=== traffic_ctrl_param ===
**traffic_ctrl_param: placement by cell class**

The bar under the picture is 20 um long. Fill, decap, tap and diode cells in grey.
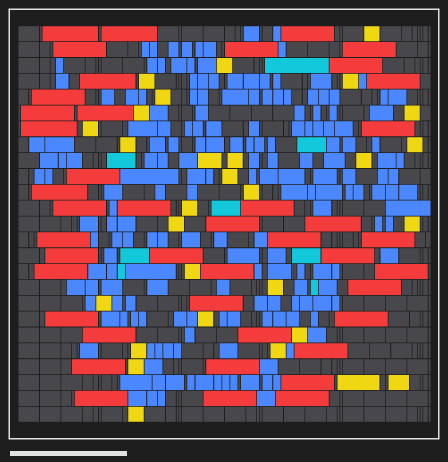

`config.mk`:
```
export PLATFORM = sky130hd
export DESIGN_NAME = traffic_ctrl_param
export DESIGN_NICKNAME = d
export VERILOG_FILES = /design/src/rtl/traffic_pkg.sv /design/src/rtl/tick_gen.sv /design/src/rtl/traffic_ctrl_param.sv
export SDC_FILE = /design/constraint.sdc
export NUM_CORES = 1
export LEC_CHECK = 0
export CAP_MARGIN = 20
export CORE_UTILIZATION = 45
export DETAILED_ROUTE_END_ITERATION = 6
export DONT_BUFFER_PORTS = 1
export GPL_TIMING_DRIVEN = 1
export SYNTH_ARGS = -nofsm -noshare
export SYNTH_HDL_FRONTEND = slang
export SYNTH_SLANG_ARGS = --single-unit
```
`constraint.sdc`:
```
create_clock -name clk -period 2.15 [get_ports clk]
set_input_delay 0.43 -clock clk [delete_from_list [all_inputs] [get_ports clk]]
set_output_delay 0.43 -clock clk [all_outputs]
set_load 0.005 [all_outputs]
```
`src/rtl/traffic_pkg.sv`:
```
// Shared encodings for the intersection controller: FSM states, lamp codes, phase durations.
// Latency: n/a (package only).
// Backpressure: n/a (package only).
package traffic_pkg;

    // FSM state encodings
    localparam logic [2:0] S_NS_G  = 3'd0;
    localparam logic [2:0] S_NS_Y  = 3'd1;
    localparam logic [2:0] S_AR_A  = 3'd2;
    localparam logic [2:0] S_EW_G  = 3'd3;
    localparam logic [2:0] S_EW_Y  = 3'd4;
    localparam logic [2:0] S_AR_B  = 3'd5;
    localparam logic [2:0] S_FLASH = 3'd6;

    // Active-low lamp codes {red,yellow,green}
    localparam logic [2:0] LAMP_RED = 3'b011;
    localparam logic [2:0] LAMP_YEL = 3'b101;
    localparam logic [2:0] LAMP_GRN = 3'b110;
    localparam logic [2:0] LAMP_OFF = 3'b111;

    // Duration in ticks of the phase entered in state st; FLASH has no countdown.
    function automatic int unsigned phase_dur(input logic [2:0] st,
                                              input int unsigned green_s,
                                              input int unsigned yellow_s,
                                              input int unsigned allred_s);
        int unsigned d;
        d = 0;
        case (st)
            S_NS_G, S_EW_G: d = green_s;
            S_NS_Y, S_EW_Y: d = yellow_s;
            S_AR_A, S_AR_B: d = allred_s;
            default:        d = 0;
        endcase
        return d;
    endfunction

endpackage

```
`src/rtl/tick_gen.sv`:
```
// Prescaler producing a one-cycle tick every TICK_CYCLES clocks.
// Latency: tick is high while the counter sits at TICK_CYCLES-1 (combinational from the count).
// Backpressure: none; free-running.
module tick_gen #(
    parameter int TICK_CYCLES = 5_000_000
) (
    input  logic clk,
    input  logic rst_n,
    output logic tick
);

    localparam int W = (TICK_CYCLES > 1) ? $clog2(TICK_CYCLES) : 1;
    localparam logic [W-1:0] LAST = W'(TICK_CYCLES - 1);

    logic [W-1:0] cnt;

    // Count 0..TICK_CYCLES-1 and wrap
    always_ff @(posedge clk or negedge rst_n) begin
        if (!rst_n)
            cnt <= '0;
        else if (cnt == LAST)
            cnt <= '0;
        else
            cnt <= cnt + W'(1);
    end

    assign tick = (cnt == LAST);

endmodule

```
`src/rtl/traffic_ctrl_param.sv`:
```
// Two-approach intersection controller with programmable phase times, ped shortening, night flash.
// Latency: lamps, countdown and ped_ack are registered; they change on the clock edge ending a tick cycle.
// Backpressure: none; ped_req is latched until served, mode_flash is sampled only at all-red expiry / in FLASH.
module traffic_ctrl_param
    import traffic_pkg::*;
#(
    parameter int TICK_CYCLES = 5_000_000,
    parameter int GREEN_S     = 10,
    parameter int YELLOW_S    = 3,
    parameter int ALLRED_S    = 1,
    parameter int MIN_GREEN_S = 4,
    parameter int CNT_W       = 8
) (
    input  logic             clk,
    input  logic             rst_n,
    input  logic             mode_flash,
    input  logic             ped_req,
    output logic [2:0]       led_ns,
    output logic [2:0]       led_ew,
    output logic [CNT_W-1:0] countdown,
    output logic             tick,
    output logic             ped_ack
);

    localparam logic [CNT_W-1:0] MIN_C = CNT_W'(MIN_GREEN_S);
    localparam logic [CNT_W-1:0] AR_C  = CNT_W'(ALLRED_S);
    localparam logic [CNT_W-1:0] ONE_C = CNT_W'(1);

    logic             tick_i;
    logic [2:0]       state, state_nxt;
    logic [CNT_W-1:0] cnt_nxt;
    logic             ped_pending, pend_nxt;
    logic             flash_ph, flash_nxt;
    logic             enter_ar;
    logic [2:0]       ns_nxt, ew_nxt;

    tick_gen #(.TICK_CYCLES(TICK_CYCLES)) u_tick_gen (
        .clk   (clk),
        .rst_n (rst_n),
        .tick  (tick_i)
    );

    assign tick = tick_i;

    // Next state / phase timer: everything moves only on a tick; expiry takes priority over ped shortening
    always_comb begin
        state_nxt = state;
        cnt_nxt   = countdown;
        flash_nxt = flash_ph;
        enter_ar  = 1'b0;
        if (tick_i) begin
            if (state == S_FLASH) begin
                if (!mode_flash) begin
                    state_nxt = S_AR_B;
                    cnt_nxt   = AR_C;
                    enter_ar  = 1'b1;
                end else begin
                    flash_nxt = ~flash_ph;
                end
            end else if (countdown == ONE_C) begin
                if ((state == S_AR_A || state == S_AR_B) && mode_flash) begin
                    state_nxt = S_FLASH;
                    cnt_nxt   = '0;
                    flash_nxt = 1'b0;
                end else begin
                    state_nxt = (state == S_AR_B) ? S_NS_G : state + 3'd1;
                    cnt_nxt   = CNT_W'(phase_dur(state_nxt, GREEN_S, YELLOW_S, ALLRED_S));
                    enter_ar  = (state_nxt == S_AR_A) || (state_nxt == S_AR_B);
                end
            end else if ((state == S_NS_G || state == S_EW_G) && ped_pending && countdown > MIN_C) begin
                cnt_nxt = MIN_C;
            end else begin
                cnt_nxt = countdown - ONE_C;
            end
        end
    end

    // Request stays latched until an all-red entry serves it; a request on that same cycle re-arms
    assign pend_nxt = ped_req | (ped_pending & ~enter_ar);

    // Lamp decode from the next state so the lamps change on the same edge as the state
    always_comb begin
        ns_nxt = LAMP_RED;
        ew_nxt = LAMP_RED;
        case (state_nxt)
            S_NS_G:  ns_nxt = LAMP_GRN;
            S_NS_Y:  ns_nxt = LAMP_YEL;
            S_EW_G:  ew_nxt = LAMP_GRN;
            S_EW_Y:  ew_nxt = LAMP_YEL;
            S_FLASH: begin
                ns_nxt = flash_nxt ? LAMP_YEL : LAMP_OFF;
                ew_nxt = flash_nxt ? LAMP_YEL : LAMP_OFF;
            end
            default: ;
        endcase
    end

    // State, timer, ped latch, flash phase and registered outputs
    always_ff @(posedge clk or negedge rst_n) begin
        if (!rst_n) begin
            state       <= S_AR_B;
            countdown   <= AR_C;
            ped_pending <= 1'b0;
            flash_ph    <= 1'b0;
            ped_ack     <= 1'b0;
            led_ns      <= LAMP_RED;
            led_ew      <= LAMP_RED;
        end else begin
            state       <= state_nxt;
            countdown   <= cnt_nxt;
            ped_pending <= pend_nxt;
            flash_ph    <= flash_nxt;
            ped_ack     <= enter_ar & ped_pending;
            led_ns      <= ns_nxt;
            led_ew      <= ew_nxt;
        end
    end

endmodule

```
=== suma_mult_gen ===
==> src/rtl/suma_mult_gen.sv <==
// Sums every k in [1, n) that is a multiple of m1 OR/AND m2, one candidate per clock.
// Residues k mod m1 / k mod m2 are tracked with wrap-around counters instead of a divider.
module suma_mult_gen #(
    parameter int N_W   = 16,
    parameter int M_W   = 8,
    parameter int ACC_W = 32
) (
    input  logic             clk,
    input  logic             rst,
    input  logic             start,
    input  logic [N_W-1:0]   n,
    input  logic [M_W-1:0]   m1,
    input  logic [M_W-1:0]   m2,
    input  logic             mode,
    output logic [ACC_W-1:0] X,
    output logic             busy,
    output logic             done,
    output logic             ovf,
    output logic             err,
    output logic [1:0]       state_o
);
    // start is taken only while busy==0 (IDLE or DONE); busy stays high until the
    // edge that raises done, and done is a single-cycle pulse carrying X/ovf/err.
    typedef enum logic [1:0] {S_IDLE = 2'd0, S_RUN = 2'd1, S_DONE = 2'd2} state_t;

    state_t           state_q;
    logic [N_W-1:0]   n_q, k_q;
    logic [M_W-1:0]   m1_q, m2_q, r1_q, r2_q;
    logic             mode_q, ovf_int_q, err_int_q;
    logic [ACC_W-1:0] acc_q, x_q;
    logic             busy_q, done_q, ovf_q, err_q;

    logic [M_W-1:0]   r1_d, r2_d;
    logic             hit_d;
    logic [ACC_W:0]   sum_d;

    always_comb begin
        r1_d  = (r1_q == m1_q - M_W'(1)) ? '0 : r1_q + M_W'(1);
        r2_d  = (r2_q == m2_q - M_W'(1)) ? '0 : r2_q + M_W'(1);
        hit_d = mode_q ? ((r1_q == '0) && (r2_q == '0))
                       : ((r1_q == '0) || (r2_q == '0));
        // Extra top bit catches the carry out of the accumulator.
        sum_d = {1'b0, acc_q} + {1'b0, ACC_W'(k_q)};
    end

    always_ff @(posedge clk or posedge rst) begin
        if (rst) begin
            state_q   <= S_IDLE;
            n_q       <= '0;
            k_q       <= '0;
            m1_q      <= '0;
            m2_q      <= '0;
            r1_q      <= '0;
            r2_q      <= '0;
            mode_q    <= 1'b0;
            ovf_int_q <= 1'b0;
            err_int_q <= 1'b0;
            acc_q     <= '0;
            x_q       <= '0;
            busy_q    <= 1'b0;
            done_q    <= 1'b0;
            ovf_q     <= 1'b0;
            err_q     <= 1'b0;
        end else begin
            case (state_q)
                S_IDLE, S_DONE: begin
                    done_q <= 1'b0;
                    if (start) begin
                        n_q       <= n;
                        m1_q      <= m1;
                        m2_q      <= m2;
                        mode_q    <= mode;
                        k_q       <= N_W'(1);
                        r1_q      <= (m1 == M_W'(1)) ? '0 : M_W'(1);
                        r2_q      <= (m2 == M_W'(1)) ? '0 : M_W'(1);
                        acc_q     <= '0;
                        ovf_int_q <= 1'b0;
                        err_int_q <= (m1 == '0) || (m2 == '0);
                        busy_q    <= 1'b1;
                        state_q   <= S_RUN;
                    end else begin
                        state_q   <= S_IDLE;
                    end
                end
                S_RUN: begin
                    if (err_int_q || (k_q >= n_q)) begin
                        x_q     <= err_int_q ? '0 : acc_q;
                        ovf_q   <= ovf_int_q;
                        err_q   <= err_int_q;
                        done_q  <= 1'b1;
                        busy_q  <= 1'b0;
                        state_q <= S_DONE;
                    end else begin
                        if (hit_d) begin
                            acc_q <= sum_d[ACC_W-1:0];
                            if (sum_d[ACC_W]) ovf_int_q <= 1'b1;
                        end
                        k_q  <= k_q + N_W'(1);
                        r1_q <= r1_d;
                        r2_q <= r2_d;
                    end
                end
                default: state_q <= S_IDLE;
            endcase
        end
    end

    assign X       = x_q;
    assign busy    = busy_q;
    assign done    = done_q;
    assign ovf     = ovf_q;
    assign err     = err_q;
    assign state_o = state_q;
endmodule

==> config.mk <==
export PLATFORM = sky130hd
export DESIGN_NAME = suma_mult_gen
export DESIGN_NICKNAME = d
export VERILOG_FILES = /design/src/rtl/suma_mult_gen.sv
export SDC_FILE = /design/constraint.sdc
export NUM_CORES = 1
export LEC_CHECK = 0
export ABC_AREA = 1
export CAP_MARGIN = 10
export CORE_UTILIZATION = 50
export DETAILED_ROUTE_END_ITERATION = 6
export PLACE_DENSITY = 0.8
export SYNTH_ARGS = -nofsm -noshare
export SYNTH_HDL_FRONTEND = slang
export SYNTH_SLANG_ARGS = --single-unit
==> constraint.sdc <==
create_clock -name clk -period 4.5 [get_ports clk]
set_input_delay 0.9 -clock clk [delete_from_list [all_inputs] [get_ports clk]]
set_output_delay 0.9 -clock clk [all_outputs]
set_load 0.01 [all_outputs]
=== cont_ld_updown ===
## config.mk

```make
export PLATFORM = sky130hd
export DESIGN_NAME = cont_ld_updown
export DESIGN_NICKNAME = d
export VERILOG_FILES = /design/src/rtl/cont_pkg.sv /design/src/rtl/cont_term_det.sv /design/src/rtl/cont_ld_updown.sv
export SDC_FILE = /design/constraint.sdc
export NUM_CORES = 1
export LEC_CHECK = 0
export CORE_AREA = 3 3 40 42
export DETAILED_ROUTE_END_ITERATION = 8
export DIE_AREA = 0 0 43 45
export GPL_TIMING_DRIVEN = 0
export PLACE_DENSITY_LB_ADDON = 0.2
export SLEW_MARGIN = 30
export SYNTH_ARGS = -nofsm -noshare
export SYNTH_HDL_FRONTEND = slang
export SYNTH_SLANG_ARGS = --single-unit
```

## constraint.sdc

```tcl
create_clock -name Ck -period 2.6 [get_ports Ck]
set_input_delay 0.78 -clock Ck [delete_from_list [all_inputs] [get_ports Ck]]
set_output_delay 0.78 -clock Ck [all_outputs]
set_load 0.05 [all_outputs]
```

## src/rtl/cont_pkg.sv

```systemverilog
// Shared constants and helpers for the loadable up/down counter family.
//   MODE_WRAP / MODE_SAT : values for the SAT_MODE parameter
//   DIR_DOWN / DIR_UP    : encodings of the Up direction input
//   clamp_load()         : limits a load value to the terminal count
package cont_pkg;

    localparam int MODE_WRAP = 0;
    localparam int MODE_SAT  = 1;

    localparam logic DIR_DOWN = 1'b0;
    localparam logic DIR_UP   = 1'b1;

    // Load values above the terminal count are pulled down to it, so the
    // register can never hold a value outside 0..max.
    function automatic logic [31:0] clamp_load(input logic [31:0] value,
                                               input logic [31:0] max);
        return (value > max) ? max : value;
    endfunction

endpackage

```

## src/rtl/cont_term_det.sv

```systemverilog
// Terminal-count detector for one counter stage (purely combinational).
//   q_i       : current registered count
//   up_i      : direction, DIR_UP or DIR_DOWN
//   ce_i      : count enable of this stage
//   at_term_o : count sits at the terminal for the current direction
//   rc_o      : ripple carry/borrow, at_term_o qualified by ce_i; drives
//               the CE of the next stage in a cascade
module cont_term_det
    import cont_pkg::*;
#(
    parameter int          WIDTH   = 4,
    parameter logic [31:0] MAX_VAL = 32'd15
) (
    input  logic [WIDTH-1:0] q_i,
    input  logic             up_i,
    input  logic             ce_i,
    output logic             at_term_o,
    output logic             rc_o
);

    localparam logic [WIDTH-1:0] MAX_W = WIDTH'(MAX_VAL);

    // Up-counting terminates at MAX_VAL, down-counting at zero.
    assign at_term_o = (up_i == DIR_UP) ? (q_i == MAX_W) : (q_i == '0);
    // Deliberately not gated by a load: RC only reflects CE, Up and Q.
    assign rc_o      = ce_i & at_term_o;

endmodule

```

## src/rtl/cont_ld_updown.sv

```systemverilog
// Parametrised up/down counter with synchronous load, programmable
// terminal count, wrap or saturate behaviour and a registered event pulse.
//   Ck  : clock, rising edge
//   Clr : asynchronous active-high clear of Q and Ovf
//   CE  : count enable
//   L   : synchronous load (beats CE)
//   Up  : direction, 1 = up, 0 = down
//   I   : load value, clamped to MAX_VAL
//   Q   : current count, always within 0..MAX_VAL
//   RC  : combinational ripple carry/borrow for cascading
//   Ovf : one-cycle pulse after an enabled edge taken at the terminal
module cont_ld_updown
    import cont_pkg::*;
#(
    parameter int          WIDTH    = 4,
    parameter logic [31:0] MAX_VAL  = 32'((64'd1 << WIDTH) - 64'd1),
    parameter int          SAT_MODE = MODE_WRAP
) (
    input  logic             Ck,
    input  logic             Clr,
    input  logic             CE,
    input  logic             L,
    input  logic             Up,
    input  logic [WIDTH-1:0] I,
    output logic [WIDTH-1:0] Q,
    output logic             RC,
    output logic             Ovf
);

    // Elaboration-time parameter checks.
    if (WIDTH < 2 || WIDTH > 32) begin : g_bad_width
        $error("cont_ld_updown: WIDTH must be in 2..32");
    end
    if (MAX_VAL == 32'd0 || 64'(MAX_VAL) > ((64'd1 << WIDTH) - 64'd1)) begin : g_bad_max
        $error("cont_ld_updown: MAX_VAL must be in 1..2**WIDTH-1");
    end

    localparam logic [WIDTH-1:0] MAX_W = WIDTH'(MAX_VAL);

    logic [WIDTH-1:0] q_q, q_d;
    logic             ovf_q, ovf_d;
    logic             at_term;

    // Increment/decrement at WIDTH+1 bits; the extra bit is never needed
    // because the terminal check intercepts both ends of the range.
    logic [WIDTH:0] inc_w, dec_w;
    logic           unused_carry;

    assign inc_w        = {1'b0, q_q} + {{WIDTH{1'b0}}, 1'b1};
    assign dec_w        = {1'b0, q_q} - {{WIDTH{1'b0}}, 1'b1};
    assign unused_carry = inc_w[WIDTH] ^ dec_w[WIDTH];

    cont_term_det #(
        .WIDTH   (WIDTH),
        .MAX_VAL (MAX_VAL)
    ) u_term_det (
        .q_i       (q_q),
        .up_i      (Up),
        .ce_i      (CE),
        .at_term_o (at_term),
        .rc_o      (RC)
    );

    always_comb begin
        q_d   = q_q;
        ovf_d = 1'b0;
        if (L) begin
            q_d = WIDTH'(clamp_load(32'(I), MAX_VAL));
        end else if (CE) begin
            if (at_term) begin
                ovf_d = 1'b1;
                if (SAT_MODE == MODE_SAT) begin
                    q_d = q_q;
                end else begin
                    q_d = (Up == DIR_UP) ? '0 : MAX_W;
                end
            end else if (Up == DIR_UP) begin
                q_d = inc_w[WIDTH-1:0];
            end else begin
                q_d = dec_w[WIDTH-1:0];
            end
        end
    end

    always_ff @(posedge Ck or posedge Clr) begin
        if (Clr) begin
            q_q   <= '0;
            ovf_q <= 1'b0;
        end else begin
            q_q   <= q_d;
            ovf_q <= ovf_d;
        end
    end

    assign Q   = q_q;
    assign Ovf = ovf_q;

endmodule

```

**cont_ld_updown: routing congestion map**

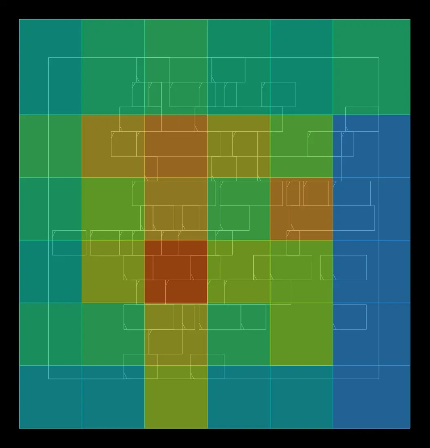
grt peak-use layer: met1
met3 global-route usage: 7.97%
post-layout util: 43.4%
Tot GR Track Use: 10.7%
DR WL/cell: 11.1 um

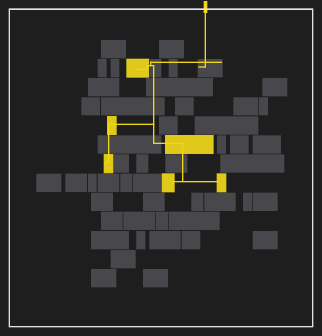
**Above:** cont_ld_updown (port wiring).
CE -> yellow  # direction input, edge top, end cells 6, buffers 1, wire 62.1 um
I/O pins: 15
I/O Buffers: 13

==> impl_metrics.ini, cont_ld_updown <==
; generated from flow reports
[outcome]
outcome = finished, violations left
violations = setup timing

[cts]
htree_levels = 1
cts.sinks = 5
clock_latency_ns = 0.24
clkTransAtPathRegs_ns = 0.04

[logic_synthesis]
top_cell_area_share_pct = 34.6
edf_count = 0

[power]
vdd_drop_max_v = 0.000264

[critical_path]
required_ns = 1.82
crit_arrival_ns = 1.85
crit_path_end = RC

[timing]
whs_ns = 0.658
rsz0062_at_grt = true
timing.final.ws_setup_ns = -0.0324
slew_headroom_pct = 67.1
setup_viol = 1
period_needed_ns = 2.63

[drt]
drt-initial-drc-count = 8
drtAntennaViolNets = 0

[flow_run]
warning_count = 28

[floorplanning]
nWellTaps = 15

[global_route]
grt_util_met2_pct = 11.7
grt_pass1_vias = 311

[finish]
comb_area_um2 = 239

[place]
place_inst = 66
-- cont_ld_updown: worst min-delay path, stage by stage, from the launching register on --
cell and delay, ns:
dfrtp_2 0.43, xnor2_1 0.13, o21ai_0 0.06
-- cont_ld_updown: cells by family after synthesis --
family	Yosys count	synth area share, %
adders and majority gates	3	12.5
DFF	5	34.6
and+or+nand+nor	12	16.3
buffers and inverters	3	3.11
AOI/OAI and AO/OA	11	23.9
xor gates and xnor gates	4	9.69
-- cont_ld_updown: how the worst min path moves through the flow --
stage                        to  slack [ns]  depth (start not counted)             start
2_1_floorplan     Ovf$_DFF_PP0_        0.56                          1               Clr
3_3_place_gp   Q[0]$_DFFE_PP0P_        0.65                          2  Q[0]$_DFFE_PP0P_
3_5_place_dp   Q[0]$_DFFE_PP0P_        0.66                          2  Q[0]$_DFFE_PP0P_
4_1_cts        Q[0]$_DFFE_PP0P_        0.66                          2  Q[0]$_DFFE_PP0P_
5_1_grt        Q[0]$_DFFE_PP0P_        0.73                          2  Q[0]$_DFFE_PP0P_
6_report       Q[0]$_DFFE_PP0P_        0.66                          2  Q[0]$_DFFE_PP0P_
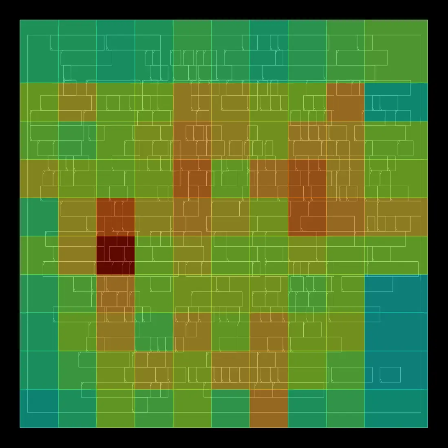
**Above:** traffic_ctrl_param (routing congestion map).
post-layout util: 56.6%
DR WL/cell: 13.7 um

## Picture notes: 'placement by cell class' of traffic_ctrl_param
registers -> red  # cells 43
clock drivers and dummy loads -> cyan  # cells 8
remaining logic cells -> blue  # cells 187
remaining buffers and delay cells -> yellow  # cells 29
core area: 4820 um^2
Seq/total area: 39.8%
cell row count: 25
final instance area: 2730 um^2

==> impl_metrics.ini, traffic_ctrl_param <==
; generated from flow reports
[outcome]
outcome = finished clean

[critical_path]
path_class = flop to primary output
critical-path-slowest-cell = dfrtp_1
required_ns = 1.72
cp-start-kind = flop
worst_path_largest_cell_delay_ns = 0.37

[global_route]
use_met1_pct = 26.6
grt_util_met2_pct = 27.6

[logic_synthesis]
ys_warn_count = 0
synth_cell_types = 46
ys_seq_share_pct = 47.2
most_common_cell = dfrtp_1

[floorplanning]
chipArea_um2 = 5390

[power]
finalPower_mw = 1.45
power_frac_seq_pct = 55.9

[cts]
post-cts-setup-buffers = 0
cts_max_path_buffers = 2

[timing]
period_needed_ns = 2.09
period_used_pct = 97.1

[flow_run]
cap_violations = 0

[finish]
instances_no_fill = 334
-- traffic_ctrl_param: layout make-up --
class / count / area (um^2) / share of cell area, %
Clock inverter: 1 / 30.0 / 1.10
Sequential cell: 43 / 1080 / 39.8
Timing Repair Buffer: 29 / 236 / 8.67
Clock buffer: 7 / 76.3 / 2.80
Inverter: 9 / 33.8 / 1.24
Tap cell: 67 / 83.8 / 3.07
Multi-Input combinational cell: 178 / 1180 / 43.4
-- traffic_ctrl_param: sequential cells by signal (all words and copies together), names as in the netlist --
| name | cells |
|---|---|
| countdown | 8 |
| u_tick_gen.cnt | 23 |
| led_ns | 3 |
| led_ew | 3 |
| ped_pending | 1 |
| state | 3 |
| flash_ph | 1 |
| ped_ack | 1 |
-- traffic_ctrl_param: kinds of logic after synthesis --
| family | synth area share (%) |
|---|---|
| xor gates and xnor gates | 9.16 |
| AOI/OAI and AO/OA | 10.7 |
| DFF | 47.2 |
| adders and majority gates | 2.72 |
| buffers and inverters | 2.78 |
| muxes | 0.926 |
| and+or+nand+nor | 26.5 |
-- traffic_ctrl_param: what timing repair did --
action,CTS,global route
resized,1,8
hold endpoints to repair,43,0
hold buffers,2,0
gates cloned,0,0
endpoints found under the setup margin,1,6
pin swaps,0,4
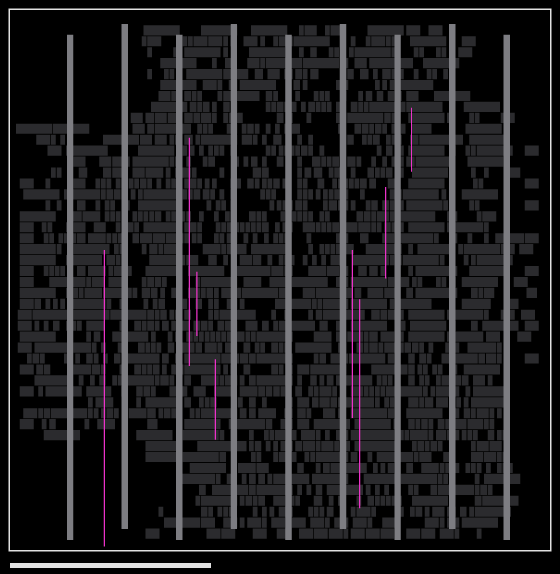
**Above:** suma_mult_gen (metal 4).
The bar under the picture is 50 um long. Supply wires on this layer in grey. Cells faint in the background.
nets with wire on the layer = 5
longest straight run = 73.4 um
wire length on this layer = 297 um
share of all routed wire = 1.5%
routed wire length: 20.2 mm
Vias: 7712

==> impl_metrics.ini, suma_mult_gen <==
; generated from flow reports
[timing]
setup_tns_ns = 0
hold_viol = 0
slew_headroom_pct = 44.1
timing.final.ws_setup_ns = 1.72

[critical_path]
worstReg2RegEnd = acc_q[21]$_DFFE_PP0P_
cp.depth = 14
path_max_fanout = 47
ff2ff_setup_slack_ns = 1.72
worst_path_largest_cell_delay_ns = 0.51

[logic_synthesis]
synth.cellmix.compoundShare_pct = 8.25
avgSynthCellArea_um2 = 7.36
numSynthFlops = 137
ys_cells = 1188

[cts]
post-cts-setup-buffers = 0

[finish]
clock_area_share_pct = 6.17
sh_seq_area_pct = 33.7
area_share_nonclk_buffers_pct = 7.60

[power]
switching_share_pct = 20.4
switching_power_uw = 566

[outcome]
outcome = finished clean

[floorplanning]
rows = 47

[global_route]
grt_pass1_wl_mm = 34.5
grt_util_met2_pct = 39.1

[place]
portBuffers = 73

[drt]
met2_length_mm = 9.28

[hold_path]
min_from = X[29]$_DFFE_PP0P_
==> suma_mult_gen: Yosys cell counts, drive strengths merged, types with 2 or more instances <==
cell type | instances | area, um^2
or2 | 3 | 18.8
ha | 39 | 488
buf | 23 | 220
xor2 | 26 | 228
xnor2 | 20 | 175
nand2 | 434 | 1720
nand4 | 13 | 81.3
nor2 | 96 | 402
nor3 | 13 | 65.1
dfrtp | 137 | 3430
o21bai | 2 | 15.0
o21ai | 93 | 571
inv | 147 | 552
clkbuf | 7 | 26.3
nand3 | 93 | 475
a21oi | 24 | 120
nand3b | 8 | 63.8
nor4 | 4 | 25.0
==> suma_mult_gen: layout by cell type, fill, tap and decap left out, types with 4 or more instances in the layout <==
master and count:
nand4_1 13, nand2_2 31, o21ai_2 28, a21oi_1 24, inv_1 141, nand2_1 401
bufinv_16 4, xor2_1 26, nand3b_1 7, nand3_1 91, nor3_1 13, o21ai_0 55
xnor2_1 20, nor4_1 4, nor2_2 7, ha_1 39, inv_2 5, clkbuf_16 17
o21ai_1 10, clkdlybuf4s50_1 73, dfrtp_1 137, nor2_1 87

=== pan_ratio_divider ===
File: src/rtl/tracking_pkg.sv
// Shared widths and encodings for the tracking datapath (calc_setup, pan_ratio_divider).
package tracking_pkg;

   // Width of the pan difference produced by calc_setup.
   localparam int unsigned DIFF_W_X      = 11;
   // Width of the divisor produced by calc_setup.
   localparam int unsigned DIVISOR_W     = 11;
   // Fractional bits of the pan ratio quotient.
   localparam int unsigned PAN_FRAC_BITS = 8;
   // One extra bit so a shifted-in remainder never overflows.
   localparam int unsigned REM_W         = DIVISOR_W + 1;

   // Divider FSM encoding.
   localparam logic [0:0] DIV_IDLE = 1'b0;
   localparam logic [0:0] DIV_RUN  = 1'b1;

endpackage

File: src/rtl/pan_div_step.sv
// One restoring shift-subtract step: shifts a bit into the remainder and
// subtracts the divisor when it fits.
module pan_div_step
   import tracking_pkg::*;
(
   input  logic [REM_W-1:0]     rem_in,
   input  logic                 bit_in,
   input  logic [DIVISOR_W-1:0] divisor,
   output logic [REM_W-1:0]     rem_out,
   output logic                 q_bit
);

   logic [REM_W-1:0] rem_sh;
   logic [REM_W-1:0] div_ext;

   // Shift, compare and conditionally subtract.
   always_comb begin
      // The remainder is always below the divisor, so its MSB is never lost.
      rem_sh  = {rem_in[REM_W-2:0], bit_in};
      div_ext = {1'b0, divisor};
      if (rem_sh >= div_ext) begin
         rem_out = rem_sh - div_ext;
         q_bit   = 1'b1;
      end else begin
         rem_out = rem_sh;
         q_bit   = 1'b0;
      end
   end

endmodule

File: src/rtl/pan_ratio_divider.sv
// Sequential restoring divider: quotient = floor(pan_dividend * 2^FRAC_BITS / pan_divisor),
// one quotient bit per clock, with start/busy/done handshake and divide-by-zero flag.
module pan_ratio_divider
   import tracking_pkg::*;
#(
   parameter  int unsigned FRAC_BITS = PAN_FRAC_BITS,
   localparam int unsigned QW        = DIFF_W_X + FRAC_BITS
) (
   input  logic                 clk,
   input  logic                 reset,
   input  logic                 start,
   input  logic [DIFF_W_X-1:0]  pan_dividend,
   input  logic [DIVISOR_W-1:0] pan_divisor,
   input  logic                 x_greater_than_y,
   output logic                 busy,
   output logic                 done,
   output logic [QW-1:0]        quotient,
   output logic                 div_zero,
   output logic                 swap_out
);

   localparam int unsigned CNT_W = $clog2(QW + 1);
   localparam logic [CNT_W-1:0] LAST_CNT = CNT_W'(QW - 1);

   logic [0:0]           state_q, state_d;
   logic                 busy_q, busy_d;
   logic                 done_q, done_d;
   logic [QW-1:0]        quotient_q, quotient_d;
   logic                 div_zero_q, div_zero_d;
   logic                 swap_q, swap_d;
   logic [CNT_W-1:0]     cnt_q, cnt_d;
   logic [REM_W-1:0]     rem_q, rem_d;
   logic [QW-1:0]        shift_q, shift_d;
   logic [QW-1:0]        work_q, work_d;
   logic [DIVISOR_W-1:0] divisor_q, divisor_d;

   logic [REM_W-1:0]     step_rem;
   logic                 step_bit;
   logic [QW-1:0]        work_next;

   pan_div_step u_step (
      .rem_in  (rem_q),
      .bit_in  (shift_q[QW-1]),
      .divisor (divisor_q),
      .rem_out (step_rem),
      .q_bit   (step_bit)
   );

   assign work_next = {work_q[QW-2:0], step_bit};

   // Next-state logic for the handshake FSM and datapath.
   always_comb begin
      state_d    = state_q;
      busy_d     = busy_q;
      done_d     = 1'b0;
      quotient_d = quotient_q;
      div_zero_d = div_zero_q;
      swap_d     = swap_q;
      cnt_d      = cnt_q;
      rem_d      = rem_q;
      shift_d    = shift_q;
      work_d     = work_q;
      divisor_d  = divisor_q;
      case (state_q)
         DIV_IDLE: begin
            if (start) begin
               swap_d = x_greater_than_y;
               if (pan_divisor == '0) begin
                  // Saturate and report immediately; no iteration needed.
                  quotient_d = '1;
                  div_zero_d = 1'b1;
                  done_d     = 1'b1;
               end else begin
                  divisor_d  = pan_divisor;
                  shift_d    = {pan_dividend, {FRAC_BITS{1'b0}}};
                  rem_d      = '0;
                  cnt_d      = '0;
                  work_d     = '0;
                  div_zero_d = 1'b0;
                  busy_d     = 1'b1;
                  state_d    = DIV_RUN;
               end
            end
         end
         DIV_RUN: begin
            rem_d   = step_rem;
            shift_d = {shift_q[QW-2:0], 1'b0};
            work_d  = work_next;
            cnt_d   = cnt_q + 1'b1;
            if (cnt_q == LAST_CNT) begin
               quotient_d = work_next;
               done_d     = 1'b1;
               busy_d     = 1'b0;
               state_d    = DIV_IDLE;
            end
         end
         default: begin
            state_d = DIV_IDLE;
            busy_d  = 1'b0;
         end
      endcase
   end

   // State registers with synchronous reset.
   always_ff @(posedge clk) begin
      if (reset) begin
         state_q    <= DIV_IDLE;
         busy_q     <= 1'b0;
         done_q     <= 1'b0;
         quotient_q <= '0;
         div_zero_q <= 1'b0;
         swap_q     <= 1'b0;
         cnt_q      <= '0;
         rem_q      <= '0;
         shift_q    <= '0;
         work_q     <= '0;
         divisor_q  <= '0;
      end else begin
         state_q    <= state_d;
         busy_q     <= busy_d;
         done_q     <= done_d;
         quotient_q <= quotient_d;
         div_zero_q <= div_zero_d;
         swap_q     <= swap_d;
         cnt_q      <= cnt_d;
         rem_q      <= rem_d;
         shift_q    <= shift_d;
         work_q     <= work_d;
         divisor_q  <= divisor_d;
      end
   end

   assign busy     = busy_q;
   assign done     = done_q;
   assign quotient = quotient_q;
   assign div_zero = div_zero_q;
   assign swap_out = swap_q;

endmodule

File: config.mk
export PLATFORM = sky130hd
export DESIGN_NAME = pan_ratio_divider
export DESIGN_NICKNAME = d
export VERILOG_FILES = /design/src/rtl/tracking_pkg.sv /design/src/rtl/pan_div_step.sv /design/src/rtl/pan_ratio_divider.sv
export SDC_FILE = /design/constraint.sdc
export NUM_CORES = 1
export LEC_CHECK = 0
export CAP_MARGIN = 30
export CELL_PAD_IN_SITES_DETAIL_PLACEMENT = 2
export CELL_PAD_IN_SITES_GLOBAL_PLACEMENT = 2
export CORE_MARGIN = 5
export CORE_UTILIZATION = 35
export CTS_CLUSTER_DIAMETER = 60
export CTS_CLUSTER_SIZE = 8
export DETAILED_ROUTE_END_ITERATION = 8
export HOLD_SLACK_MARGIN = 0.12
export PLACE_DENSITY = 0.9
export SLEW_MARGIN = 20
export SYNTH_ARGS = -nofsm -noshare
export SYNTH_HDL_FRONTEND = slang
export SYNTH_SLANG_ARGS = --single-unit
File: constraint.sdc
create_clock -name clk -period 6.7 [get_ports clk]
set_input_delay 1.34 -clock clk [delete_from_list [all_inputs] [get_ports clk]]
set_output_delay 1.34 -clock clk [all_outputs]
set_load 0.01 [all_outputs]
=== ex_mem_stage ===
--- src/rtl/ex_pkg.sv ---
// Shared types and defaults for the execute / EX-MEM stage.
package ex_pkg;

  localparam int EX_DW  = 32;
  localparam int EX_RDW = 6;

  typedef enum logic [3:0] {
    ALU_ADD    = 4'd0,
    ALU_SUB    = 4'd1,
    ALU_INC    = 4'd2,
    ALU_NEG    = 4'd3,
    ALU_AND    = 4'd4,
    ALU_OR     = 4'd5,
    ALU_PASS_A = 4'd6,
    ALU_PASS_B = 4'd7
  } alu_op_e;

  typedef struct packed {
    logic reg_wrt;
    logic mem_to_reg;
    logic pc_to_reg;
    logic mem_rd;
    logic mem_wrt;
  } exmem_ctrl_t;

endpackage

--- src/rtl/ex_alu.sv ---
// Combinational ALU: result plus Z/N and a flag-write enable for defined ops.
module ex_alu
  import ex_pkg::*;
#(
  parameter int DW = EX_DW
) (
  input  logic [3:0]    alu_op,
  input  logic [DW-1:0] a,
  input  logic [DW-1:0] b,
  output logic [DW-1:0] result,
  output logic          z,
  output logic          n,
  output logic          flag_we
);

  // Operation decode; undefined encodings give zero and leave flags alone.
  always_comb begin
    result  = {DW{1'b0}};
    flag_we = 1'b1;
    case (alu_op)
      ALU_ADD:    result = a + b;
      ALU_SUB:    result = a - b;
      ALU_INC:    result = a + {{(DW-1){1'b0}}, 1'b1};
      ALU_NEG:    result = {DW{1'b0}} - a;
      ALU_AND:    result = a & b;
      ALU_OR:     result = a | b;
      ALU_PASS_A: result = a;
      ALU_PASS_B: result = b;
      default: begin
        result  = {DW{1'b0}};
        flag_we = 1'b0;
      end
    endcase
  end

  assign z = (result == {DW{1'b0}});
  assign n = result[DW-1];

endmodule

--- src/rtl/ex_mem_stage.sv ---
// Execute stage with Z/N flags, branch redirect and the EX/MEM register.
// Optional EX->EX forwarding is enabled by defining EXMEM_FWD_EN.
module ex_mem_stage
  import ex_pkg::*;
#(
  parameter int DW  = EX_DW,
  parameter int RDW = EX_RDW
) (
  input  logic           clk,
  input  logic           rst,
  input  logic           stall,
  input  logic           flush,
  input  logic           valid_in,
  input  logic           reg_wrt,
  input  logic           mem_to_reg,
  input  logic           pc_to_reg,
  input  logic           mem_rd,
  input  logic           mem_wrt,
  input  logic           branch_neg,
  input  logic           branch_Zero,
  input  logic           jump,
  input  logic           jump_mem,
  input  logic [3:0]     ALU_op,
  input  logic [DW-1:0]  rs,
  input  logic [DW-1:0]  rt,
  input  logic [RDW-1:0] rd,
  input  logic [DW-1:0]  adder,
  output logic           valid_out,
  output logic           reg_wrt_out,
  output logic           mem_to_reg_out,
  output logic           pc_to_reg_out,
  output logic           mem_rd_out,
  output logic           mem_wrt_out,
  output logic [DW-1:0]  alu_result,
  output logic [DW-1:0]  store_data,
  output logic [RDW-1:0] rd_out,
  output logic [DW-1:0]  adder_out,
  output logic           flag_z,
  output logic           flag_n,
  output logic           redirect,
  output logic [DW-1:0]  redirect_pc,
  output logic           redirect_mem
);

  logic           valid_q, valid_d;
  exmem_ctrl_t    ctrl_q, ctrl_d;
  logic [DW-1:0]  alu_result_q, alu_result_d;
  logic [DW-1:0]  store_data_q, store_data_d;
  logic [RDW-1:0] rd_q, rd_d;
  logic [DW-1:0]  adder_q, adder_d;
  logic           flag_z_q, flag_z_d;
  logic           flag_n_q, flag_n_d;
  logic           redirect_q, redirect_d;
  logic [DW-1:0]  redirect_pc_q, redirect_pc_d;
  logic           redirect_mem_q, redirect_mem_d;
  logic           kill_q, kill_d;

  logic [DW-1:0]  op_a_s, op_b_s, alu_res_s;
  logic           alu_z_s, alu_n_s, alu_we_s;
  logic           accept_s, take_s;

`ifdef EXMEM_FWD_EN
  logic fwd_hit_s;
  assign fwd_hit_s = valid_q & ctrl_q.reg_wrt & ~ctrl_q.mem_to_reg & ~ctrl_q.pc_to_reg
                     & (rd == rd_q);
  assign op_a_s = fwd_hit_s ? alu_result_q : rs;
  assign op_b_s = fwd_hit_s ? alu_result_q : rt;
`else
  assign op_a_s = rs;
  assign op_b_s = rt;
`endif

  ex_alu #(.DW(DW)) u_alu (
    .alu_op  (ALU_op),
    .a       (op_a_s),
    .b       (op_b_s),
    .result  (alu_res_s),
    .z       (alu_z_s),
    .n       (alu_n_s),
    .flag_we (alu_we_s)
  );

  // Branch decision reads the flags held before this edge, so an instruction never steers itself.
  assign accept_s = valid_in & ~stall & ~flush & ~kill_q;
  assign take_s   = jump | jump_mem | (branch_Zero & flag_z_q) | (branch_neg & flag_n_q);

  // Next-state for the EX/MEM register, flags and squash; stall holds everything but the pulse.
  always_comb begin
    valid_d        = valid_q;
    ctrl_d         = ctrl_q;
    alu_result_d   = alu_result_q;
    store_data_d   = store_data_q;
    rd_d           = rd_q;
    adder_d        = adder_q;
    flag_z_d       = flag_z_q;
    flag_n_d       = flag_n_q;
    redirect_d     = redirect_q;
    redirect_pc_d  = redirect_pc_q;
    redirect_mem_d = redirect_mem_q;
    kill_d         = kill_q;
    if (stall) begin
      redirect_d = 1'b0;
    end else begin
      valid_d            = accept_s;
      ctrl_d.reg_wrt     = accept_s & reg_wrt;
      ctrl_d.mem_to_reg  = mem_to_reg;
      ctrl_d.pc_to_reg   = pc_to_reg;
      ctrl_d.mem_rd      = mem_rd;
      ctrl_d.mem_wrt     = accept_s & mem_wrt;
      alu_result_d       = alu_res_s;
      store_data_d       = op_b_s;
      rd_d               = rd;
      adder_d            = adder;
      redirect_d         = accept_s & take_s;
      redirect_mem_d     = accept_s & take_s & jump_mem;
      kill_d             = accept_s & take_s;
      if (accept_s & take_s) begin
        redirect_pc_d = op_a_s;
      end else begin
        redirect_pc_d = redirect_pc_q;
      end
      if (accept_s & alu_we_s & ~mem_rd & ~mem_wrt) begin
        flag_z_d = alu_z_s;
        flag_n_d = alu_n_s;
      end else begin
        flag_z_d = flag_z_q;
        flag_n_d = flag_n_q;
      end
    end
  end

  // State registers with synchronous reset.
  always_ff @(posedge clk) begin
    if (rst) begin
      valid_q        <= 1'b0;
      ctrl_q         <= '{default: 1'b0};
      alu_result_q   <= {DW{1'b0}};
      store_data_q   <= {DW{1'b0}};
      rd_q           <= {RDW{1'b0}};
      adder_q        <= {DW{1'b0}};
      flag_z_q       <= 1'b0;
      flag_n_q       <= 1'b0;
      redirect_q     <= 1'b0;
      redirect_pc_q  <= {DW{1'b0}};
      redirect_mem_q <= 1'b0;
      kill_q         <= 1'b0;
    end else begin
      valid_q        <= valid_d;
      ctrl_q         <= ctrl_d;
      alu_result_q   <= alu_result_d;
      store_data_q   <= store_data_d;
      rd_q           <= rd_d;
      adder_q        <= adder_d;
      flag_z_q       <= flag_z_d;
      flag_n_q       <= flag_n_d;
      redirect_q     <= redirect_d;
      redirect_pc_q  <= redirect_pc_d;
      redirect_mem_q <= redirect_mem_d;
      kill_q         <= kill_d;
    end
  end

  assign valid_out      = valid_q;
  assign reg_wrt_out    = ctrl_q.reg_wrt;
  assign mem_to_reg_out = ctrl_q.mem_to_reg;
  assign pc_to_reg_out  = ctrl_q.pc_to_reg;
  assign mem_rd_out     = ctrl_q.mem_rd;
  assign mem_wrt_out    = ctrl_q.mem_wrt;
  assign alu_result     = alu_result_q;
  assign store_data     = store_data_q;
  assign rd_out         = rd_q;
  assign adder_out      = adder_q;
  assign flag_z         = flag_z_q;
  assign flag_n         = flag_n_q;
  assign redirect       = redirect_q;
  assign redirect_pc    = redirect_pc_q;
  assign redirect_mem   = redirect_mem_q;

endmodule

--- config.mk ---
export PLATFORM = sky130hd
export DESIGN_NAME = ex_mem_stage
export DESIGN_NICKNAME = d
export VERILOG_FILES = /design/src/rtl/ex_pkg.sv /design/src/rtl/ex_alu.sv /design/src/rtl/ex_mem_stage.sv
export SDC_FILE = /design/constraint.sdc
export NUM_CORES = 1
export LEC_CHECK = 0
export CORE_UTILIZATION = 50
export DETAILED_ROUTE_END_ITERATION = 8
export MAX_ROUTING_LAYER = met4
export PLACE_DENSITY = 0.87
export SYNTH_ARGS = -nofsm -noshare
export SYNTH_HDL_FRONTEND = slang
export SYNTH_SLANG_ARGS = --single-unit
--- constraint.sdc ---
create_clock -name clk -period 16.1 [get_ports clk]
set_clock_uncertainty 0.15 [all_clocks]
set_input_delay 3.22 -clock clk [delete_from_list [all_inputs] [get_ports clk]]
set_output_delay 3.22 -clock clk [all_outputs]
set_load 0.02 [all_outputs]
**ex_mem_stage: M1 wires**

Supply wires on this layer in grey.
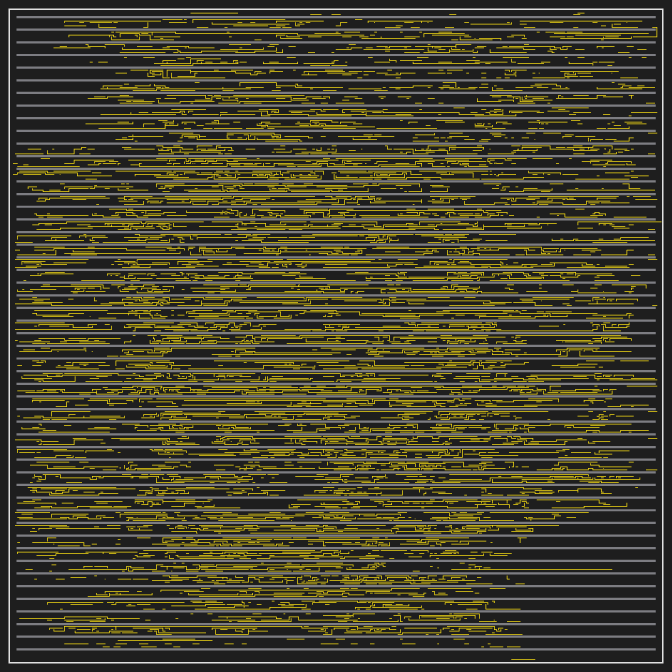
nets with wire on the layer = 1473
wire length on this layer = 14500 um
longest straight run = 51.1 um
share of all routed wire = 44%
main direction = horizontal
M1 GR Usage: 47.7%
Vias: 10384
routed wire length: 33.1 mm

==> impl_metrics.ini, ex_mem_stage <==
; generated from flow reports
[outcome]
outcome = finished clean

[logic_synthesis]
ys_warn_count = 0
syn_area_um2 = 9560
fa_ha_area_share_pct = 5.45

[timing]
timing.final.ws_setup_ns = 7.44

[place]
post-place-ws_ns = 7.20
portBuffers = 263

[critical_path]
reg2reg_depth = 6
crit_path_end = flag_z$_SDFFE_PP0P_
cp_common_cell = o21ai_0
regToRegStartpoint = flag_n$_SDFFE_PP0P_
critical-path-slowest-cell = or4_4

[cts]
cts_resized = 0

[drt]
wl_met1_mm = 14.5

[global_route]
grt_use_total_pct = 34.1
==> ex_mem_stage: registers in the layout, indices dropped and copies added, names as in the netlist, 6 cells and up <==
| name | count |
|---|---|
| adder_out | 32 |
| alu_result | 32 |
| rd_out | 6 |
| redirect_pc | 32 |
| store_data | 32 |
==> ex_mem_stage: where the power goes <==
group	leakage (nW)	total [mW]	internal (mW)	switching, mW
sequential	1.19	0.387	0.378	0.00963
clock	0.294	0.404	0.211	0.193
combinational	3.54	0.311	0.132	0.180
total	5.02	1.10	0.720	0.383
==> ex_mem_stage: area by class of cell <==
class | count | area [um^2] | share of cell area (%)
diodes | 1 | 2.50 | 0.0194
clock buffers | 17 | 425 | 3.30
clock inverters | 15 | 190 | 1.48
inverters | 15 | 56.3 | 0.437
multi-input cells | 977 | 6280 | 48.8
flip-flops and latches | 145 | 2900 | 22.5
well taps | 234 | 293 | 2.27
repair buffers | 276 | 2730 | 21.2
==> ex_mem_stage: worst reg2reg max path: stages (launching register included) <==
cell and delay [ns]:
dfxtp_1 0.36, a211oi_1 0.36, nand2_1 0.12, nand2_1 0.42, buf_4 0.38, nand2_1 0.10, a21oi_1 0.16
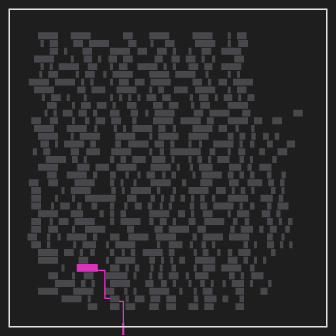
**Above:** pan_ratio_divider (port wiring).
swap_out -> magenta  # direction output, edge bottom, end cells 1, buffers 1, wire 24.2 um
I/O pins: 49
I/O Buffers: 48

==> impl_metrics.ini, pan_ratio_divider <==
; generated from flow reports
[outcome]
outcome = finished clean

[drt]
wl_met3_um = 298

[power]
powerClk_uw = 395
comb_power_share_pct = 36.8
powerComb_uw = 548

[finish]
mostFrequentLayoutCell = dfxtp_1
fin_area_um2 = 4340
n_antenna_cell = 0

[global_route]
grt_pass1_wl_mm = 20.7

[logic_synthesis]
top_cell_area_share_pct = 44.8
syn_area_um2 = 3570
ys_cells = 420
avgSynthCellArea_um2 = 8.51

[place]
hpwl_mm = 7.91

[cts]
clkTransAtPathRegs_ns = 0.08

[floorplanning]
chipArea_um2 = 12300

[flow_run]
warning_count = 27
-- pan_ratio_divider: worst paths after layout --
path                             startpoint                   endpoint  slack (ns)  depth (start not counted)
hold / removal    divisor_q[2]$_SDFFE_PP0P_  divisor_q[2]$_SDFFE_PP0P_        0.46                          2
setup / recovery                      start     work_q[3]$_SDFFE_PP0P_        2.61                          5
setup reg to reg   shift_q[18]$_SDFFE_PP0P_      rem_q[3]$_SDFFE_PP0P_        3.21                         10
hold reg to reg   divisor_q[2]$_SDFFE_PP0P_  divisor_q[2]$_SDFFE_PP0P_        0.46                          2
-- pan_ratio_divider: per-stage QoR --
step | setup slack [ns] | hold slack, ns
floorplan | 4.09 | 0.423
global placement | 2.53 | 0.440
detailed placement | 2.39 | 0.454
CTS | 2.63 | 0.465
global route | 2.36 | 0.502
finish | 2.61 | 0.464
-- pan_ratio_divider: final cells by class --
class | instances | area, um^2 | share of cell area (%)
timing repair buffer | 52 | 505 | 11.7
clock buffer | 10 | 138 | 3.17
inverter | 38 | 143 | 3.29
sequential | 80 | 1600 | 37.0
multi-input combinational | 276 | 1710 | 39.5
clock inverter | 4 | 70.1 | 1.62
tap | 133 | 166 | 3.84

=== digital_lock ===
**digital_lock: M1 wires**

Supply wires on this layer in grey.
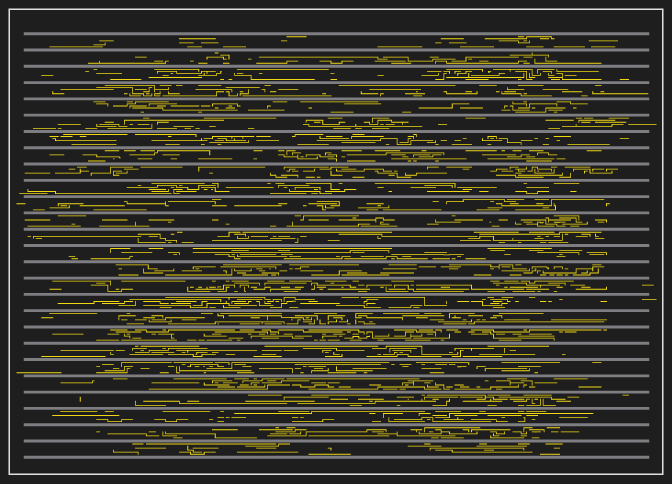

`src/rtl/digital_lock.sv`:
```
// Four-key BCD combination lock with a multiplexed 7-segment display and an alarm
// tone streamed over a serial audio link; three wrong codes latch the alarm until reset.
module digital_lock #(
  parameter logic [15:0] PASSWORD  = 16'h1000,
  parameter int          MAX_TRIES = 3,
  parameter int          SCAN_DIV  = 50000,
  parameter int          TONE_DIV  = 8
) (
  input  logic       clk,
  input  logic       reset,
  input  logic       key_a,
  input  logic       key_b,
  input  logic       key_c,
  input  logic       key_d,
  input  logic       Pause,
  output logic [6:0] postion_state,
  output logic [3:0] x,
  output logic [1:0] Led2,
  output logic [3:0] selector,
  output logic       dot,
  output logic       S_CLK,
  output logic       LR_CLK,
  output logic       M_CLK,
  output logic       Sin,
  output logic       clk2,
  output logic       clk3
);

  localparam int SW = $clog2(SCAN_DIV + 1);
  localparam int TW = $clog2(TONE_DIV + 1);
  localparam logic [SW-1:0] SCAN_LAST = SW'(SCAN_DIV - 1);
  localparam logic [TW-1:0] TONE_LAST = TW'(TONE_DIV - 1);
  localparam logic [7:0]    TRIES     = 8'(MAX_TRIES);

  typedef enum logic [1:0] {ENTRY = 2'd0, OPEN = 2'd1, ALARM = 2'd2} state_t;

  function automatic logic [6:0] seg_enc(input logic [3:0] d);
    case (d)
      4'd0:    seg_enc = 7'b1000000;
      4'd1:    seg_enc = 7'b1111001;
      4'd2:    seg_enc = 7'b0100100;
      4'd3:    seg_enc = 7'b0110000;
      4'd4:    seg_enc = 7'b0011001;
      4'd5:    seg_enc = 7'b0010010;
      4'd6:    seg_enc = 7'b0000010;
      4'd7:    seg_enc = 7'b1111000;
      4'd8:    seg_enc = 7'b0000000;
      4'd9:    seg_enc = 7'b0010000;
      default: seg_enc = 7'b1111111;
    endcase
  endfunction

  // key bit order {d, c, b, a}
  logic [3:0] sync1_r, sync2_r, prev_r, rise_s;
  state_t          state_r, state_n;
  logic [3:0][3:0] digit_r, digit_n;
  logic [1:0]      pos_r, pos_n;
  logic [7:0]      fail_r, fail_n;
  logic [15:0]     code_s;
  logic [SW-1:0]   scan_cnt_r;
  logic [1:0]      shown_pos_s;
  logic [8:0]      aud_cnt_r;
  logic [15:0]     shift_r, sample_s;
  logic [TW-1:0]   tone_cnt_r;

  assign rise_s = sync2_r & ~prev_r;
  assign code_s = {digit_r[0], digit_r[1], digit_r[2], digit_r[3]};

  // key synchronizers and edge-detect history
  always_ff @(posedge clk or posedge reset) begin
    if (reset) begin
      sync1_r <= 4'b0000;
      sync2_r <= 4'b0000;
      prev_r  <= 4'b0000;
    end else begin
      sync1_r <= {key_d, key_c, key_b, key_a};
      sync2_r <= sync1_r;
      prev_r  <= sync2_r;
    end
  end

  // next-state logic; the if-chain order gives d > c > a > b priority
  always_comb begin
    state_n = state_r;
    digit_n = digit_r;
    pos_n   = pos_r;
    fail_n  = fail_r;
    case (state_r)
      ENTRY: begin
        if (rise_s[3]) begin
          if (code_s == PASSWORD) begin
            state_n = OPEN;
            fail_n  = 8'd0;
          end else begin
            fail_n  = fail_r + 8'd1;
            digit_n = 16'h0000;
            pos_n   = 2'd0;
            if (fail_n >= TRIES) state_n = ALARM;
            else state_n = ENTRY;
          end
        end else if (rise_s[2]) begin
          pos_n = pos_r + 2'd1;
        end else if (rise_s[0]) begin
          digit_n[pos_r] = (digit_r[pos_r] == 4'd9) ? 4'd0 : digit_r[pos_r] + 4'd1;
        end else if (rise_s[1]) begin
          digit_n[pos_r] = (digit_r[pos_r] == 4'd0) ? 4'd9 : digit_r[pos_r] - 4'd1;
        end else begin
          state_n = ENTRY;
        end
      end
      OPEN: begin
        if (rise_s[3]) begin
          state_n = ENTRY;
          digit_n = 16'h0000;
          pos_n   = 2'd0;
          fail_n  = 8'd0;
        end else begin
          state_n = OPEN;
        end
      end
      ALARM:   state_n = ALARM;
      default: state_n = ENTRY;
    endcase
  end

  // lock state and registered user-visible status
  always_ff @(posedge clk or posedge reset) begin
    if (reset) begin
      state_r <= ENTRY;
      digit_r <= 16'h0000;
      pos_r   <= 2'd0;
      fail_r  <= 8'd0;
      Led2    <= 2'b00;
      x       <= 4'd0;
    end else begin
      state_r <= state_n;
      digit_r <= digit_n;
      pos_r   <= pos_n;
      fail_r  <= fail_n;
      Led2    <= (state_n == OPEN) ? 2'b01 : ((state_n == ALARM) ? 2'b10 : 2'b00);
      x       <= digit_n[pos_n];
    end
  end

  // display scan: rotate the active-low anode once per SCAN_DIV cycles
  always_ff @(posedge clk or posedge reset) begin
    if (reset) begin
      scan_cnt_r <= '0;
      selector   <= 4'b1110;
      clk2       <= 1'b0;
    end else if (scan_cnt_r == SCAN_LAST) begin
      scan_cnt_r <= '0;
      selector   <= {selector[2:0], selector[3]};
      clk2       <= ~clk2;
    end else begin
      scan_cnt_r <= scan_cnt_r + SW'(1);
    end
  end

  // segment and decimal-point decode; selector[3] is position 0
  always_comb begin
    case (selector)
      4'b0111: shown_pos_s = 2'd0;
      4'b1011: shown_pos_s = 2'd1;
      4'b1101: shown_pos_s = 2'd2;
      default: shown_pos_s = 2'd3;
    endcase
    if (state_r == ALARM) postion_state = 7'b0111111;
    else postion_state = seg_enc(digit_r[shown_pos_s]);
    if (shown_pos_s == pos_r) dot = 1'b0;
    else dot = 1'b1;
  end

  assign M_CLK  = aud_cnt_r[1];
  assign S_CLK  = aud_cnt_r[2];
  assign LR_CLK = aud_cnt_r[8];

  // alarm sample: +/-0x4000 square wave, silent when paused or not alarmed
  always_comb begin
    if (state_r == ALARM && !Pause) sample_s = clk3 ? 16'h4000 : 16'hC000;
    else sample_s = 16'h0000;
  end

  // serial audio: a new bit is loaded in the last cycle of each S_CLK high phase
  always_ff @(posedge clk or posedge reset) begin
    if (reset) begin
      aud_cnt_r <= 9'd0;
      shift_r   <= 16'h0000;
      Sin       <= 1'b0;
    end else begin
      aud_cnt_r <= aud_cnt_r + 9'd1;
      if (aud_cnt_r[2:0] == 3'b111) begin
        if (aud_cnt_r[7:3] == 5'd31) begin
          Sin     <= sample_s[15];
          shift_r <= {sample_s[14:0], 1'b0};
        end else begin
          Sin     <= shift_r[15];
          shift_r <= {shift_r[14:0], 1'b0};
        end
      end
    end
  end

  // alarm tone: toggle every TONE_DIV LR frames while alarmed
  always_ff @(posedge clk or posedge reset) begin
    if (reset) begin
      tone_cnt_r <= '0;
      clk3       <= 1'b0;
    end else if (state_r != ALARM) begin
      tone_cnt_r <= '0;
      clk3       <= 1'b0;
    end else if (aud_cnt_r == 9'h1ff) begin
      if (tone_cnt_r == TONE_LAST) begin
        tone_cnt_r <= '0;
        clk3       <= ~clk3;
      end else begin
        tone_cnt_r <= tone_cnt_r + TW'(1);
      end
    end
  end

endmodule

```
`config.mk`:
```
export PLATFORM = sky130hd
export DESIGN_NAME = digital_lock
export DESIGN_NICKNAME = d
export VERILOG_FILES = /design/src/rtl/digital_lock.sv
export SDC_FILE = /design/constraint.sdc
export NUM_CORES = 1
export LEC_CHECK = 0
export CAP_MARGIN = 5
export CORE_ASPECT_RATIO = 0.7
export CORE_MARGIN = 2
export CORE_UTILIZATION = 59
export CTS_BUF_LIST = sky130_fd_sc_hd__clkbuf_16
export DETAILED_ROUTE_END_ITERATION = 12
export PLACE_DENSITY = 0.8
export SYNTH_ARGS = -nofsm -noshare
export SYNTH_HDL_FRONTEND = slang
export SYNTH_SLANG_ARGS = --single-unit
```
`constraint.sdc`:
```
create_clock -name clk -period 4.2 [get_ports clk]
set_input_delay 1.26 -clock clk [delete_from_list [all_inputs] [get_ports clk]]
set_output_delay 1.26 -clock clk [all_outputs]
set_load 0.05 [all_outputs]
```
=== demux_1x2_32bit_buf ===
[config.mk]
export PLATFORM = sky130hd
export DESIGN_NAME = demux_1x2_32bit_buf
export DESIGN_NICKNAME = d
export VERILOG_FILES = /design/src/rtl/demux_1x2_32bit_buf.sv
export SDC_FILE = /design/constraint.sdc
export NUM_CORES = 1
export LEC_CHECK = 0
export ABC_AREA = 1
export CAP_MARGIN = 20
export CORE_MARGIN = 1.5
export CORE_UTILIZATION = 58
export CTS_BUF_LIST = sky130_fd_sc_hd__clkbuf_4 sky130_fd_sc_hd__clkbuf_8 sky130_fd_sc_hd__clkbuf_16
export DETAILED_ROUTE_END_ITERATION = 8
export PLACE_DENSITY = 0.86
export REMOVE_ABC_BUFFERS = 1
export SYNTH_ARGS = -nofsm -noshare
export SYNTH_HDL_FRONTEND = slang
export SYNTH_SLANG_ARGS = --single-unit
[constraint.sdc]
create_clock -name clk -period 4.5 [get_ports clk]
set_clock_uncertainty 0.05 [all_clocks]
set_input_delay 0.675 -clock clk [delete_from_list [all_inputs] [get_ports clk]]
set_output_delay 0.675 -clock clk [all_outputs]
set_load 0.005 [all_outputs]
[src/rtl/demux_1x2_32bit_buf.sv]
// Buffered 1-to-2 demultiplexer: one valid/ready input stream is steered by in_sel
// into one of two valid/ready output streams, each behind its own 2-entry FIFO.
module demux_1x2_32bit_buf #(
    parameter int WIDTH = 32
) (
    input  logic             clk,
    input  logic             rst_n,
    input  logic [WIDTH-1:0] in_data,
    input  logic             in_sel,
    input  logic             in_valid,
    output logic             in_ready,
    output logic [WIDTH-1:0] out1_data,
    output logic             out1_valid,
    input  logic             out1_ready,
    output logic [WIDTH-1:0] out2_data,
    output logic             out2_valid,
    input  logic             out2_ready
);

    // Index 0 is branch 1 (in_sel = 0), index 1 is branch 2 (in_sel = 1).
    logic [WIDTH-1:0] mem [2][2];
    logic [1:0]       count [2];
    logic [1:0]       rd_ptr;
    logic [1:0]       wr_ptr;
    logic [1:0]       push;
    logic [1:0]       pop;

    // in_ready looks only at registered counts, never at the consumers' ready.
    assign in_ready = in_sel ? (count[1] != 2'd2) : (count[0] != 2'd2);

    assign push[0] = in_valid & in_ready & ~in_sel;
    assign push[1] = in_valid & in_ready &  in_sel;
    assign pop[0]  = (count[0] != 2'd0) & out1_ready;
    assign pop[1]  = (count[1] != 2'd0) & out2_ready;

    assign out1_valid = (count[0] != 2'd0);
    assign out2_valid = (count[1] != 2'd0);
    assign out1_data  = mem[0][rd_ptr[0]];
    assign out2_data  = mem[1][rd_ptr[1]];

    always_ff @(posedge clk or negedge rst_n) begin
        if (!rst_n) begin
            // NOTE: the entries are reset too, so idle out*_data reads as 0 after reset.
            for (int b = 0; b < 2; b++) begin
                mem[b][0] <= '0;
                mem[b][1] <= '0;
                count[b]  <= 2'd0;
            end
            rd_ptr <= 2'b00;
            wr_ptr <= 2'b00;
        end else begin
            // NOTE: non-blocking updates keep every branch reading pre-edge state.
            for (int b = 0; b < 2; b++) begin
                if (push[b]) begin
                    mem[b][wr_ptr[b]] <= in_data;
                    wr_ptr[b]         <= ~wr_ptr[b];
                end
                if (pop[b]) begin
                    rd_ptr[b] <= ~rd_ptr[b];
                end
                // Simultaneous push and pop leaves the occupancy unchanged.
                unique case ({push[b], pop[b]})
                    2'b10:   count[b] <= count[b] + 2'd1;
                    2'b01:   count[b] <= count[b] - 2'd1;
                    default: count[b] <= count[b];
                endcase
            end
        end
    end

endmodule

=== karatsuba_seq_ctrl ===
**config.mk**
```make
export PLATFORM = sky130hd
export DESIGN_NAME = karatsuba_seq_ctrl
export DESIGN_NICKNAME = d
export VERILOG_FILES = /design/src/rtl/karatsuba_seq_ctrl_pkg.sv /design/src/rtl/karatsuba_seq_ctrl_seq_mult_unit.sv /design/src/rtl/karatsuba_seq_ctrl.sv
export SDC_FILE = /design/constraint.sdc
export NUM_CORES = 1
export LEC_CHECK = 0
export CORE_ASPECT_RATIO = 0.8
export CORE_MARGIN = 2
export CORE_UTILIZATION = 60
export CTS_BUF_LIST = sky130_fd_sc_hd__clkbuf_4
export DETAILED_ROUTE_END_ITERATION = 8
export GPL_TIMING_DRIVEN = 0
export PLACE_DENSITY = 0.86
export SETUP_SLACK_MARGIN = 0.15
export SLEW_MARGIN = 5
export SYNTH_ARGS = -nofsm -noshare
export SYNTH_HDL_FRONTEND = slang
export SYNTH_SLANG_ARGS = --single-unit
export TNS_END_PERCENT = 100
```
**constraint.sdc**
```tcl
create_clock -name clk -period 7.5 [get_ports clk]
set_input_delay 1.5 -clock clk [delete_from_list [all_inputs] [get_ports clk]]
set_output_delay 1.5 -clock clk [all_outputs]
set_load 0.01 [all_outputs]
```
**src/rtl/karatsuba_seq_ctrl_pkg.sv**
```systemverilog
// Shared types and width helpers for the sequential Karatsuba multiplier controller.
package karatsuba_seq_ctrl_pkg;

  localparam int KS_N_DEFAULT = 32;

  typedef enum logic [2:0] {
    ST_IDLE    = 3'd0,
    ST_MUL_HH  = 3'd1,
    ST_MUL_LL  = 3'd2,
    ST_MUL_MID = 3'd3,
    ST_COMBINE = 3'd4,
    ST_DONE    = 3'd5
  } state_e;

  localparam logic [1:0] PH_HH   = 2'd0;
  localparam logic [1:0] PH_LL   = 2'd1;
  localparam logic [1:0] PH_MID  = 2'd2;
  localparam logic [1:0] PH_NONE = 2'd3;

  function automatic int ks_half_w(input int n);
    return n / 2;
  endfunction

  function automatic int ks_prod_w(input int n);
    return 2 * (n / 2) + 2;
  endfunction

  function automatic int ks_out_w(input int n);
    return 2 * n;
  endfunction

  function automatic logic [1:0] ks_phase_of(input state_e s);
    case (s)
      ST_MUL_HH:  return PH_HH;
      ST_MUL_LL:  return PH_LL;
      ST_MUL_MID: return PH_MID;
      default:    return PH_NONE;
    endcase
  endfunction

endpackage

```
**src/rtl/karatsuba_seq_ctrl_seq_mult_unit.sv**
```systemverilog
// Iterative shift-add unsigned multiplier: bit 0 is folded in at the start edge,
// so the product and a one-cycle done pulse appear W cycles after start.
module seq_mult_unit #(
  parameter int W = 17
) (
  input  logic           clk,
  input  logic           rst,
  input  logic           i_start,
  input  logic [W-1:0]   i_a,
  input  logic [W-1:0]   i_b,
  output logic           o_done,
  output logic [2*W-1:0] o_p
);

  localparam int CW = $clog2(W) + 1;

  logic [2*W-1:0] r_acc;
  logic [2*W-1:0] r_mcand;
  logic [W-1:0]   r_mplier;
  logic [CW-1:0]  r_cnt;
  logic           r_done;

  // Load-and-first-step on start, then one multiplier bit per cycle.
  always_ff @(posedge clk) begin
    if (rst) begin
      r_acc    <= '0;
      r_mcand  <= '0;
      r_mplier <= '0;
      r_cnt    <= '0;
      r_done   <= 1'b0;
    end else begin
      r_done <= 1'b0;
      if (i_start) begin
        r_acc    <= i_b[0] ? {{W{1'b0}}, i_a} : {(2*W){1'b0}};
        r_mcand  <= {{(W-1){1'b0}}, i_a, 1'b0};
        r_mplier <= i_b >> 1;
        r_cnt    <= CW'(W - 1);
      end else if (r_cnt != '0) begin
        if (r_mplier[0]) begin
          r_acc <= r_acc + r_mcand;
        end
        r_mcand  <= r_mcand << 1;
        r_mplier <= r_mplier >> 1;
        r_cnt    <= r_cnt - CW'(1);
        r_done   <= (r_cnt == CW'(1));
      end
    end
  end

  assign o_done = r_done;
  assign o_p    = r_acc;

endmodule

```
**src/rtl/karatsuba_seq_ctrl.sv**
```systemverilog
// Karatsuba controller: three time-shared (H+1)-bit products k1, k2, k3 combined
// into an N x N unsigned product, with valid/ready handshakes on both sides.
module karatsuba_seq_ctrl
  import karatsuba_seq_ctrl_pkg::*;
#(
  parameter int N = KS_N_DEFAULT
) (
  input  logic           clk,
  input  logic           rst,
  input  logic           in_valid,
  output logic           in_ready,
  input  logic [N-1:0]   a,
  input  logic [N-1:0]   b,
  output logic           out_valid,
  input  logic           out_ready,
  output logic [2*N-1:0] p,
  output logic           busy,
  output logic [1:0]     phase
);

  localparam int H  = ks_half_w(N);
  localparam int W  = H + 1;
  localparam int KW = ks_prod_w(N);
  localparam int PW = ks_out_w(N);

  state_e         r_state;
  state_e         w_next;
  logic [N-1:0]   r_a;
  logic [N-1:0]   r_b;
  logic [KW-1:0]  r_k1;
  logic [KW-1:0]  r_k2;
  logic [KW-1:0]  r_k3;
  logic [PW-1:0]  r_p;
  logic           r_in_ready;
  logic           r_out_valid;
  logic           r_busy;
  logic [1:0]     r_phase;

  logic           w_accept;
  logic           w_start;
  logic [W-1:0]   w_op_a;
  logic [W-1:0]   w_op_b;
  logic           w_done;
  logic [KW-1:0]  w_prod;
  logic [KW-1:0]  w_mid;
  logic [PW-1:0]  w_sum;

  seq_mult_unit #(.W(W)) u_mult (
    .clk     (clk),
    .rst     (rst),
    .i_start (w_start),
    .i_a     (w_op_a),
    .i_b     (w_op_b),
    .o_done  (w_done),
    .o_p     (w_prod)
  );

  // State register.
  always_ff @(posedge clk) begin
    if (rst) begin
      r_state <= ST_IDLE;
    end else begin
      r_state <= w_next;
    end
  end

  // Next state; each multiply is launched on the edge that enters its state.
  always_comb begin
    w_next   = r_state;
    w_accept = 1'b0;
    w_start  = 1'b0;
    w_op_a   = '0;
    w_op_b   = '0;
    case (r_state)
      ST_IDLE: begin
        if (in_valid && r_in_ready) begin
          w_accept = 1'b1;
          w_start  = 1'b1;
          w_op_a   = {1'b0, a[N-1:H]};
          w_op_b   = {1'b0, b[N-1:H]};
          w_next   = ST_MUL_HH;
        end else begin
          w_next = ST_IDLE;
        end
      end
      ST_MUL_HH: begin
        if (w_done) begin
          w_start = 1'b1;
          w_op_a  = {1'b0, r_a[H-1:0]};
          w_op_b  = {1'b0, r_b[H-1:0]};
          w_next  = ST_MUL_LL;
        end else begin
          w_next = ST_MUL_HH;
        end
      end
      ST_MUL_LL: begin
        if (w_done) begin
          w_start = 1'b1;
          w_op_a  = {1'b0, r_a[N-1:H]} + {1'b0, r_a[H-1:0]};
          w_op_b  = {1'b0, r_b[N-1:H]} + {1'b0, r_b[H-1:0]};
          w_next  = ST_MUL_MID;
        end else begin
          w_next = ST_MUL_LL;
        end
      end
      ST_MUL_MID: begin
        if (w_done) begin
          w_next = ST_COMBINE;
        end else begin
          w_next = ST_MUL_MID;
        end
      end
      ST_COMBINE: w_next = ST_DONE;
      ST_DONE: begin
        if (r_out_valid && out_ready) begin
          w_next = ST_IDLE;
        end else begin
          w_next = ST_DONE;
        end
      end
      default: w_next = ST_IDLE;
    endcase
  end

  // k3 - k1 - k2 equals a_hi*b_lo + a_lo*b_hi, so it fits in KW bits without underflow.
  assign w_mid = r_k3 - r_k1 - r_k2;
  assign w_sum = (PW'(r_k1) << N) + (PW'(w_mid) << H) + PW'(r_k2);

  // Operand capture, partial-product registers and registered outputs.
  always_ff @(posedge clk) begin
    if (rst) begin
      r_a         <= '0;
      r_b         <= '0;
      r_k1        <= '0;
      r_k2        <= '0;
      r_k3        <= '0;
      r_p         <= '0;
      r_in_ready  <= 1'b1;
      r_out_valid <= 1'b0;
      r_busy      <= 1'b0;
      r_phase     <= PH_NONE;
    end else begin
      if (w_accept) begin
        r_a <= a;
        r_b <= b;
      end
      if (r_state == ST_MUL_HH && w_done) begin
        r_k1 <= w_prod;
      end
      if (r_state == ST_MUL_LL && w_done) begin
        r_k2 <= w_prod;
      end
      if (r_state == ST_MUL_MID && w_done) begin
        r_k3 <= w_prod;
      end
      if (r_state == ST_COMBINE) begin
        r_p <= w_sum;
      end
      r_in_ready  <= (w_next == ST_IDLE);
      r_busy      <= (w_next != ST_IDLE);
      r_out_valid <= (w_next == ST_DONE);
      r_phase     <= ks_phase_of(w_next);
    end
  end

  assign in_ready  = r_in_ready;
  assign out_valid = r_out_valid;
  assign busy      = r_busy;
  assign phase     = r_phase;
  assign p         = r_p;

endmodule

```
**karatsuba_seq_ctrl: metal 4**

The bar under the picture is 50 um long. Supply wires on this layer in grey. Cells faint in the background.
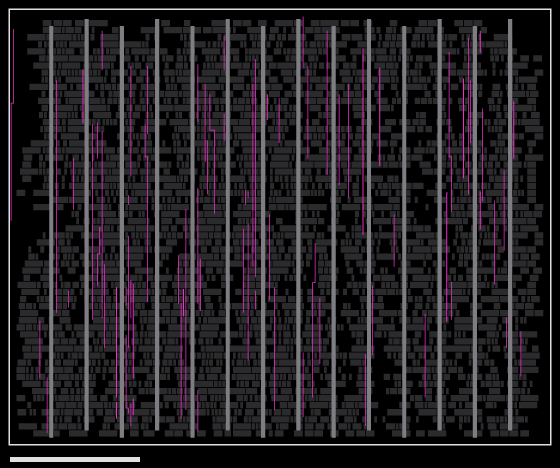
nets with wire on the layer = 57
longest straight run = 89.1 um
wire length on this layer = 2480 um
main direction = vertical
share of all routed wire = 3.8%
Vias: 19748
routed wire length: 65.2 mm

==> impl_metrics.ini, karatsuba_seq_ctrl <==
; generated from flow reports
[critical_path]
path_max_fanout = 4
path_class = flop to flop

[power]
switching_power_mw = 1.83
power_frac_seq_pct = 40.9
comb_power_share_pct = 28.1
powerClk_mw = 1.55
internal_power_mw = 3.19

[hold_path]
hold_end = p[46]$_SDFFE_PP0N_
whs_path_depth = 2

[drt]
remaining_drc_errors = 0
firstDrtPassIters = 8

[logic_synthesis]
area_leaders = dfxtp_1 (33%), ha_1 (11%), nand2_1 (10%)
syn_area_um2 = 19900

[timing]
hold_viol = 0
setup_viol = 0
worstMarginPinSlew_ns = 1.15

[outcome]
outcome = finished clean

[floorplanning]
chipArea_um2 = 34600

[global_route]
grt_pass1_wl_mm = 102
karatsuba_seq_ctrl: routing by layer:
layer	global-route usage, %	part of all wire (%)
met2	52.7	40
met1	51.3	43
met3	12.1	13
met4	15.0	3.8
met5	0	0
karatsuba_seq_ctrl: metrics by stage:
stage	hold WS (ns)	utilization, %	total power, mW
after detailed placement	0.449	66.9	3.43
after global routing	0.464	70.1	5.26
after global placement	0.440	66.9	3.38
after CTS	0.454	70.1	4.96
after floorplan	0.436	-	2.99
final	0.454	70.1	5.02
karatsuba_seq_ctrl: cell type report:
type	instances	share of cell area [%]
multi-input combinational	1955	54.4
sequential	328	28.8
timing repair buffer	136	5.97
clock buffer	113	3.72
tap	427	2.34
buffer	133	2.27
inverter	105	1.73
clock inverter	22	0.729
antenna	3	0.0329
karatsuba_seq_ctrl: cell families after synthesis:
family	after synthesis
xor+xnor	118
buf+inv	238
fa+ha+maj	207
simple gates	894
mux	7
flops	328
compound gates	729
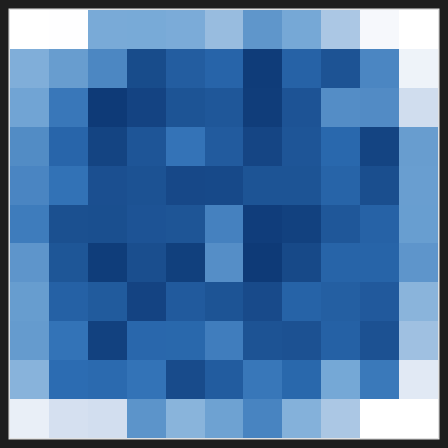
**Above:** demux_1x2_32bit_buf (cell area per tile).
The die is cut into 11 by 11 equal tiles; white is low, dark blue is high, 0 to 100% covered.
fullest tile = 96%
nearly empty tiles = 4.1%
tiles over 75% full = 54%
mean over tiles = 68%
core area: 10400 um^2
fp util: 60.5%

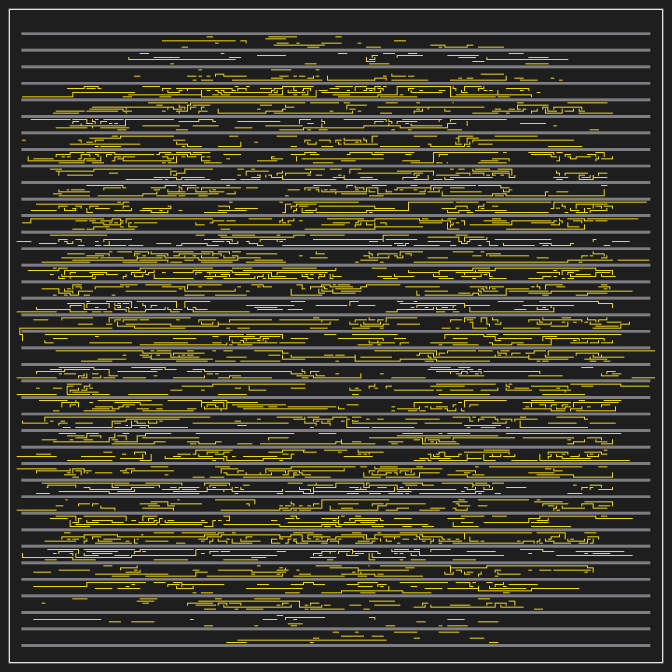
**Above:** demux_1x2_32bit_buf (M1 wires).
Supply wires on this layer in grey.
nets with wire on the layer = 825
wire length on this layer = 6600 um
longest straight run = 32.7 um
share of all routed wire = 39%
main direction = horizontal
routed wire length: 16.9 mm
Vias: 5773
M1 GR Usage: 40.5%

==> impl_metrics.ini, demux_1x2_32bit_buf <==
; generated from flow reports
[floorplanning]
die_height_um = 107

[cts]
cts_resized = 0
htree_levels = 4

[place]
post-place-ws_ns = 1.61
gp_congestion = 0.803
portBuffers = 104

[critical_path]
crit_chain = buf_4, clkinv_1, buf_4, nand2_1, nand2_1, clkdlybuf4s50_1
critical-path-slowest-cell = clkinv_1

[outcome]
outcome = finished clean

[drt]
maxUsedRoutingLayer = met4
wl_met3_mm = 1.51
drtAntennaViolNets = 0

[logic_synthesis]
most_common_cell = nand2_1
synth_async_sr_flop_share_pct = 100
area_leaders = dfrtp_1 (54%), nand2_1 (27%), nand3_1 (10%)

[power]
power_frac_seq_pct = 34.4

[finish]
drive_above_1_share_pct = 5.75
seq_cell_count = 136
regArea_um2 = 3400
area_growth_pct = 26.2

[timing]
slew_viol_final = 0
-- demux_1x2_32bit_buf: sequential cells by signal, indices dropped and copies added, names as in the netlist --
register  flops
wr_ptr        2
rd_ptr        2
mem         128
count         4
-- demux_1x2_32bit_buf: kinds of logic (layout without fill, tap and decap cells) --
kind of cell	count (synthesis)	after routing	synth area share, %
compound gates	4	4	0.318
simple gates	596	596	38.6
fa+ha+maj	2	2	0.397
flops	136	136	54.0
xor+xnor	6	6	0.834
buf+inv	67	160	5.85
-- demux_1x2_32bit_buf: worst max-delay path by stage --
stage / start / endpoint / cells past startpoint
global route: rd_ptr[0]$_DFFE_PN0P_ / out1_data[30] / 6
detailed placement: in_sel / mem[42]$_DFFE_PN0P_ / 8
global placement: in_sel / in_ready / 6
floorplan: in_sel / count[1]$_DFFE_PN0P_ / 8
CTS: rd_ptr[0]$_DFFE_PN0P_ / out1_data[30] / 6
finish: rd_ptr[0]$_DFFE_PN0P_ / out1_data[30] / 6
-- demux_1x2_32bit_buf: worst reg2reg max path, cell delays in order (launching register included) --
cell and delay, ns:
dfrtp_1 0.64, buf_4 0.40, nand3_2 0.69, nand2_1 0.27
nand2_1 0.09
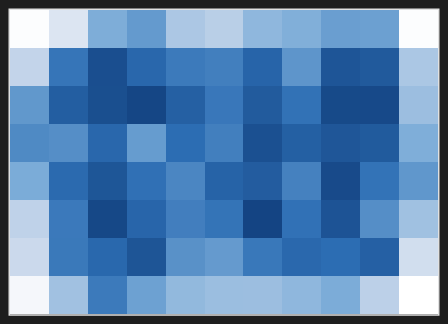
**Above:** digital_lock (cell area per tile).
The die is cut into 11 by 8 equal tiles; white is low, dark blue is high, 0 to 100% covered.
mean over tiles = 62%
fullest tile = 92%
tiles over 75% full = 36%
nearly empty tiles = 3.4%
core area: 7380 um^2
post-layout util: 71.9%
fp util: 61.5%

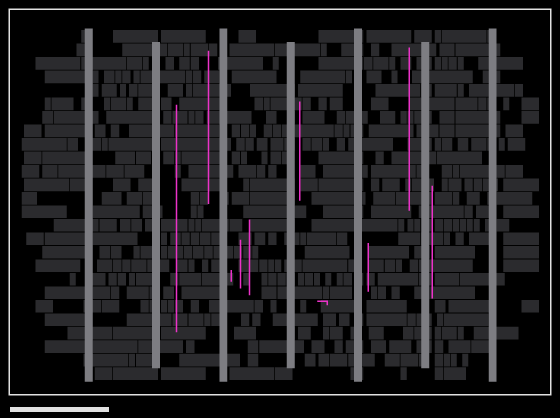
**Above:** digital_lock (metal 4).
The bar under the picture is 20 um long. Supply wires on this layer in grey. Cells faint in the background.
longest straight run = 45.6 um
wire length on this layer = 190 um
share of all routed wire = 1.8%
nets with wire on the layer = 9
Vias: 3715
routed wire length: 10.7 mm

About 'M1 wires' of digital_lock:
longest straight run = 33.1 um
main direction = horizontal
share of all routed wire = 44%
M1 GR Usage: 40.5%

==> impl_metrics.ini, digital_lock <==
; generated from flow reports
[power]
powerClk_uw = 809
power_frac_seq_pct = 33.5
switching_power_mw = 1.18
vdd_drop_max_v = 0.000488
power-per-cell-area_nw_per_um2 = 567

[timing]
worstMarginPinSlew_ns = 0.918
setup_tns_ns = 0
period_needed_ns = 4.09

[drt]
met2_length_mm = 4.57
wl_met1_mm = 4.66
routed_via_density = 6.28

[finish]
drive_above_1_share_pct = 11.9
area_growth_pct = 16.9
mostFrequentLayoutCell = dfrtp_1
n_antenna_cell = 0

[flow_run]
cap_violations = 0
warning_count = 38

[place]
hpwl_mm = 7.62

[logic_synthesis]
yosys-top-cells-count = dfrtp_1 (80), nand2_1 (46), o21ai_0 (40)
top_cell_area_share_pct = 44.1
syn_inst = 459
synth.cellmix.compoundShare_pct = 14.4
syn_area_um2 = 4540

[cts]
clock_latency_ns = 0.34
post-cts-setup-buffers = 0

[global_route]
busiest_layer = met1
grt_util_met2_pct = 38.4
grt_use_met3_pct = 10.3

[outcome]
outcome = finished clean
-- digital_lock: worst max path at each step --
stage / slack [ns] / cells after the start / start / end
6_report: 0.11 / 8 / selector[3]$_DFFE_PP1N_ / postion_state[3]
5_1_grt: -0.003 / 8 / selector[3]$_DFFE_PP1N_ / postion_state[3]
4_1_cts: 0.003 / 9 / selector[3]$_DFFE_PP1N_ / postion_state[0]
3_5_place_dp: 0.24 / 9 / selector[3]$_DFFE_PP1N_ / postion_state[0]
3_3_place_gp: 0.34 / 9 / selector[3]$_DFFE_PP1N_ / postion_state[0]
2_1_floorplan: -0.23 / 6 / selector[3]$_DFFE_PP1N_ / postion_state[2]
-- digital_lock: final cells by class --
cell class,count,area (um^2)
Inverter,21,80.1
Multi-Input combinational cell,339,2330
Clock buffer,9,225
Clock inverter,7,78.8
Sequential cell,83,2080
Timing Repair Buffer,35,395
Tap cell,98,123
Fill cell,507,2080
-- digital_lock: worst max-delay path, cell delays in order (launching register included) --
cell,delay (ns)
dfstp_2,0.57
xor2_1,0.14
and3_4,0.26
mux4_2,0.58
ha_1,0.36
a21oi_2,0.17
nor2_1,0.08
o21ai_2,0.16
buf_12,0.15

=== uart_rx ===
$ cat src/rtl/uart_pkg.sv
// ============================================================================
// Module   : uart_pkg
// Purpose  : Shared UART definitions (state encoding, default frame shape).
// Revision : 1.0  initial release
// ============================================================================
`default_nettype none

package uart_pkg;

  localparam int unsigned c_DEF_OVERSAMPLE = 16;
  localparam int unsigned c_DEF_DATA_BITS  = 8;

  localparam logic [1:0] c_ST_IDLE  = 2'd0;
  localparam logic [1:0] c_ST_START = 2'd1;
  localparam logic [1:0] c_ST_DATA  = 2'd2;
  localparam logic [1:0] c_ST_STOP  = 2'd3;

  typedef enum logic [1:0] {
    ST_IDLE  = c_ST_IDLE,
    ST_START = c_ST_START,
    ST_DATA  = c_ST_DATA,
    ST_STOP  = c_ST_STOP
  } uart_state_t;

endpackage

`default_nettype wire

$ cat src/rtl/sync_2ff.sv
// ============================================================================
// Module   : sync_2ff
// Purpose  : Two-flop synchronizer with a parameterised reset value.
// Revision : 1.0  initial release
// ============================================================================
`default_nettype none

module sync_2ff #(
  parameter logic RST_VAL = 1'b0
) (
  input  logic clk,
  input  logic rst_n,
  input  logic d,
  output logic q
);

  logic r_meta;
  logic r_sync;

  always_ff @(posedge clk or negedge rst_n) begin
    if (!rst_n) begin
      r_meta <= RST_VAL;
      r_sync <= RST_VAL;
    end else begin
      r_meta <= d;
      r_sync <= r_meta;
    end
  end

  assign q = r_sync;

endmodule

`default_nettype wire

$ cat src/rtl/uart_rx.sv
// ============================================================================
// Module   : uart_rx
// Purpose  : Oversampling UART receiver, LSB first, one stop bit.
// Revision : 1.0  initial release
// ============================================================================
`default_nettype none

module uart_rx
  import uart_pkg::*;
#(
  parameter int unsigned OVERSAMPLE = c_DEF_OVERSAMPLE,
  parameter int unsigned DATA_BITS  = c_DEF_DATA_BITS
) (
  input  logic                 baud_clk,
  input  logic                 rst_n,
  input  logic                 rx_in,
  output logic [DATA_BITS-1:0] data_out,
  output logic                 data_valid,
  output logic                 frame_err,
  output logic                 busy
);

  localparam int unsigned     c_CW       = (OVERSAMPLE > 1) ? $clog2(OVERSAMPLE) : 1;
  localparam int unsigned     c_IW       = (DATA_BITS > 1) ? $clog2(DATA_BITS) : 1;
  localparam logic [c_CW-1:0] c_CNT_LAST = c_CW'(OVERSAMPLE - 1);
  localparam logic [c_CW-1:0] c_CNT_MID  = c_CW'(OVERSAMPLE / 2 - 1);
  localparam logic [c_CW-1:0] c_CNT_ONE  = c_CW'(1);
  localparam logic [c_IW-1:0] c_IDX_LAST = c_IW'(DATA_BITS - 1);
  localparam logic [c_IW-1:0] c_IDX_ONE  = c_IW'(1);

  logic                 w_rx_s;
  logic                 r_rx_prev;
  uart_state_t          r_state,      w_state_nxt;
  logic [c_CW-1:0]      r_cnt,        w_cnt_nxt;
  logic [c_IW-1:0]      r_idx,        w_idx_nxt;
  logic [DATA_BITS-1:0] r_shift,      w_shift_nxt;
  logic [DATA_BITS-1:0] r_data_out,   w_data_out_nxt;
  logic                 r_data_valid, w_data_valid_nxt;
  logic                 r_frame_err,  w_frame_err_nxt;

  // Reset to the idle level so leaving reset never looks like a start edge.
  sync_2ff #(
    .RST_VAL (1'b1)
  ) u_sync (
    .clk   (baud_clk),
    .rst_n (rst_n),
    .d     (rx_in),
    .q     (w_rx_s)
  );

  always_ff @(posedge baud_clk or negedge rst_n) begin
    if (!rst_n) begin
      r_rx_prev    <= 1'b1;
      r_state      <= ST_IDLE;
      r_cnt        <= '0;
      r_idx        <= '0;
      r_shift      <= '0;
      r_data_out   <= '0;
      r_data_valid <= 1'b0;
      r_frame_err  <= 1'b0;
    end else begin
      r_rx_prev    <= w_rx_s;
      r_state      <= w_state_nxt;
      r_cnt        <= w_cnt_nxt;
      r_idx        <= w_idx_nxt;
      r_shift      <= w_shift_nxt;
      r_data_out   <= w_data_out_nxt;
      r_data_valid <= w_data_valid_nxt;
      r_frame_err  <= w_frame_err_nxt;
    end
  end

  always_comb begin
    w_state_nxt      = r_state;
    w_cnt_nxt        = r_cnt;
    w_idx_nxt        = r_idx;
    w_shift_nxt      = r_shift;
    w_data_out_nxt   = r_data_out;
    w_data_valid_nxt = 1'b0;
    w_frame_err_nxt  = 1'b0;

    unique case (r_state)
      ST_IDLE: begin
        if (r_rx_prev && !w_rx_s) begin
          w_state_nxt = ST_START;
          w_cnt_nxt   = '0;
        end
      end
      ST_START: begin
        // Mid-start-bit check rejects glitches shorter than half a bit.
        if (r_cnt == c_CNT_MID) begin
          w_cnt_nxt = '0;
          if (w_rx_s) begin
            w_state_nxt = ST_IDLE;
          end else begin
            w_state_nxt = ST_DATA;
            w_idx_nxt   = '0;
          end
        end else begin
          w_cnt_nxt = r_cnt + c_CNT_ONE;
        end
      end
      ST_DATA: begin
        if (r_cnt == c_CNT_LAST) begin
          w_cnt_nxt   = '0;
          w_shift_nxt = {w_rx_s, r_shift[DATA_BITS-1:1]};
          if (r_idx == c_IDX_LAST) begin
            w_state_nxt = ST_STOP;
          end else begin
            w_idx_nxt = r_idx + c_IDX_ONE;
          end
        end else begin
          w_cnt_nxt = r_cnt + c_CNT_ONE;
        end
      end
      ST_STOP: begin
        if (r_cnt == c_CNT_LAST) begin
          w_cnt_nxt   = '0;
          w_state_nxt = ST_IDLE;
          if (w_rx_s) begin
            w_data_out_nxt   = r_shift;
            w_data_valid_nxt = 1'b1;
          end else begin
            w_frame_err_nxt  = 1'b1;
          end
        end else begin
          w_cnt_nxt = r_cnt + c_CNT_ONE;
        end
      end
      default: begin
        w_state_nxt = ST_IDLE;
        w_cnt_nxt   = '0;
      end
    endcase
  end

  assign data_out   = r_data_out;
  assign data_valid = r_data_valid;
  assign frame_err  = r_frame_err;
  assign busy       = (r_state != ST_IDLE);

endmodule

`default_nettype wire

$ cat config.mk
export PLATFORM = sky130hd
export DESIGN_NAME = uart_rx
export DESIGN_NICKNAME = d
export VERILOG_FILES = /design/src/rtl/uart_pkg.sv /design/src/rtl/sync_2ff.sv /design/src/rtl/uart_rx.sv
export SDC_FILE = /design/constraint.sdc
export NUM_CORES = 1
export LEC_CHECK = 0
export CORE_MARGIN = 5
export CORE_UTILIZATION = 51
export DETAILED_ROUTE_END_ITERATION = 6
export PLACE_DENSITY = 0.73
export SKIP_LAST_GASP = 1
export SLEW_MARGIN = 20
export SYNTH_ARGS = -nofsm -noshare
export SYNTH_HDL_FRONTEND = slang
export SYNTH_HIERARCHICAL = 1
export SYNTH_SLANG_ARGS = --single-unit
$ cat constraint.sdc
create_clock -name baud_clk -period 4 [get_ports baud_clk]
set_input_delay 1.2 -clock baud_clk [delete_from_list [all_inputs] [get_ports baud_clk]]
set_output_delay 1.2 -clock baud_clk [all_outputs]
set_load 0.005 [all_outputs]
=== uart_rx_buffered ===
==> config.mk <==
export PLATFORM = sky130hd
export DESIGN_NAME = uart_rx_buffered
export DESIGN_NICKNAME = d
export VERILOG_FILES = /design/src/rtl/uart_pkg.sv /design/src/rtl/uart_rx_buffered_sync_fifo.sv /design/src/rtl/uart_rx_buffered.sv
export SDC_FILE = /design/constraint.sdc
export NUM_CORES = 1
export LEC_CHECK = 0
export CORE_ASPECT_RATIO = 1.25
export CORE_MARGIN = 4
export CORE_UTILIZATION = 50
export DETAILED_ROUTE_END_ITERATION = 6
export PLACE_DENSITY = 0.68
export SYNTH_ARGS = -nofsm -noshare
export SYNTH_HDL_FRONTEND = slang
export SYNTH_SLANG_ARGS = --single-unit
export TNS_END_PERCENT = 10
==> constraint.sdc <==
create_clock -name clk -period 4.1 [get_ports clk]
set_clock_uncertainty 0.15 [all_clocks]
set_input_delay 0.41 -clock clk [delete_from_list [all_inputs] [get_ports clk]]
set_output_delay 0.41 -clock clk [all_outputs]
set_load 0.01 [all_outputs]
==> src/rtl/uart_pkg.sv <==
// Shared definitions for the buffered UART receiver.
//   rx_state_t          - receiver FSM state encoding
//   DEFAULT_CLK_PER_BIT - 9600 baud at a 50 MHz clock
//   DATA_W              - width of one received character
package uart_pkg;

  typedef enum logic [2:0] {
    ST_IDLE,
    ST_START,
    ST_DATA,
    ST_STOP,
    ST_BREAK
  } rx_state_t;

  localparam int DEFAULT_CLK_PER_BIT = 5208;
  localparam int DATA_W              = 8;

endpackage

==> src/rtl/uart_rx_buffered_sync_fifo.sv <==
// sync_fifo: single-clock show-ahead FIFO.
//   clk, rst    - clock, asynchronous active-low reset
//   push, din   - write request and data (accepted when not full, or when
//                 a pop happens in the same cycle)
//   pop         - read request (ignored while empty)
//   dout        - head entry; reads as zero while empty
//   count       - occupancy, 0..DEPTH
//   full, empty - status flags
module sync_fifo #(
  parameter int WIDTH = 8,
  parameter int DEPTH = 8
) (
  input  logic                     clk,
  input  logic                     rst,
  input  logic                     push,
  input  logic                     pop,
  input  logic [WIDTH-1:0]         din,
  output logic [WIDTH-1:0]         dout,
  output logic [$clog2(DEPTH):0]   count,
  output logic                     full,
  output logic                     empty
);

  localparam int AW = $clog2(DEPTH);

  logic [WIDTH-1:0] mem [DEPTH];
  logic [AW-1:0]    wr_ptr_reg;
  logic [AW-1:0]    rd_ptr_reg;
  logic [AW:0]      count_reg;
  logic             do_push;
  logic             do_pop;

  assign empty = (count_reg == '0);
  assign full  = (count_reg == (AW+1)'(DEPTH));
  assign count = count_reg;

  // A pop frees a slot in the same cycle, so a full FIFO can still accept
  // a write when it is being read.
  assign do_pop  = pop && !empty;
  assign do_push = push && (!full || do_pop);

  // Storage carries no reset; only pointers and occupancy define contents.
  always_ff @(posedge clk) begin
    if (do_push) begin
      mem[wr_ptr_reg] <= din;
    end
  end

  always_ff @(posedge clk or negedge rst) begin
    if (!rst) begin
      wr_ptr_reg <= '0;
      rd_ptr_reg <= '0;
      count_reg  <= '0;
    end else begin
      // Power-of-two depth: pointers wrap naturally.
      if (do_push) wr_ptr_reg <= wr_ptr_reg + AW'(1);
      if (do_pop)  rd_ptr_reg <= rd_ptr_reg + AW'(1);
      case ({do_push, do_pop})
        2'b10:   count_reg <= count_reg + (AW+1)'(1);
        2'b01:   count_reg <= count_reg - (AW+1)'(1);
        default: count_reg <= count_reg;
      endcase
    end
  end

  assign dout = empty ? '0 : mem[rd_ptr_reg];

endmodule

==> src/rtl/uart_rx_buffered.sv <==
// uart_rx_buffered: 8N1 UART receiver feeding a show-ahead receive FIFO.
//   clk        - system clock (rising edge)
//   rst        - asynchronous active-low reset
//   rx_in      - asynchronous serial line, idle high
//   rx_data    - byte at FIFO head
//   rx_valid   - FIFO non-empty
//   rx_ready   - consumer accept; pop on rx_valid && rx_ready
//   fifo_count - FIFO occupancy
//   frame_err  - one-cycle pulse when the stop bit samples low
//   overrun    - one-cycle pulse when a good byte is dropped (FIFO full)
//   busy       - receiver not idle
module uart_rx_buffered
  import uart_pkg::*;
#(
  parameter int CLK_PER_BIT = DEFAULT_CLK_PER_BIT,
  parameter int FIFO_DEPTH  = 8
) (
  input  logic                          clk,
  input  logic                          rst,
  input  logic                          rx_in,
  output logic [DATA_W-1:0]             rx_data,
  output logic                          rx_valid,
  input  logic                          rx_ready,
  output logic [$clog2(FIFO_DEPTH):0]   fifo_count,
  output logic                          frame_err,
  output logic                          overrun,
  output logic                          busy
);

  localparam logic [15:0] HALF_M1 = 16'(CLK_PER_BIT / 2 - 1);
  localparam logic [15:0] FULL_M1 = 16'(CLK_PER_BIT - 1);
  localparam int          BW      = $clog2(DATA_W);

  logic              sync1_reg;
  logic              sync2_reg;
  logic              prev_reg;
  logic [1:0]        fill_reg;
  logic              armed_reg;
  rx_state_t         state_reg, state_next;
  logic [15:0]       cnt_reg, cnt_next;
  logic [BW-1:0]     bit_reg, bit_next;
  logic [DATA_W-1:0] shift_reg, shift_next;
  logic              push_en;
  logic              pop;
  logic              fifo_full;
  logic              fifo_empty;

  assign pop      = rx_valid && rx_ready;
  assign rx_valid = !fifo_empty;
  assign busy     = (state_reg != ST_IDLE);

  // Synchronizer and arming. fill_reg marks when sync2_reg holds a real
  // line sample rather than its reset value, so a line held low through
  // reset never looks like a high-to-low start edge.
  always_ff @(posedge clk or negedge rst) begin
    if (!rst) begin
      sync1_reg <= 1'b1;
      sync2_reg <= 1'b1;
      prev_reg  <= 1'b1;
      fill_reg  <= 2'b00;
      armed_reg <= 1'b0;
    end else begin
      sync1_reg <= rx_in;
      sync2_reg <= sync1_reg;
      prev_reg  <= sync2_reg;
      fill_reg  <= {fill_reg[0], 1'b1};
      armed_reg <= armed_reg | (fill_reg[1] & sync2_reg);
    end
  end

  always_ff @(posedge clk or negedge rst) begin
    if (!rst) begin
      state_reg <= ST_IDLE;
      cnt_reg   <= '0;
      bit_reg   <= '0;
      shift_reg <= '0;
    end else begin
      state_reg <= state_next;
      cnt_reg   <= cnt_next;
      bit_reg   <= bit_next;
      shift_reg <= shift_next;
    end
  end

  always_comb begin
    state_next = state_reg;
    cnt_next   = cnt_reg + 16'd1;
    bit_next   = bit_reg;
    shift_next = shift_reg;
    push_en    = 1'b0;
    frame_err  = 1'b0;
    overrun    = 1'b0;
    case (state_reg)
      ST_IDLE: begin
        cnt_next = '0;
        if (armed_reg && prev_reg && !sync2_reg) begin
          state_next = ST_START;
        end
      end
      ST_START: begin
        // Re-check the start bit at its midpoint; high means a glitch.
        if (cnt_reg == HALF_M1) begin
          cnt_next   = '0;
          bit_next   = '0;
          state_next = sync2_reg ? ST_IDLE : ST_DATA;
        end
      end
      ST_DATA: begin
        if (cnt_reg == FULL_M1) begin
          cnt_next   = '0;
          shift_next = {sync2_reg, shift_reg[DATA_W-1:1]};
          bit_next   = bit_reg + BW'(1);
          if (bit_reg == BW'(DATA_W - 1)) begin
            state_next = ST_STOP;
          end
        end
      end
      ST_STOP: begin
        if (cnt_reg == FULL_M1) begin
          cnt_next = '0;
          if (sync2_reg) begin
            // A same-cycle pop makes room even when full.
            if (fifo_full && !pop) overrun = 1'b1;
            else                   push_en = 1'b1;
            state_next = ST_IDLE;
          end else begin
            frame_err  = 1'b1;
            state_next = ST_BREAK;
          end
        end
      end
      ST_BREAK: begin
        cnt_next = '0;
        if (sync2_reg) state_next = ST_IDLE;
      end
      default: begin
        state_next = ST_IDLE;
        cnt_next   = '0;
      end
    endcase
  end

  sync_fifo #(
    .WIDTH (DATA_W),
    .DEPTH (FIFO_DEPTH)
  ) u_fifo (
    .clk   (clk),
    .rst   (rst),
    .push  (push_en),
    .pop   (pop),
    .din   (shift_reg),
    .dout  (rx_data),
    .count (fifo_count),
    .full  (fifo_full),
    .empty (fifo_empty)
  );

endmodule

=== fetch_stage_flat ===
--- config.mk ---
export PLATFORM = sky130hd
export DESIGN_NAME = fetch_stage_flat
export DESIGN_NICKNAME = d
export VERILOG_FILES = /design/src/rtl/cpu_types_pkg.sv /design/src/rtl/fetch_stage_if.sv /design/src/rtl/fetch_stage_next_pc_sel.sv /design/src/rtl/fetch_stage.sv /design/src/flat_wrapper.sv
export SDC_FILE = /design/constraint.sdc
export NUM_CORES = 1
export LEC_CHECK = 0
export ABC_AREA = 1
export CAP_MARGIN = 20
export CORE_MARGIN = 1
export CORE_UTILIZATION = 60
export DETAILED_ROUTE_END_ITERATION = 16
export DONT_BUFFER_PORTS = 1
export PLACE_DENSITY_LB_ADDON = 0.05
export SLEW_MARGIN = 0
export SYNTH_ARGS = -nofsm -noshare
export SYNTH_HDL_FRONTEND = slang
export SYNTH_HIERARCHICAL = 1
export SYNTH_SLANG_ARGS = --single-unit
--- constraint.sdc ---
create_clock -name CLK -period 5.55 [get_ports CLK]
set_clock_uncertainty 0.05 [all_clocks]
set_input_delay 0.555 -clock CLK [delete_from_list [all_inputs] [get_ports CLK]]
set_output_delay 0.555 -clock CLK [all_outputs]
set_load 0.1 [all_outputs]
--- src/rtl/cpu_types_pkg.sv ---
// Shared CPU types: machine word, PC source select, fetch redirect FSM state and the NOP word.
// Latency: n/a (types and constants only).
// Backpressure: n/a.
package cpu_types_pkg;

  typedef logic [31:0] word_t;

  // PC source select. The hazard unit drives it, and fetch_stage is its only consumer.
  typedef enum logic [1:0] {
    PC_SEQ = 2'd0,
    PC_JR  = 2'd1,
    PC_J   = 2'd2,
    PC_BR  = 2'd3
  } pcsel_t;

  // PENDING means a redirect arrived while the PC was stalled and has not been applied yet.
  typedef enum logic {
    IDLE    = 1'b0,
    PENDING = 1'b1
  } fetch_state_t;

  localparam word_t NOP = 32'h0000_0000;

endpackage

--- src/rtl/fetch_stage_if.sv ---
// Bundle of signals between the fetch stage and its neighbours (hazard unit, execute, I-memory, decode).
// Latency: n/a (wires only).
// Backpressure: pcen/deen act as stall enables; iREN is the only request to I-memory.
// Ports: master drives control, targets and imemload, and observes fetch outputs. slave is the fetch stage.
interface fetch_stage_if;
  import cpu_types_pkg::*;

  logic   pcen;
  pcsel_t PCSel;
  logic   deen;
  logic   deflush;
  word_t  jr_target;
  word_t  br_target;
  logic   halt;
  word_t  imemload;
  logic   iREN;
  word_t  imemaddr;
  word_t  de_instr;
  word_t  de_npc;
  logic   de_valid;
  logic   redirect_pending;

  modport master (
    output pcen, PCSel, deen, deflush, jr_target, br_target, halt, imemload,
    input  iREN, imemaddr, de_instr, de_npc, de_valid, redirect_pending
  );

  modport slave (
    input  pcen, PCSel, deen, deflush, jr_target, br_target, halt, imemload,
    output iREN, imemaddr, de_instr, de_npc, de_valid, redirect_pending
  );

endinterface

--- src/rtl/fetch_stage_next_pc_sel.sv ---
// Next-PC candidate mux. Selects PC+4, the jr target, the jump target or the branch target.
// Latency: purely combinational.
// Backpressure: none. The caller decides whether the candidate is taken, captured or ignored.
// Ports: pcsel_i select, jr/br targets, IF/DE slices for the jump target, pc_plus4_i; target_o is the chosen PC.
module next_pc_sel
  import cpu_types_pkg::*;
(
  input  pcsel_t      pcsel_i,
  input  word_t       jr_target_i,
  input  word_t       br_target_i,
  input  logic [3:0]  npc_hi_i,     // de_npc[31:28]
  input  logic [25:0] instr_idx_i,  // de_instr[25:0]
  input  word_t       pc_plus4_i,
  output word_t       target_o
);

  // The jump is sitting in decode when PCSel selects it, so the target is built from IF/DE contents.
  word_t jtgt;
  assign jtgt = {npc_hi_i, instr_idx_i, 2'b00};

  always_comb begin
    target_o = pc_plus4_i;
    case (pcsel_i)
      PC_JR:   target_o = jr_target_i;
      PC_J:    target_o = jtgt;
      PC_BR:   target_o = br_target_i;
      default: target_o = pc_plus4_i;
    endcase
  end

endmodule

--- src/rtl/fetch_stage.sv ---
// Instruction fetch stage: PC register, redirect-pending FSM, halt flag and IF/DE pipeline latch.
// Latency: imemaddr is the current PC (combinational). IF/DE and the PC update one cycle after the enables.
// Backpressure: pcen stalls the PC, and a redirect seen during the stall is kept; deen stalls IF/DE; halt freezes everything but deflush.
// Ports: CLK, RST (synchronous, active-high); bus is the slave side of fetch_stage_if.
module fetch_stage
  import cpu_types_pkg::*;
#(
  parameter word_t PC_RESET  = 32'h0000_0000,
  parameter word_t NOP_INSTR = NOP
)(
  input  logic          CLK,
  input  logic          RST,
  fetch_stage_if.slave  bus
);

  word_t        pc_q, pc_d;
  word_t        pend_q, pend_d;
  fetch_state_t state_q, state_d;
  logic         halted_q, halted_d;
  word_t        de_instr_q, de_instr_d;
  word_t        de_npc_q, de_npc_d;
  logic         de_valid_q, de_valid_d;

  word_t pc_plus4;
  word_t sel_tgt;
  logic  frozen;
  logic  redirect;
  logic  take_pend;

  assign pc_plus4 = pc_q + 32'd4;  // mod 2^32; the wrap to 0 is intended
  assign redirect = (bus.PCSel != PC_SEQ);
  // A halt arriving this edge already wins over a same-cycle redirect.
  assign frozen    = halted_q | bus.halt;
  assign take_pend = ~frozen & bus.pcen & ~redirect & (state_q == PENDING);

  next_pc_sel u_next_pc_sel (
    .pcsel_i     (bus.PCSel),
    .jr_target_i (bus.jr_target),
    .br_target_i (bus.br_target),
    .npc_hi_i    (de_npc_q[31:28]),
    .instr_idx_i (de_instr_q[25:0]),
    .pc_plus4_i  (pc_plus4),
    .target_o    (sel_tgt)
  );

  always_comb begin
    pc_d       = pc_q;
    pend_d     = pend_q;
    state_d    = state_q;
    halted_d   = halted_q | bus.halt;
    de_instr_d = de_instr_q;
    de_npc_d   = de_npc_q;
    de_valid_d = de_valid_q;

    if (!frozen) begin
      if (bus.pcen) begin
        // A fresh redirect beats a pending one, and the pending one is dropped.
        if (redirect)               pc_d = sel_tgt;
        else if (state_q == PENDING) pc_d = pend_q;
        else                         pc_d = pc_plus4;
        state_d = IDLE;
      end else if (redirect) begin
        // Latest redirect seen during the stall wins.
        pend_d  = sel_tgt;
        state_d = PENDING;
      end
    end

    if (bus.deflush) begin
      de_instr_d = NOP_INSTR;
      de_npc_d   = '0;
      de_valid_d = 1'b0;
    end else if (!frozen && bus.deen) begin
      if (take_pend) begin
        // The word fetched at the stalled PC is on the wrong path.
        de_instr_d = NOP_INSTR;
        de_npc_d   = '0;
        de_valid_d = 1'b0;
      end else begin
        de_instr_d = bus.imemload;
        de_npc_d   = pc_plus4;
        de_valid_d = 1'b1;
      end
    end
  end

  always_ff @(posedge CLK) begin
    if (RST) begin
      pc_q       <= PC_RESET;
      pend_q     <= '0;
      state_q    <= IDLE;
      halted_q   <= 1'b0;
      de_instr_q <= NOP_INSTR;
      de_npc_q   <= '0;
      de_valid_q <= 1'b0;
    end else begin
      pc_q       <= pc_d;
      pend_q     <= pend_d;
      state_q    <= state_d;
      halted_q   <= halted_d;
      de_instr_q <= de_instr_d;
      de_npc_q   <= de_npc_d;
      de_valid_q <= de_valid_d;
    end
  end

  assign bus.imemaddr         = pc_q;
  assign bus.iREN             = ~halted_q;
  assign bus.de_instr         = de_instr_q;
  assign bus.de_npc           = de_npc_q;
  assign bus.de_valid         = de_valid_q;
  assign bus.redirect_pending = (state_q == PENDING);

endmodule

--- src/flat_wrapper.sv ---
// flat-port wrapper written by rule: the top's interface ports become plain ports
module fetch_stage_flat import cpu_types_pkg::*;
#(
  parameter word_t PC_RESET  = 32'h0000_0000,
  parameter word_t NOP_INSTR = NOP
)
  (CLK, RST, bus_pcen, bus_PCSel, bus_deen, bus_deflush, bus_jr_target, bus_br_target, bus_halt, bus_imemload, bus_iREN, bus_imemaddr, bus_de_instr, bus_de_npc, bus_de_valid, bus_redirect_pending);
  fetch_stage_if bus_i ();
  input  logic CLK;
  input  logic RST;
  input wire logic [$bits(bus_i.pcen)-1:0] bus_pcen;
  input wire logic [$bits(bus_i.PCSel)-1:0] bus_PCSel;
  input wire logic [$bits(bus_i.deen)-1:0] bus_deen;
  input wire logic [$bits(bus_i.deflush)-1:0] bus_deflush;
  input wire logic [$bits(bus_i.jr_target)-1:0] bus_jr_target;
  input wire logic [$bits(bus_i.br_target)-1:0] bus_br_target;
  input wire logic [$bits(bus_i.halt)-1:0] bus_halt;
  input wire logic [$bits(bus_i.imemload)-1:0] bus_imemload;
  output wire logic [$bits(bus_i.iREN)-1:0] bus_iREN;
  output wire logic [$bits(bus_i.imemaddr)-1:0] bus_imemaddr;
  output wire logic [$bits(bus_i.de_instr)-1:0] bus_de_instr;
  output wire logic [$bits(bus_i.de_npc)-1:0] bus_de_npc;
  output wire logic [$bits(bus_i.de_valid)-1:0] bus_de_valid;
  output wire logic [$bits(bus_i.redirect_pending)-1:0] bus_redirect_pending;
  assign bus_i.pcen = bus_pcen;
  assign bus_i.PCSel = bus_PCSel;
  assign bus_i.deen = bus_deen;
  assign bus_i.deflush = bus_deflush;
  assign bus_i.jr_target = bus_jr_target;
  assign bus_i.br_target = bus_br_target;
  assign bus_i.halt = bus_halt;
  assign bus_i.imemload = bus_imemload;
  assign bus_iREN = bus_i.iREN;
  assign bus_imemaddr = bus_i.imemaddr;
  assign bus_de_instr = bus_i.de_instr;
  assign bus_de_npc = bus_i.de_npc;
  assign bus_de_valid = bus_i.de_valid;
  assign bus_redirect_pending = bus_i.redirect_pending;
  fetch_stage #(.PC_RESET(PC_RESET), .NOP_INSTR(NOP_INSTR)) u_core (.CLK(CLK), .RST(RST), .bus(bus_i));
endmodule
**fetch_stage_flat: routing congestion map**

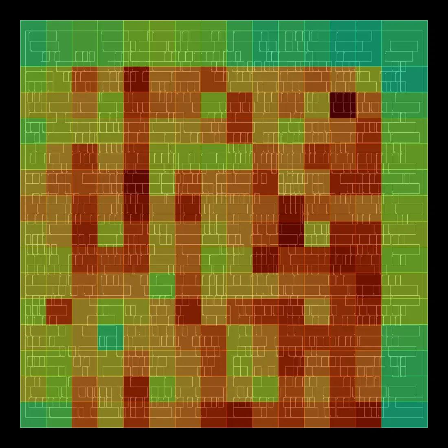
met2 Resource Use GR: 59.7%
post-layout util: 67.8%
DR WL/cell: 18.5 um
Tot GR Track Use: 35.6%
met3 global-route usage: 8.97%

==> impl_metrics.ini, fetch_stage_flat <==
; generated from flow reports
[finish]
regArea_um2 = 2620
mostFrequentLayoutCell = nand2_1
comb_area_share_pct = 49.4
num-clock-buffers = 20
area_share_nonclk_buffers_pct = 3.29
n_antenna_cell = 0

[drt]
drt-initial-drc-count = 647
firstDrtPassIters = 5
routed_via_density = 6.13

[outcome]
outcome = finished clean

[place]
postPlaceCellArea_um2 = 6780

[power]
power.leakage_nw = 2.56
switching_power_uw = 747

[critical_path]
crit_start = u_core/bus.redirect_pending$_SDFFE_PP0P_
critical-path-slowest-cell = dfxtp_1
path_class = flop to flop

[cts]
cts_max_path_buffers = 2
clkTransAtPathRegs_ns = 0.06
post-cts-setup-buffers = 0
ctsHoldBuffers = 0

[floorplanning]
core_area_um2 = 11000

[logic_synthesis]
most_common_cell = nand2_1
ys_seq_share_pct = 38.2
edf_count = 0
syn_area_um2 = 6860

[timing]
setup_tns_ns = 0
worstMarginPinSlew_ns = 1.17
clock.fmax_mhz = 334

[hold_path]
hold_end = u_core/pend_q[8]$_SDFFE_PP0P_

[global_route]
grt-ovfl-total = 0
[fetch_stage_flat: power groups by stage]
stage	registers, mW	clock network (mW)	logic, mW
2_1_floorplan	1.17	0	0.183
3_3_place_gp	1.16	0	0.225
3_5_place_dp	1.16	0	0.231
4_1_cts	1.14	1.02	0.233
5_1_grt	1.13	1.06	0.287
6_report	1.13	1.01	0.266
[fetch_stage_flat: metrics by stage]
stage / power (mW) / setup slack [ns] / instances / util [%] / hold WS, ns
floorplan: 1.35 / 2.81 / 1007 / - / 0.375
global placement: 1.39 / 2.66 / 1088 / 61.8 / 0.388
detailed placement: 1.39 / 2.59 / 1088 / 61.8 / 0.394
CTS: 2.39 / 2.58 / 1120 / 66.6 / 0.136
global route: 2.48 / 2.36 / 1128 / 67.8 / 0.136
finish: 2.40 / 2.55 / 1128 / 67.8 / 0.148
[fetch_stage_flat: routing by layer]
layer / wire length (um) / share of wire, % / GRT usage [%]
met5: 0 / 0 / 0
met4: 976 / 4.7 / 21.3
met3: 1650 / 7.9 / 8.97
met2: 10000 / 48 / 59.7
met1: 8230 / 39 / 40.7
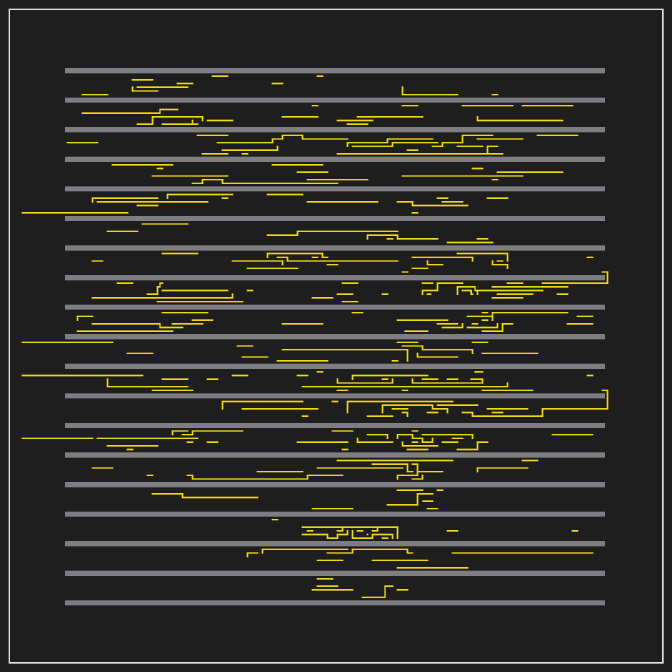
**Above:** uart_rx (M1 wires).
Supply wires on this layer in grey.
nets with wire on the layer = 106
main direction = horizontal
routed wire length: 2.03 mm
Vias: 754

==> impl_metrics.ini, uart_rx <==
; generated from flow reports
[power]
finalPower_uw = 717

[critical_path]
path_class = flop to primary output
cp-end-kind = primary output
reg2reg_depth = 4
critical-path-slowest-cell = dfrtp_1

[logic_synthesis]
top_area_cell = dfrtp_1
edf_count = 0
ys_cells = 93
top_cell_area_share_pct = 53.0
simple_gate_area_share_pct = 13.3
ys_seq_share_pct = 59.2
area_leaders = dfrtp_1 (53%), mux2_2 (15%), dfstp_2 (6.2%)

[timing]
setup_viol = 0
period_needed_ns = 2.87

[place]
hpwl_mm = 1.46
portBuffers = 13
post-place-ws_ns = 1.48

[finish]
finalNetCount = 118
n_antenna_cell = 0

[outcome]
outcome = finished clean

[drt]
met2_length_mm = 1.03

[global_route]
grt_pass1_vias = 814
busiest_layer = met2

[floorplanning]
ioPinCount = 14

[cts]
htree_levels = 2
clock_latency_ns = 0.32
[uart_rx: sequential cells by signal, indices dropped and copies added (netlist names), named ones only]
signal and count:
u_sync/r_meta 1, r_state 1, data_valid 1, data_out 8, r_shift 8, r_rx_prev 1
u_sync/q 1, frame_err 1, r_idx 3, r_cnt 4
[uart_rx: metrics by stage]
stage	cell area, um^2	cells
after global placement	1430	135
after floorplan	1270	93
after detailed placement	1430	135
final	1490	143
after CTS	1490	143
after global routing	1490	143
[uart_rx: final cells by class]
| type | instances | area share [%] |
|---|---|---|
| inverters | 2 | 0.505 |
| multi-input cells | 59 | 32.9 |
| well taps | 30 | 2.53 |
| flip-flops and latches | 30 | 50.8 |
| repair buffers | 14 | 9.26 |
| clock inverters | 1 | 0.337 |
| clock buffers | 7 | 3.70 |
[uart_rx: cell usage in the layout (no fill, tap or decap), drive strengths merged, types with 2 or more instances in the layout]
cell and count:
nand2 7, a21oi 2, a22o 3, nor2b 3, dfstp 3, o21ai 6
nand3 4, clkbuf 7, dfrtp 27, clkdlybuf4s50 13, ha 3, nor3 3
inv 2, nor2 6, mux2 17
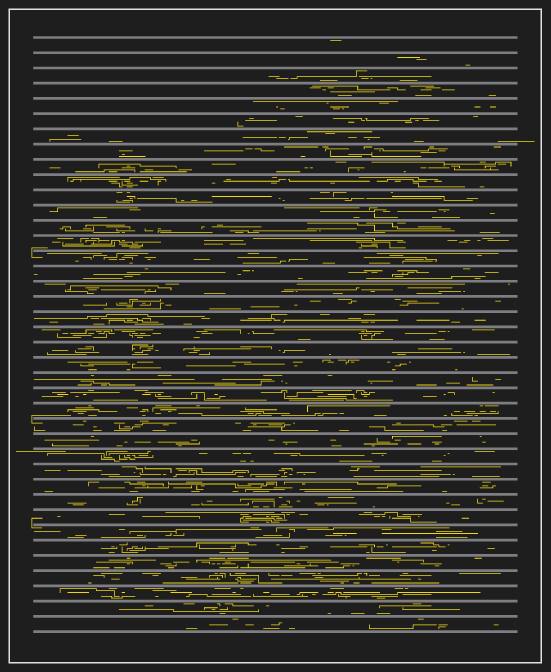
**Above:** uart_rx_buffered (M1 wires).
Supply wires on this layer in grey.
wire length on this layer = 3430 um
share of all routed wire = 42%
longest straight run = 29.9 um
main direction = horizontal
nets with wire on the layer = 329
routed wire length: 8.18 mm
M1 GR Usage: 21.2%
Vias: 2578

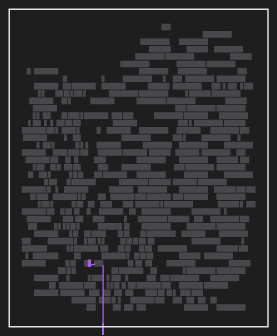
**Above:** uart_rx_buffered (port wiring).
overrun -> purple  # direction output, edge bottom, end cells 1, buffers 1, wire 24.1 um
I/O Buffers: 19
I/O pins: 20

==> impl_metrics.ini, uart_rx_buffered <==
; generated from flow reports
[finish]
area_growth_pct = 13.4
fin_area_um2 = 5330
largest_class = registers

[critical_path]
crit_arrival_ns = 2.55
crit_start = cnt_reg[7]$_DFF_PN0_

[flow_run]
warning_count = 27

[place]
postPlaceCellArea_um2 = 5070
gp_congestion = 0.791

[outcome]
outcome = finished clean

[logic_synthesis]
synth_cell_types = 46
fa_ha_area_share_pct = 2.13
ys_seq_share_pct = 65.4
edf_count = 64

[power]
finalPower_mw = 2.70

[timing]
setup_tns_ns = 0
clock.fmax_mhz = 321

[global_route]
antenna_found_initial = 0
busiest_layer = met2

[drt]
routed_via_density = 5.47
==> uart_rx_buffered: critical path, stage by stage, from the launching register on <==
cell             delay [ns]
dfrtp_1                0.46
nor4b_2                0.34
nand4_1                0.20
or3_1                  0.51
nor2_1                 0.15
clkdlybuf4s50_1        0.55
==> uart_rx_buffered: layer usage <==
metal	up-vias	wire, um
li1	1225	-
met1	1300	3430
met2	40	4400
met3	13	214
met4	0	136
met5	-	0
==> uart_rx_buffered: report_power, final <==
group	total [mW]	leakage, nW	switching (mW)	internal, mW
Clock	0.768	0.124	0.358	0.411
Combinational	0.558	0.661	0.268	0.290
Sequential	1.37	1.03	0.144	1.23
Total	2.70	1.81	0.770	1.93
==> uart_rx_buffered: placed cells by master (no fill, tap or decap), types with 11 or more instances in the layout <==
master,n
clkdlybuf4s50_1,18
dfrtp_1,43
xnor2_1,11
mux2_2,11
buf_4,12
nand2_1,17
xor2_1,11
edfxtp_1,64
nor2_1,38
mux4_2,16

==> screenshots <==
Cell area per tile.
Plate I
The die is cut into 11 by 11 equal tiles; white is low, dark blue is high, 0 to 100% covered.
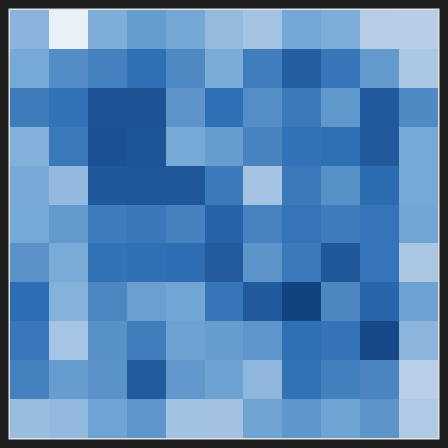
Plate II
The die is cut into 9 by 12 equal tiles; white is low, dark blue is high, 0 to 100% covered.
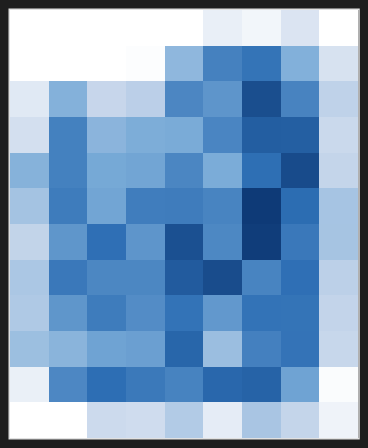
Plate III
The die is cut into 12 by 12 equal tiles; white is low, dark blue is high, 0 to 100% covered.
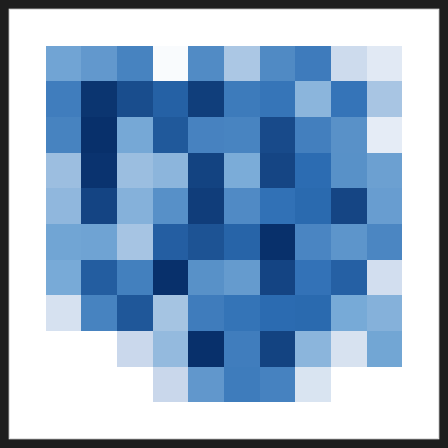
| from | picture |
|---|---|
| uart_rx_buffered | Plate II |
| uart_rx | Plate III |
| fetch_stage_flat | Plate I |



==> gallery <==
Cell area per tile.
picture 1
The die is cut into 13 by 13 equal tiles; white is low, dark blue is high, 0 to 100% covered.
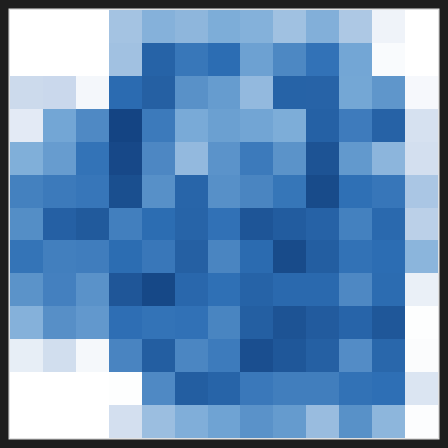
picture 2
The die is cut into 14 by 14 equal tiles; white is low, dark blue is high, 0 to 100% covered.
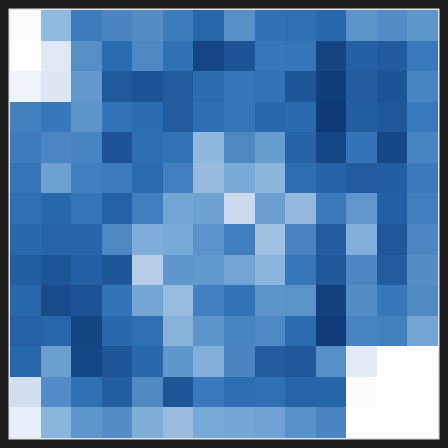
picture 3
The die is cut into 9 by 9 equal tiles; white is low, dark blue is high, 0 to 100% covered.
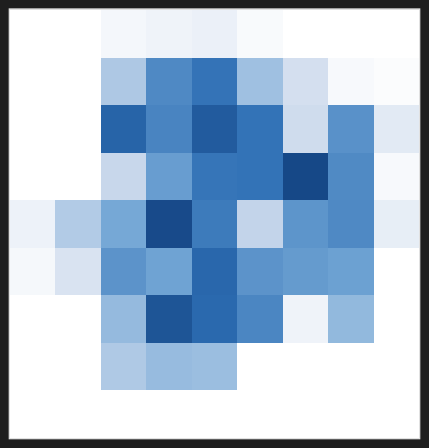
picture 4
The die is cut into 21 by 17 equal tiles; white is low, dark blue is high, 0 to 100% covered.
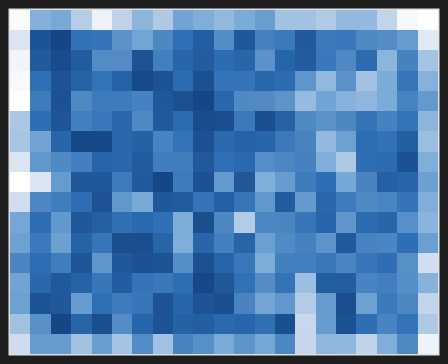
picture 5
The die is cut into 7 by 7 equal tiles; white is low, dark blue is high, 0 to 100% covered.
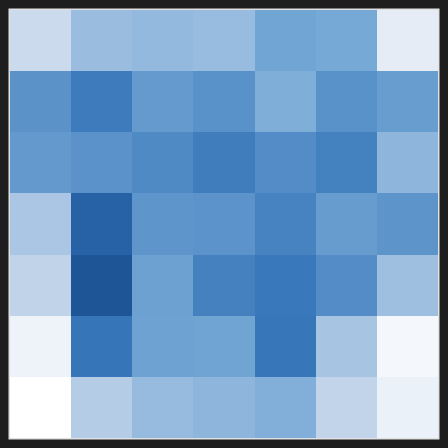
picture 6
The die is cut into 11 by 11 equal tiles; white is low, dark blue is high, 0 to 100% covered.
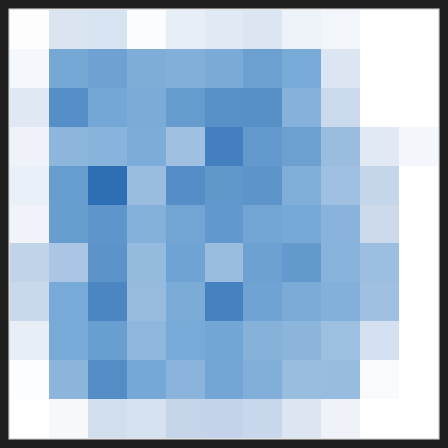
Picture 2 comes from ex_mem_stage.
Picture 1 comes from suma_mult_gen.
Picture 6 comes from pan_ratio_divider.
Picture 5 comes from traffic_ctrl_param.
Picture 4 comes from karatsuba_seq_ctrl.
Picture 3 comes from cont_ld_updown.

Key to picture 4:
fullest tile = 91%
mean over tiles = 64%
nearly empty tiles = 0.80%


==> notes/layouts.md <==
Pictures saved along the way, in no particular order.

Placement by cell class.
shot_01.png
The bar under the picture is 20 um long. Fill, decap, tap and diode cells in grey.
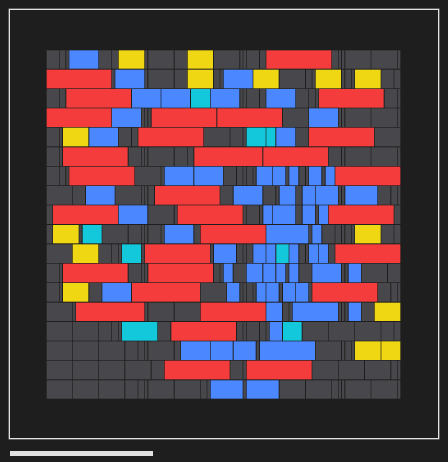
shot_02.png
The bar under the picture is 50 um long. Fill, decap, tap and diode cells in grey.
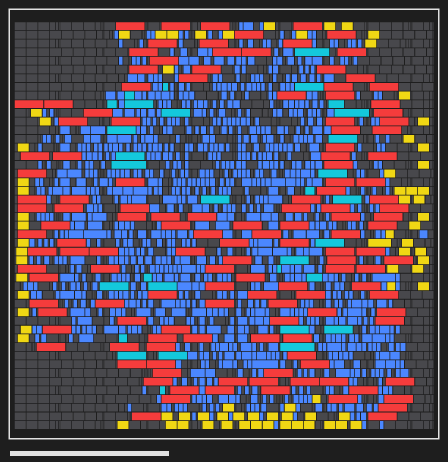
shot_03.png
The bar under the picture is 10 um long. Fill, decap, tap and diode cells in grey.
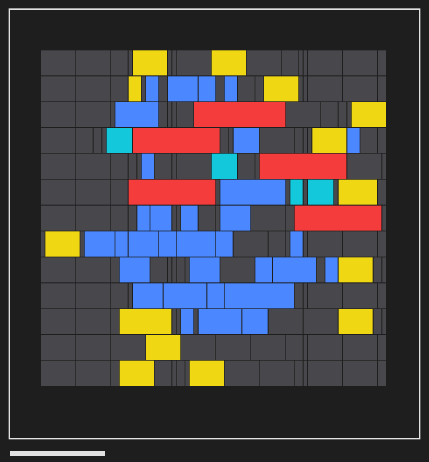
shot_04.png
The bar under the picture is 20 um long. Fill, decap, tap and diode cells in grey.
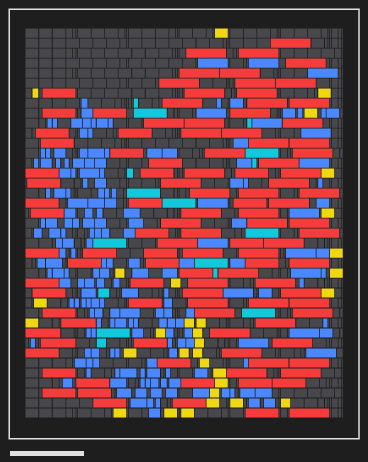
shot_05.png
The bar under the picture is 20 um long. Fill, decap, tap and diode cells in grey.
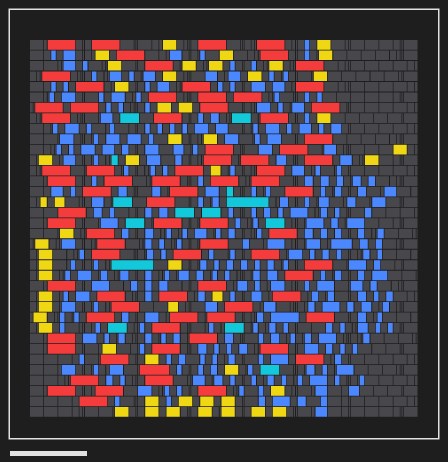
shot_06.png
The bar under the picture is 20 um long. Fill, decap, tap and diode cells in grey.
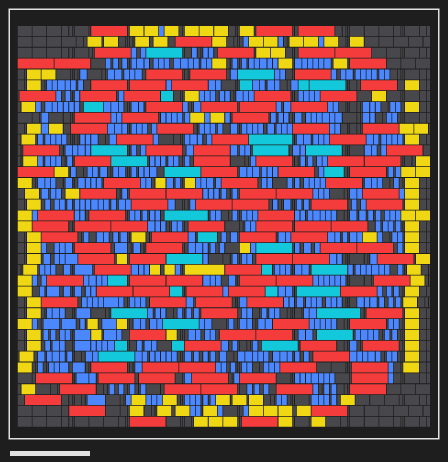
shot_03.png is cont_ld_updown.
shot_01.png is uart_rx.
shot_02.png is suma_mult_gen.
shot_06.png is demux_1x2_32bit_buf.
shot_04.png is uart_rx_buffered.
shot_05.png is pan_ratio_divider.
- fewest sequential cells: shot_03.png

Power figures rest on the tool's default switching activity, not on a simulated workload.
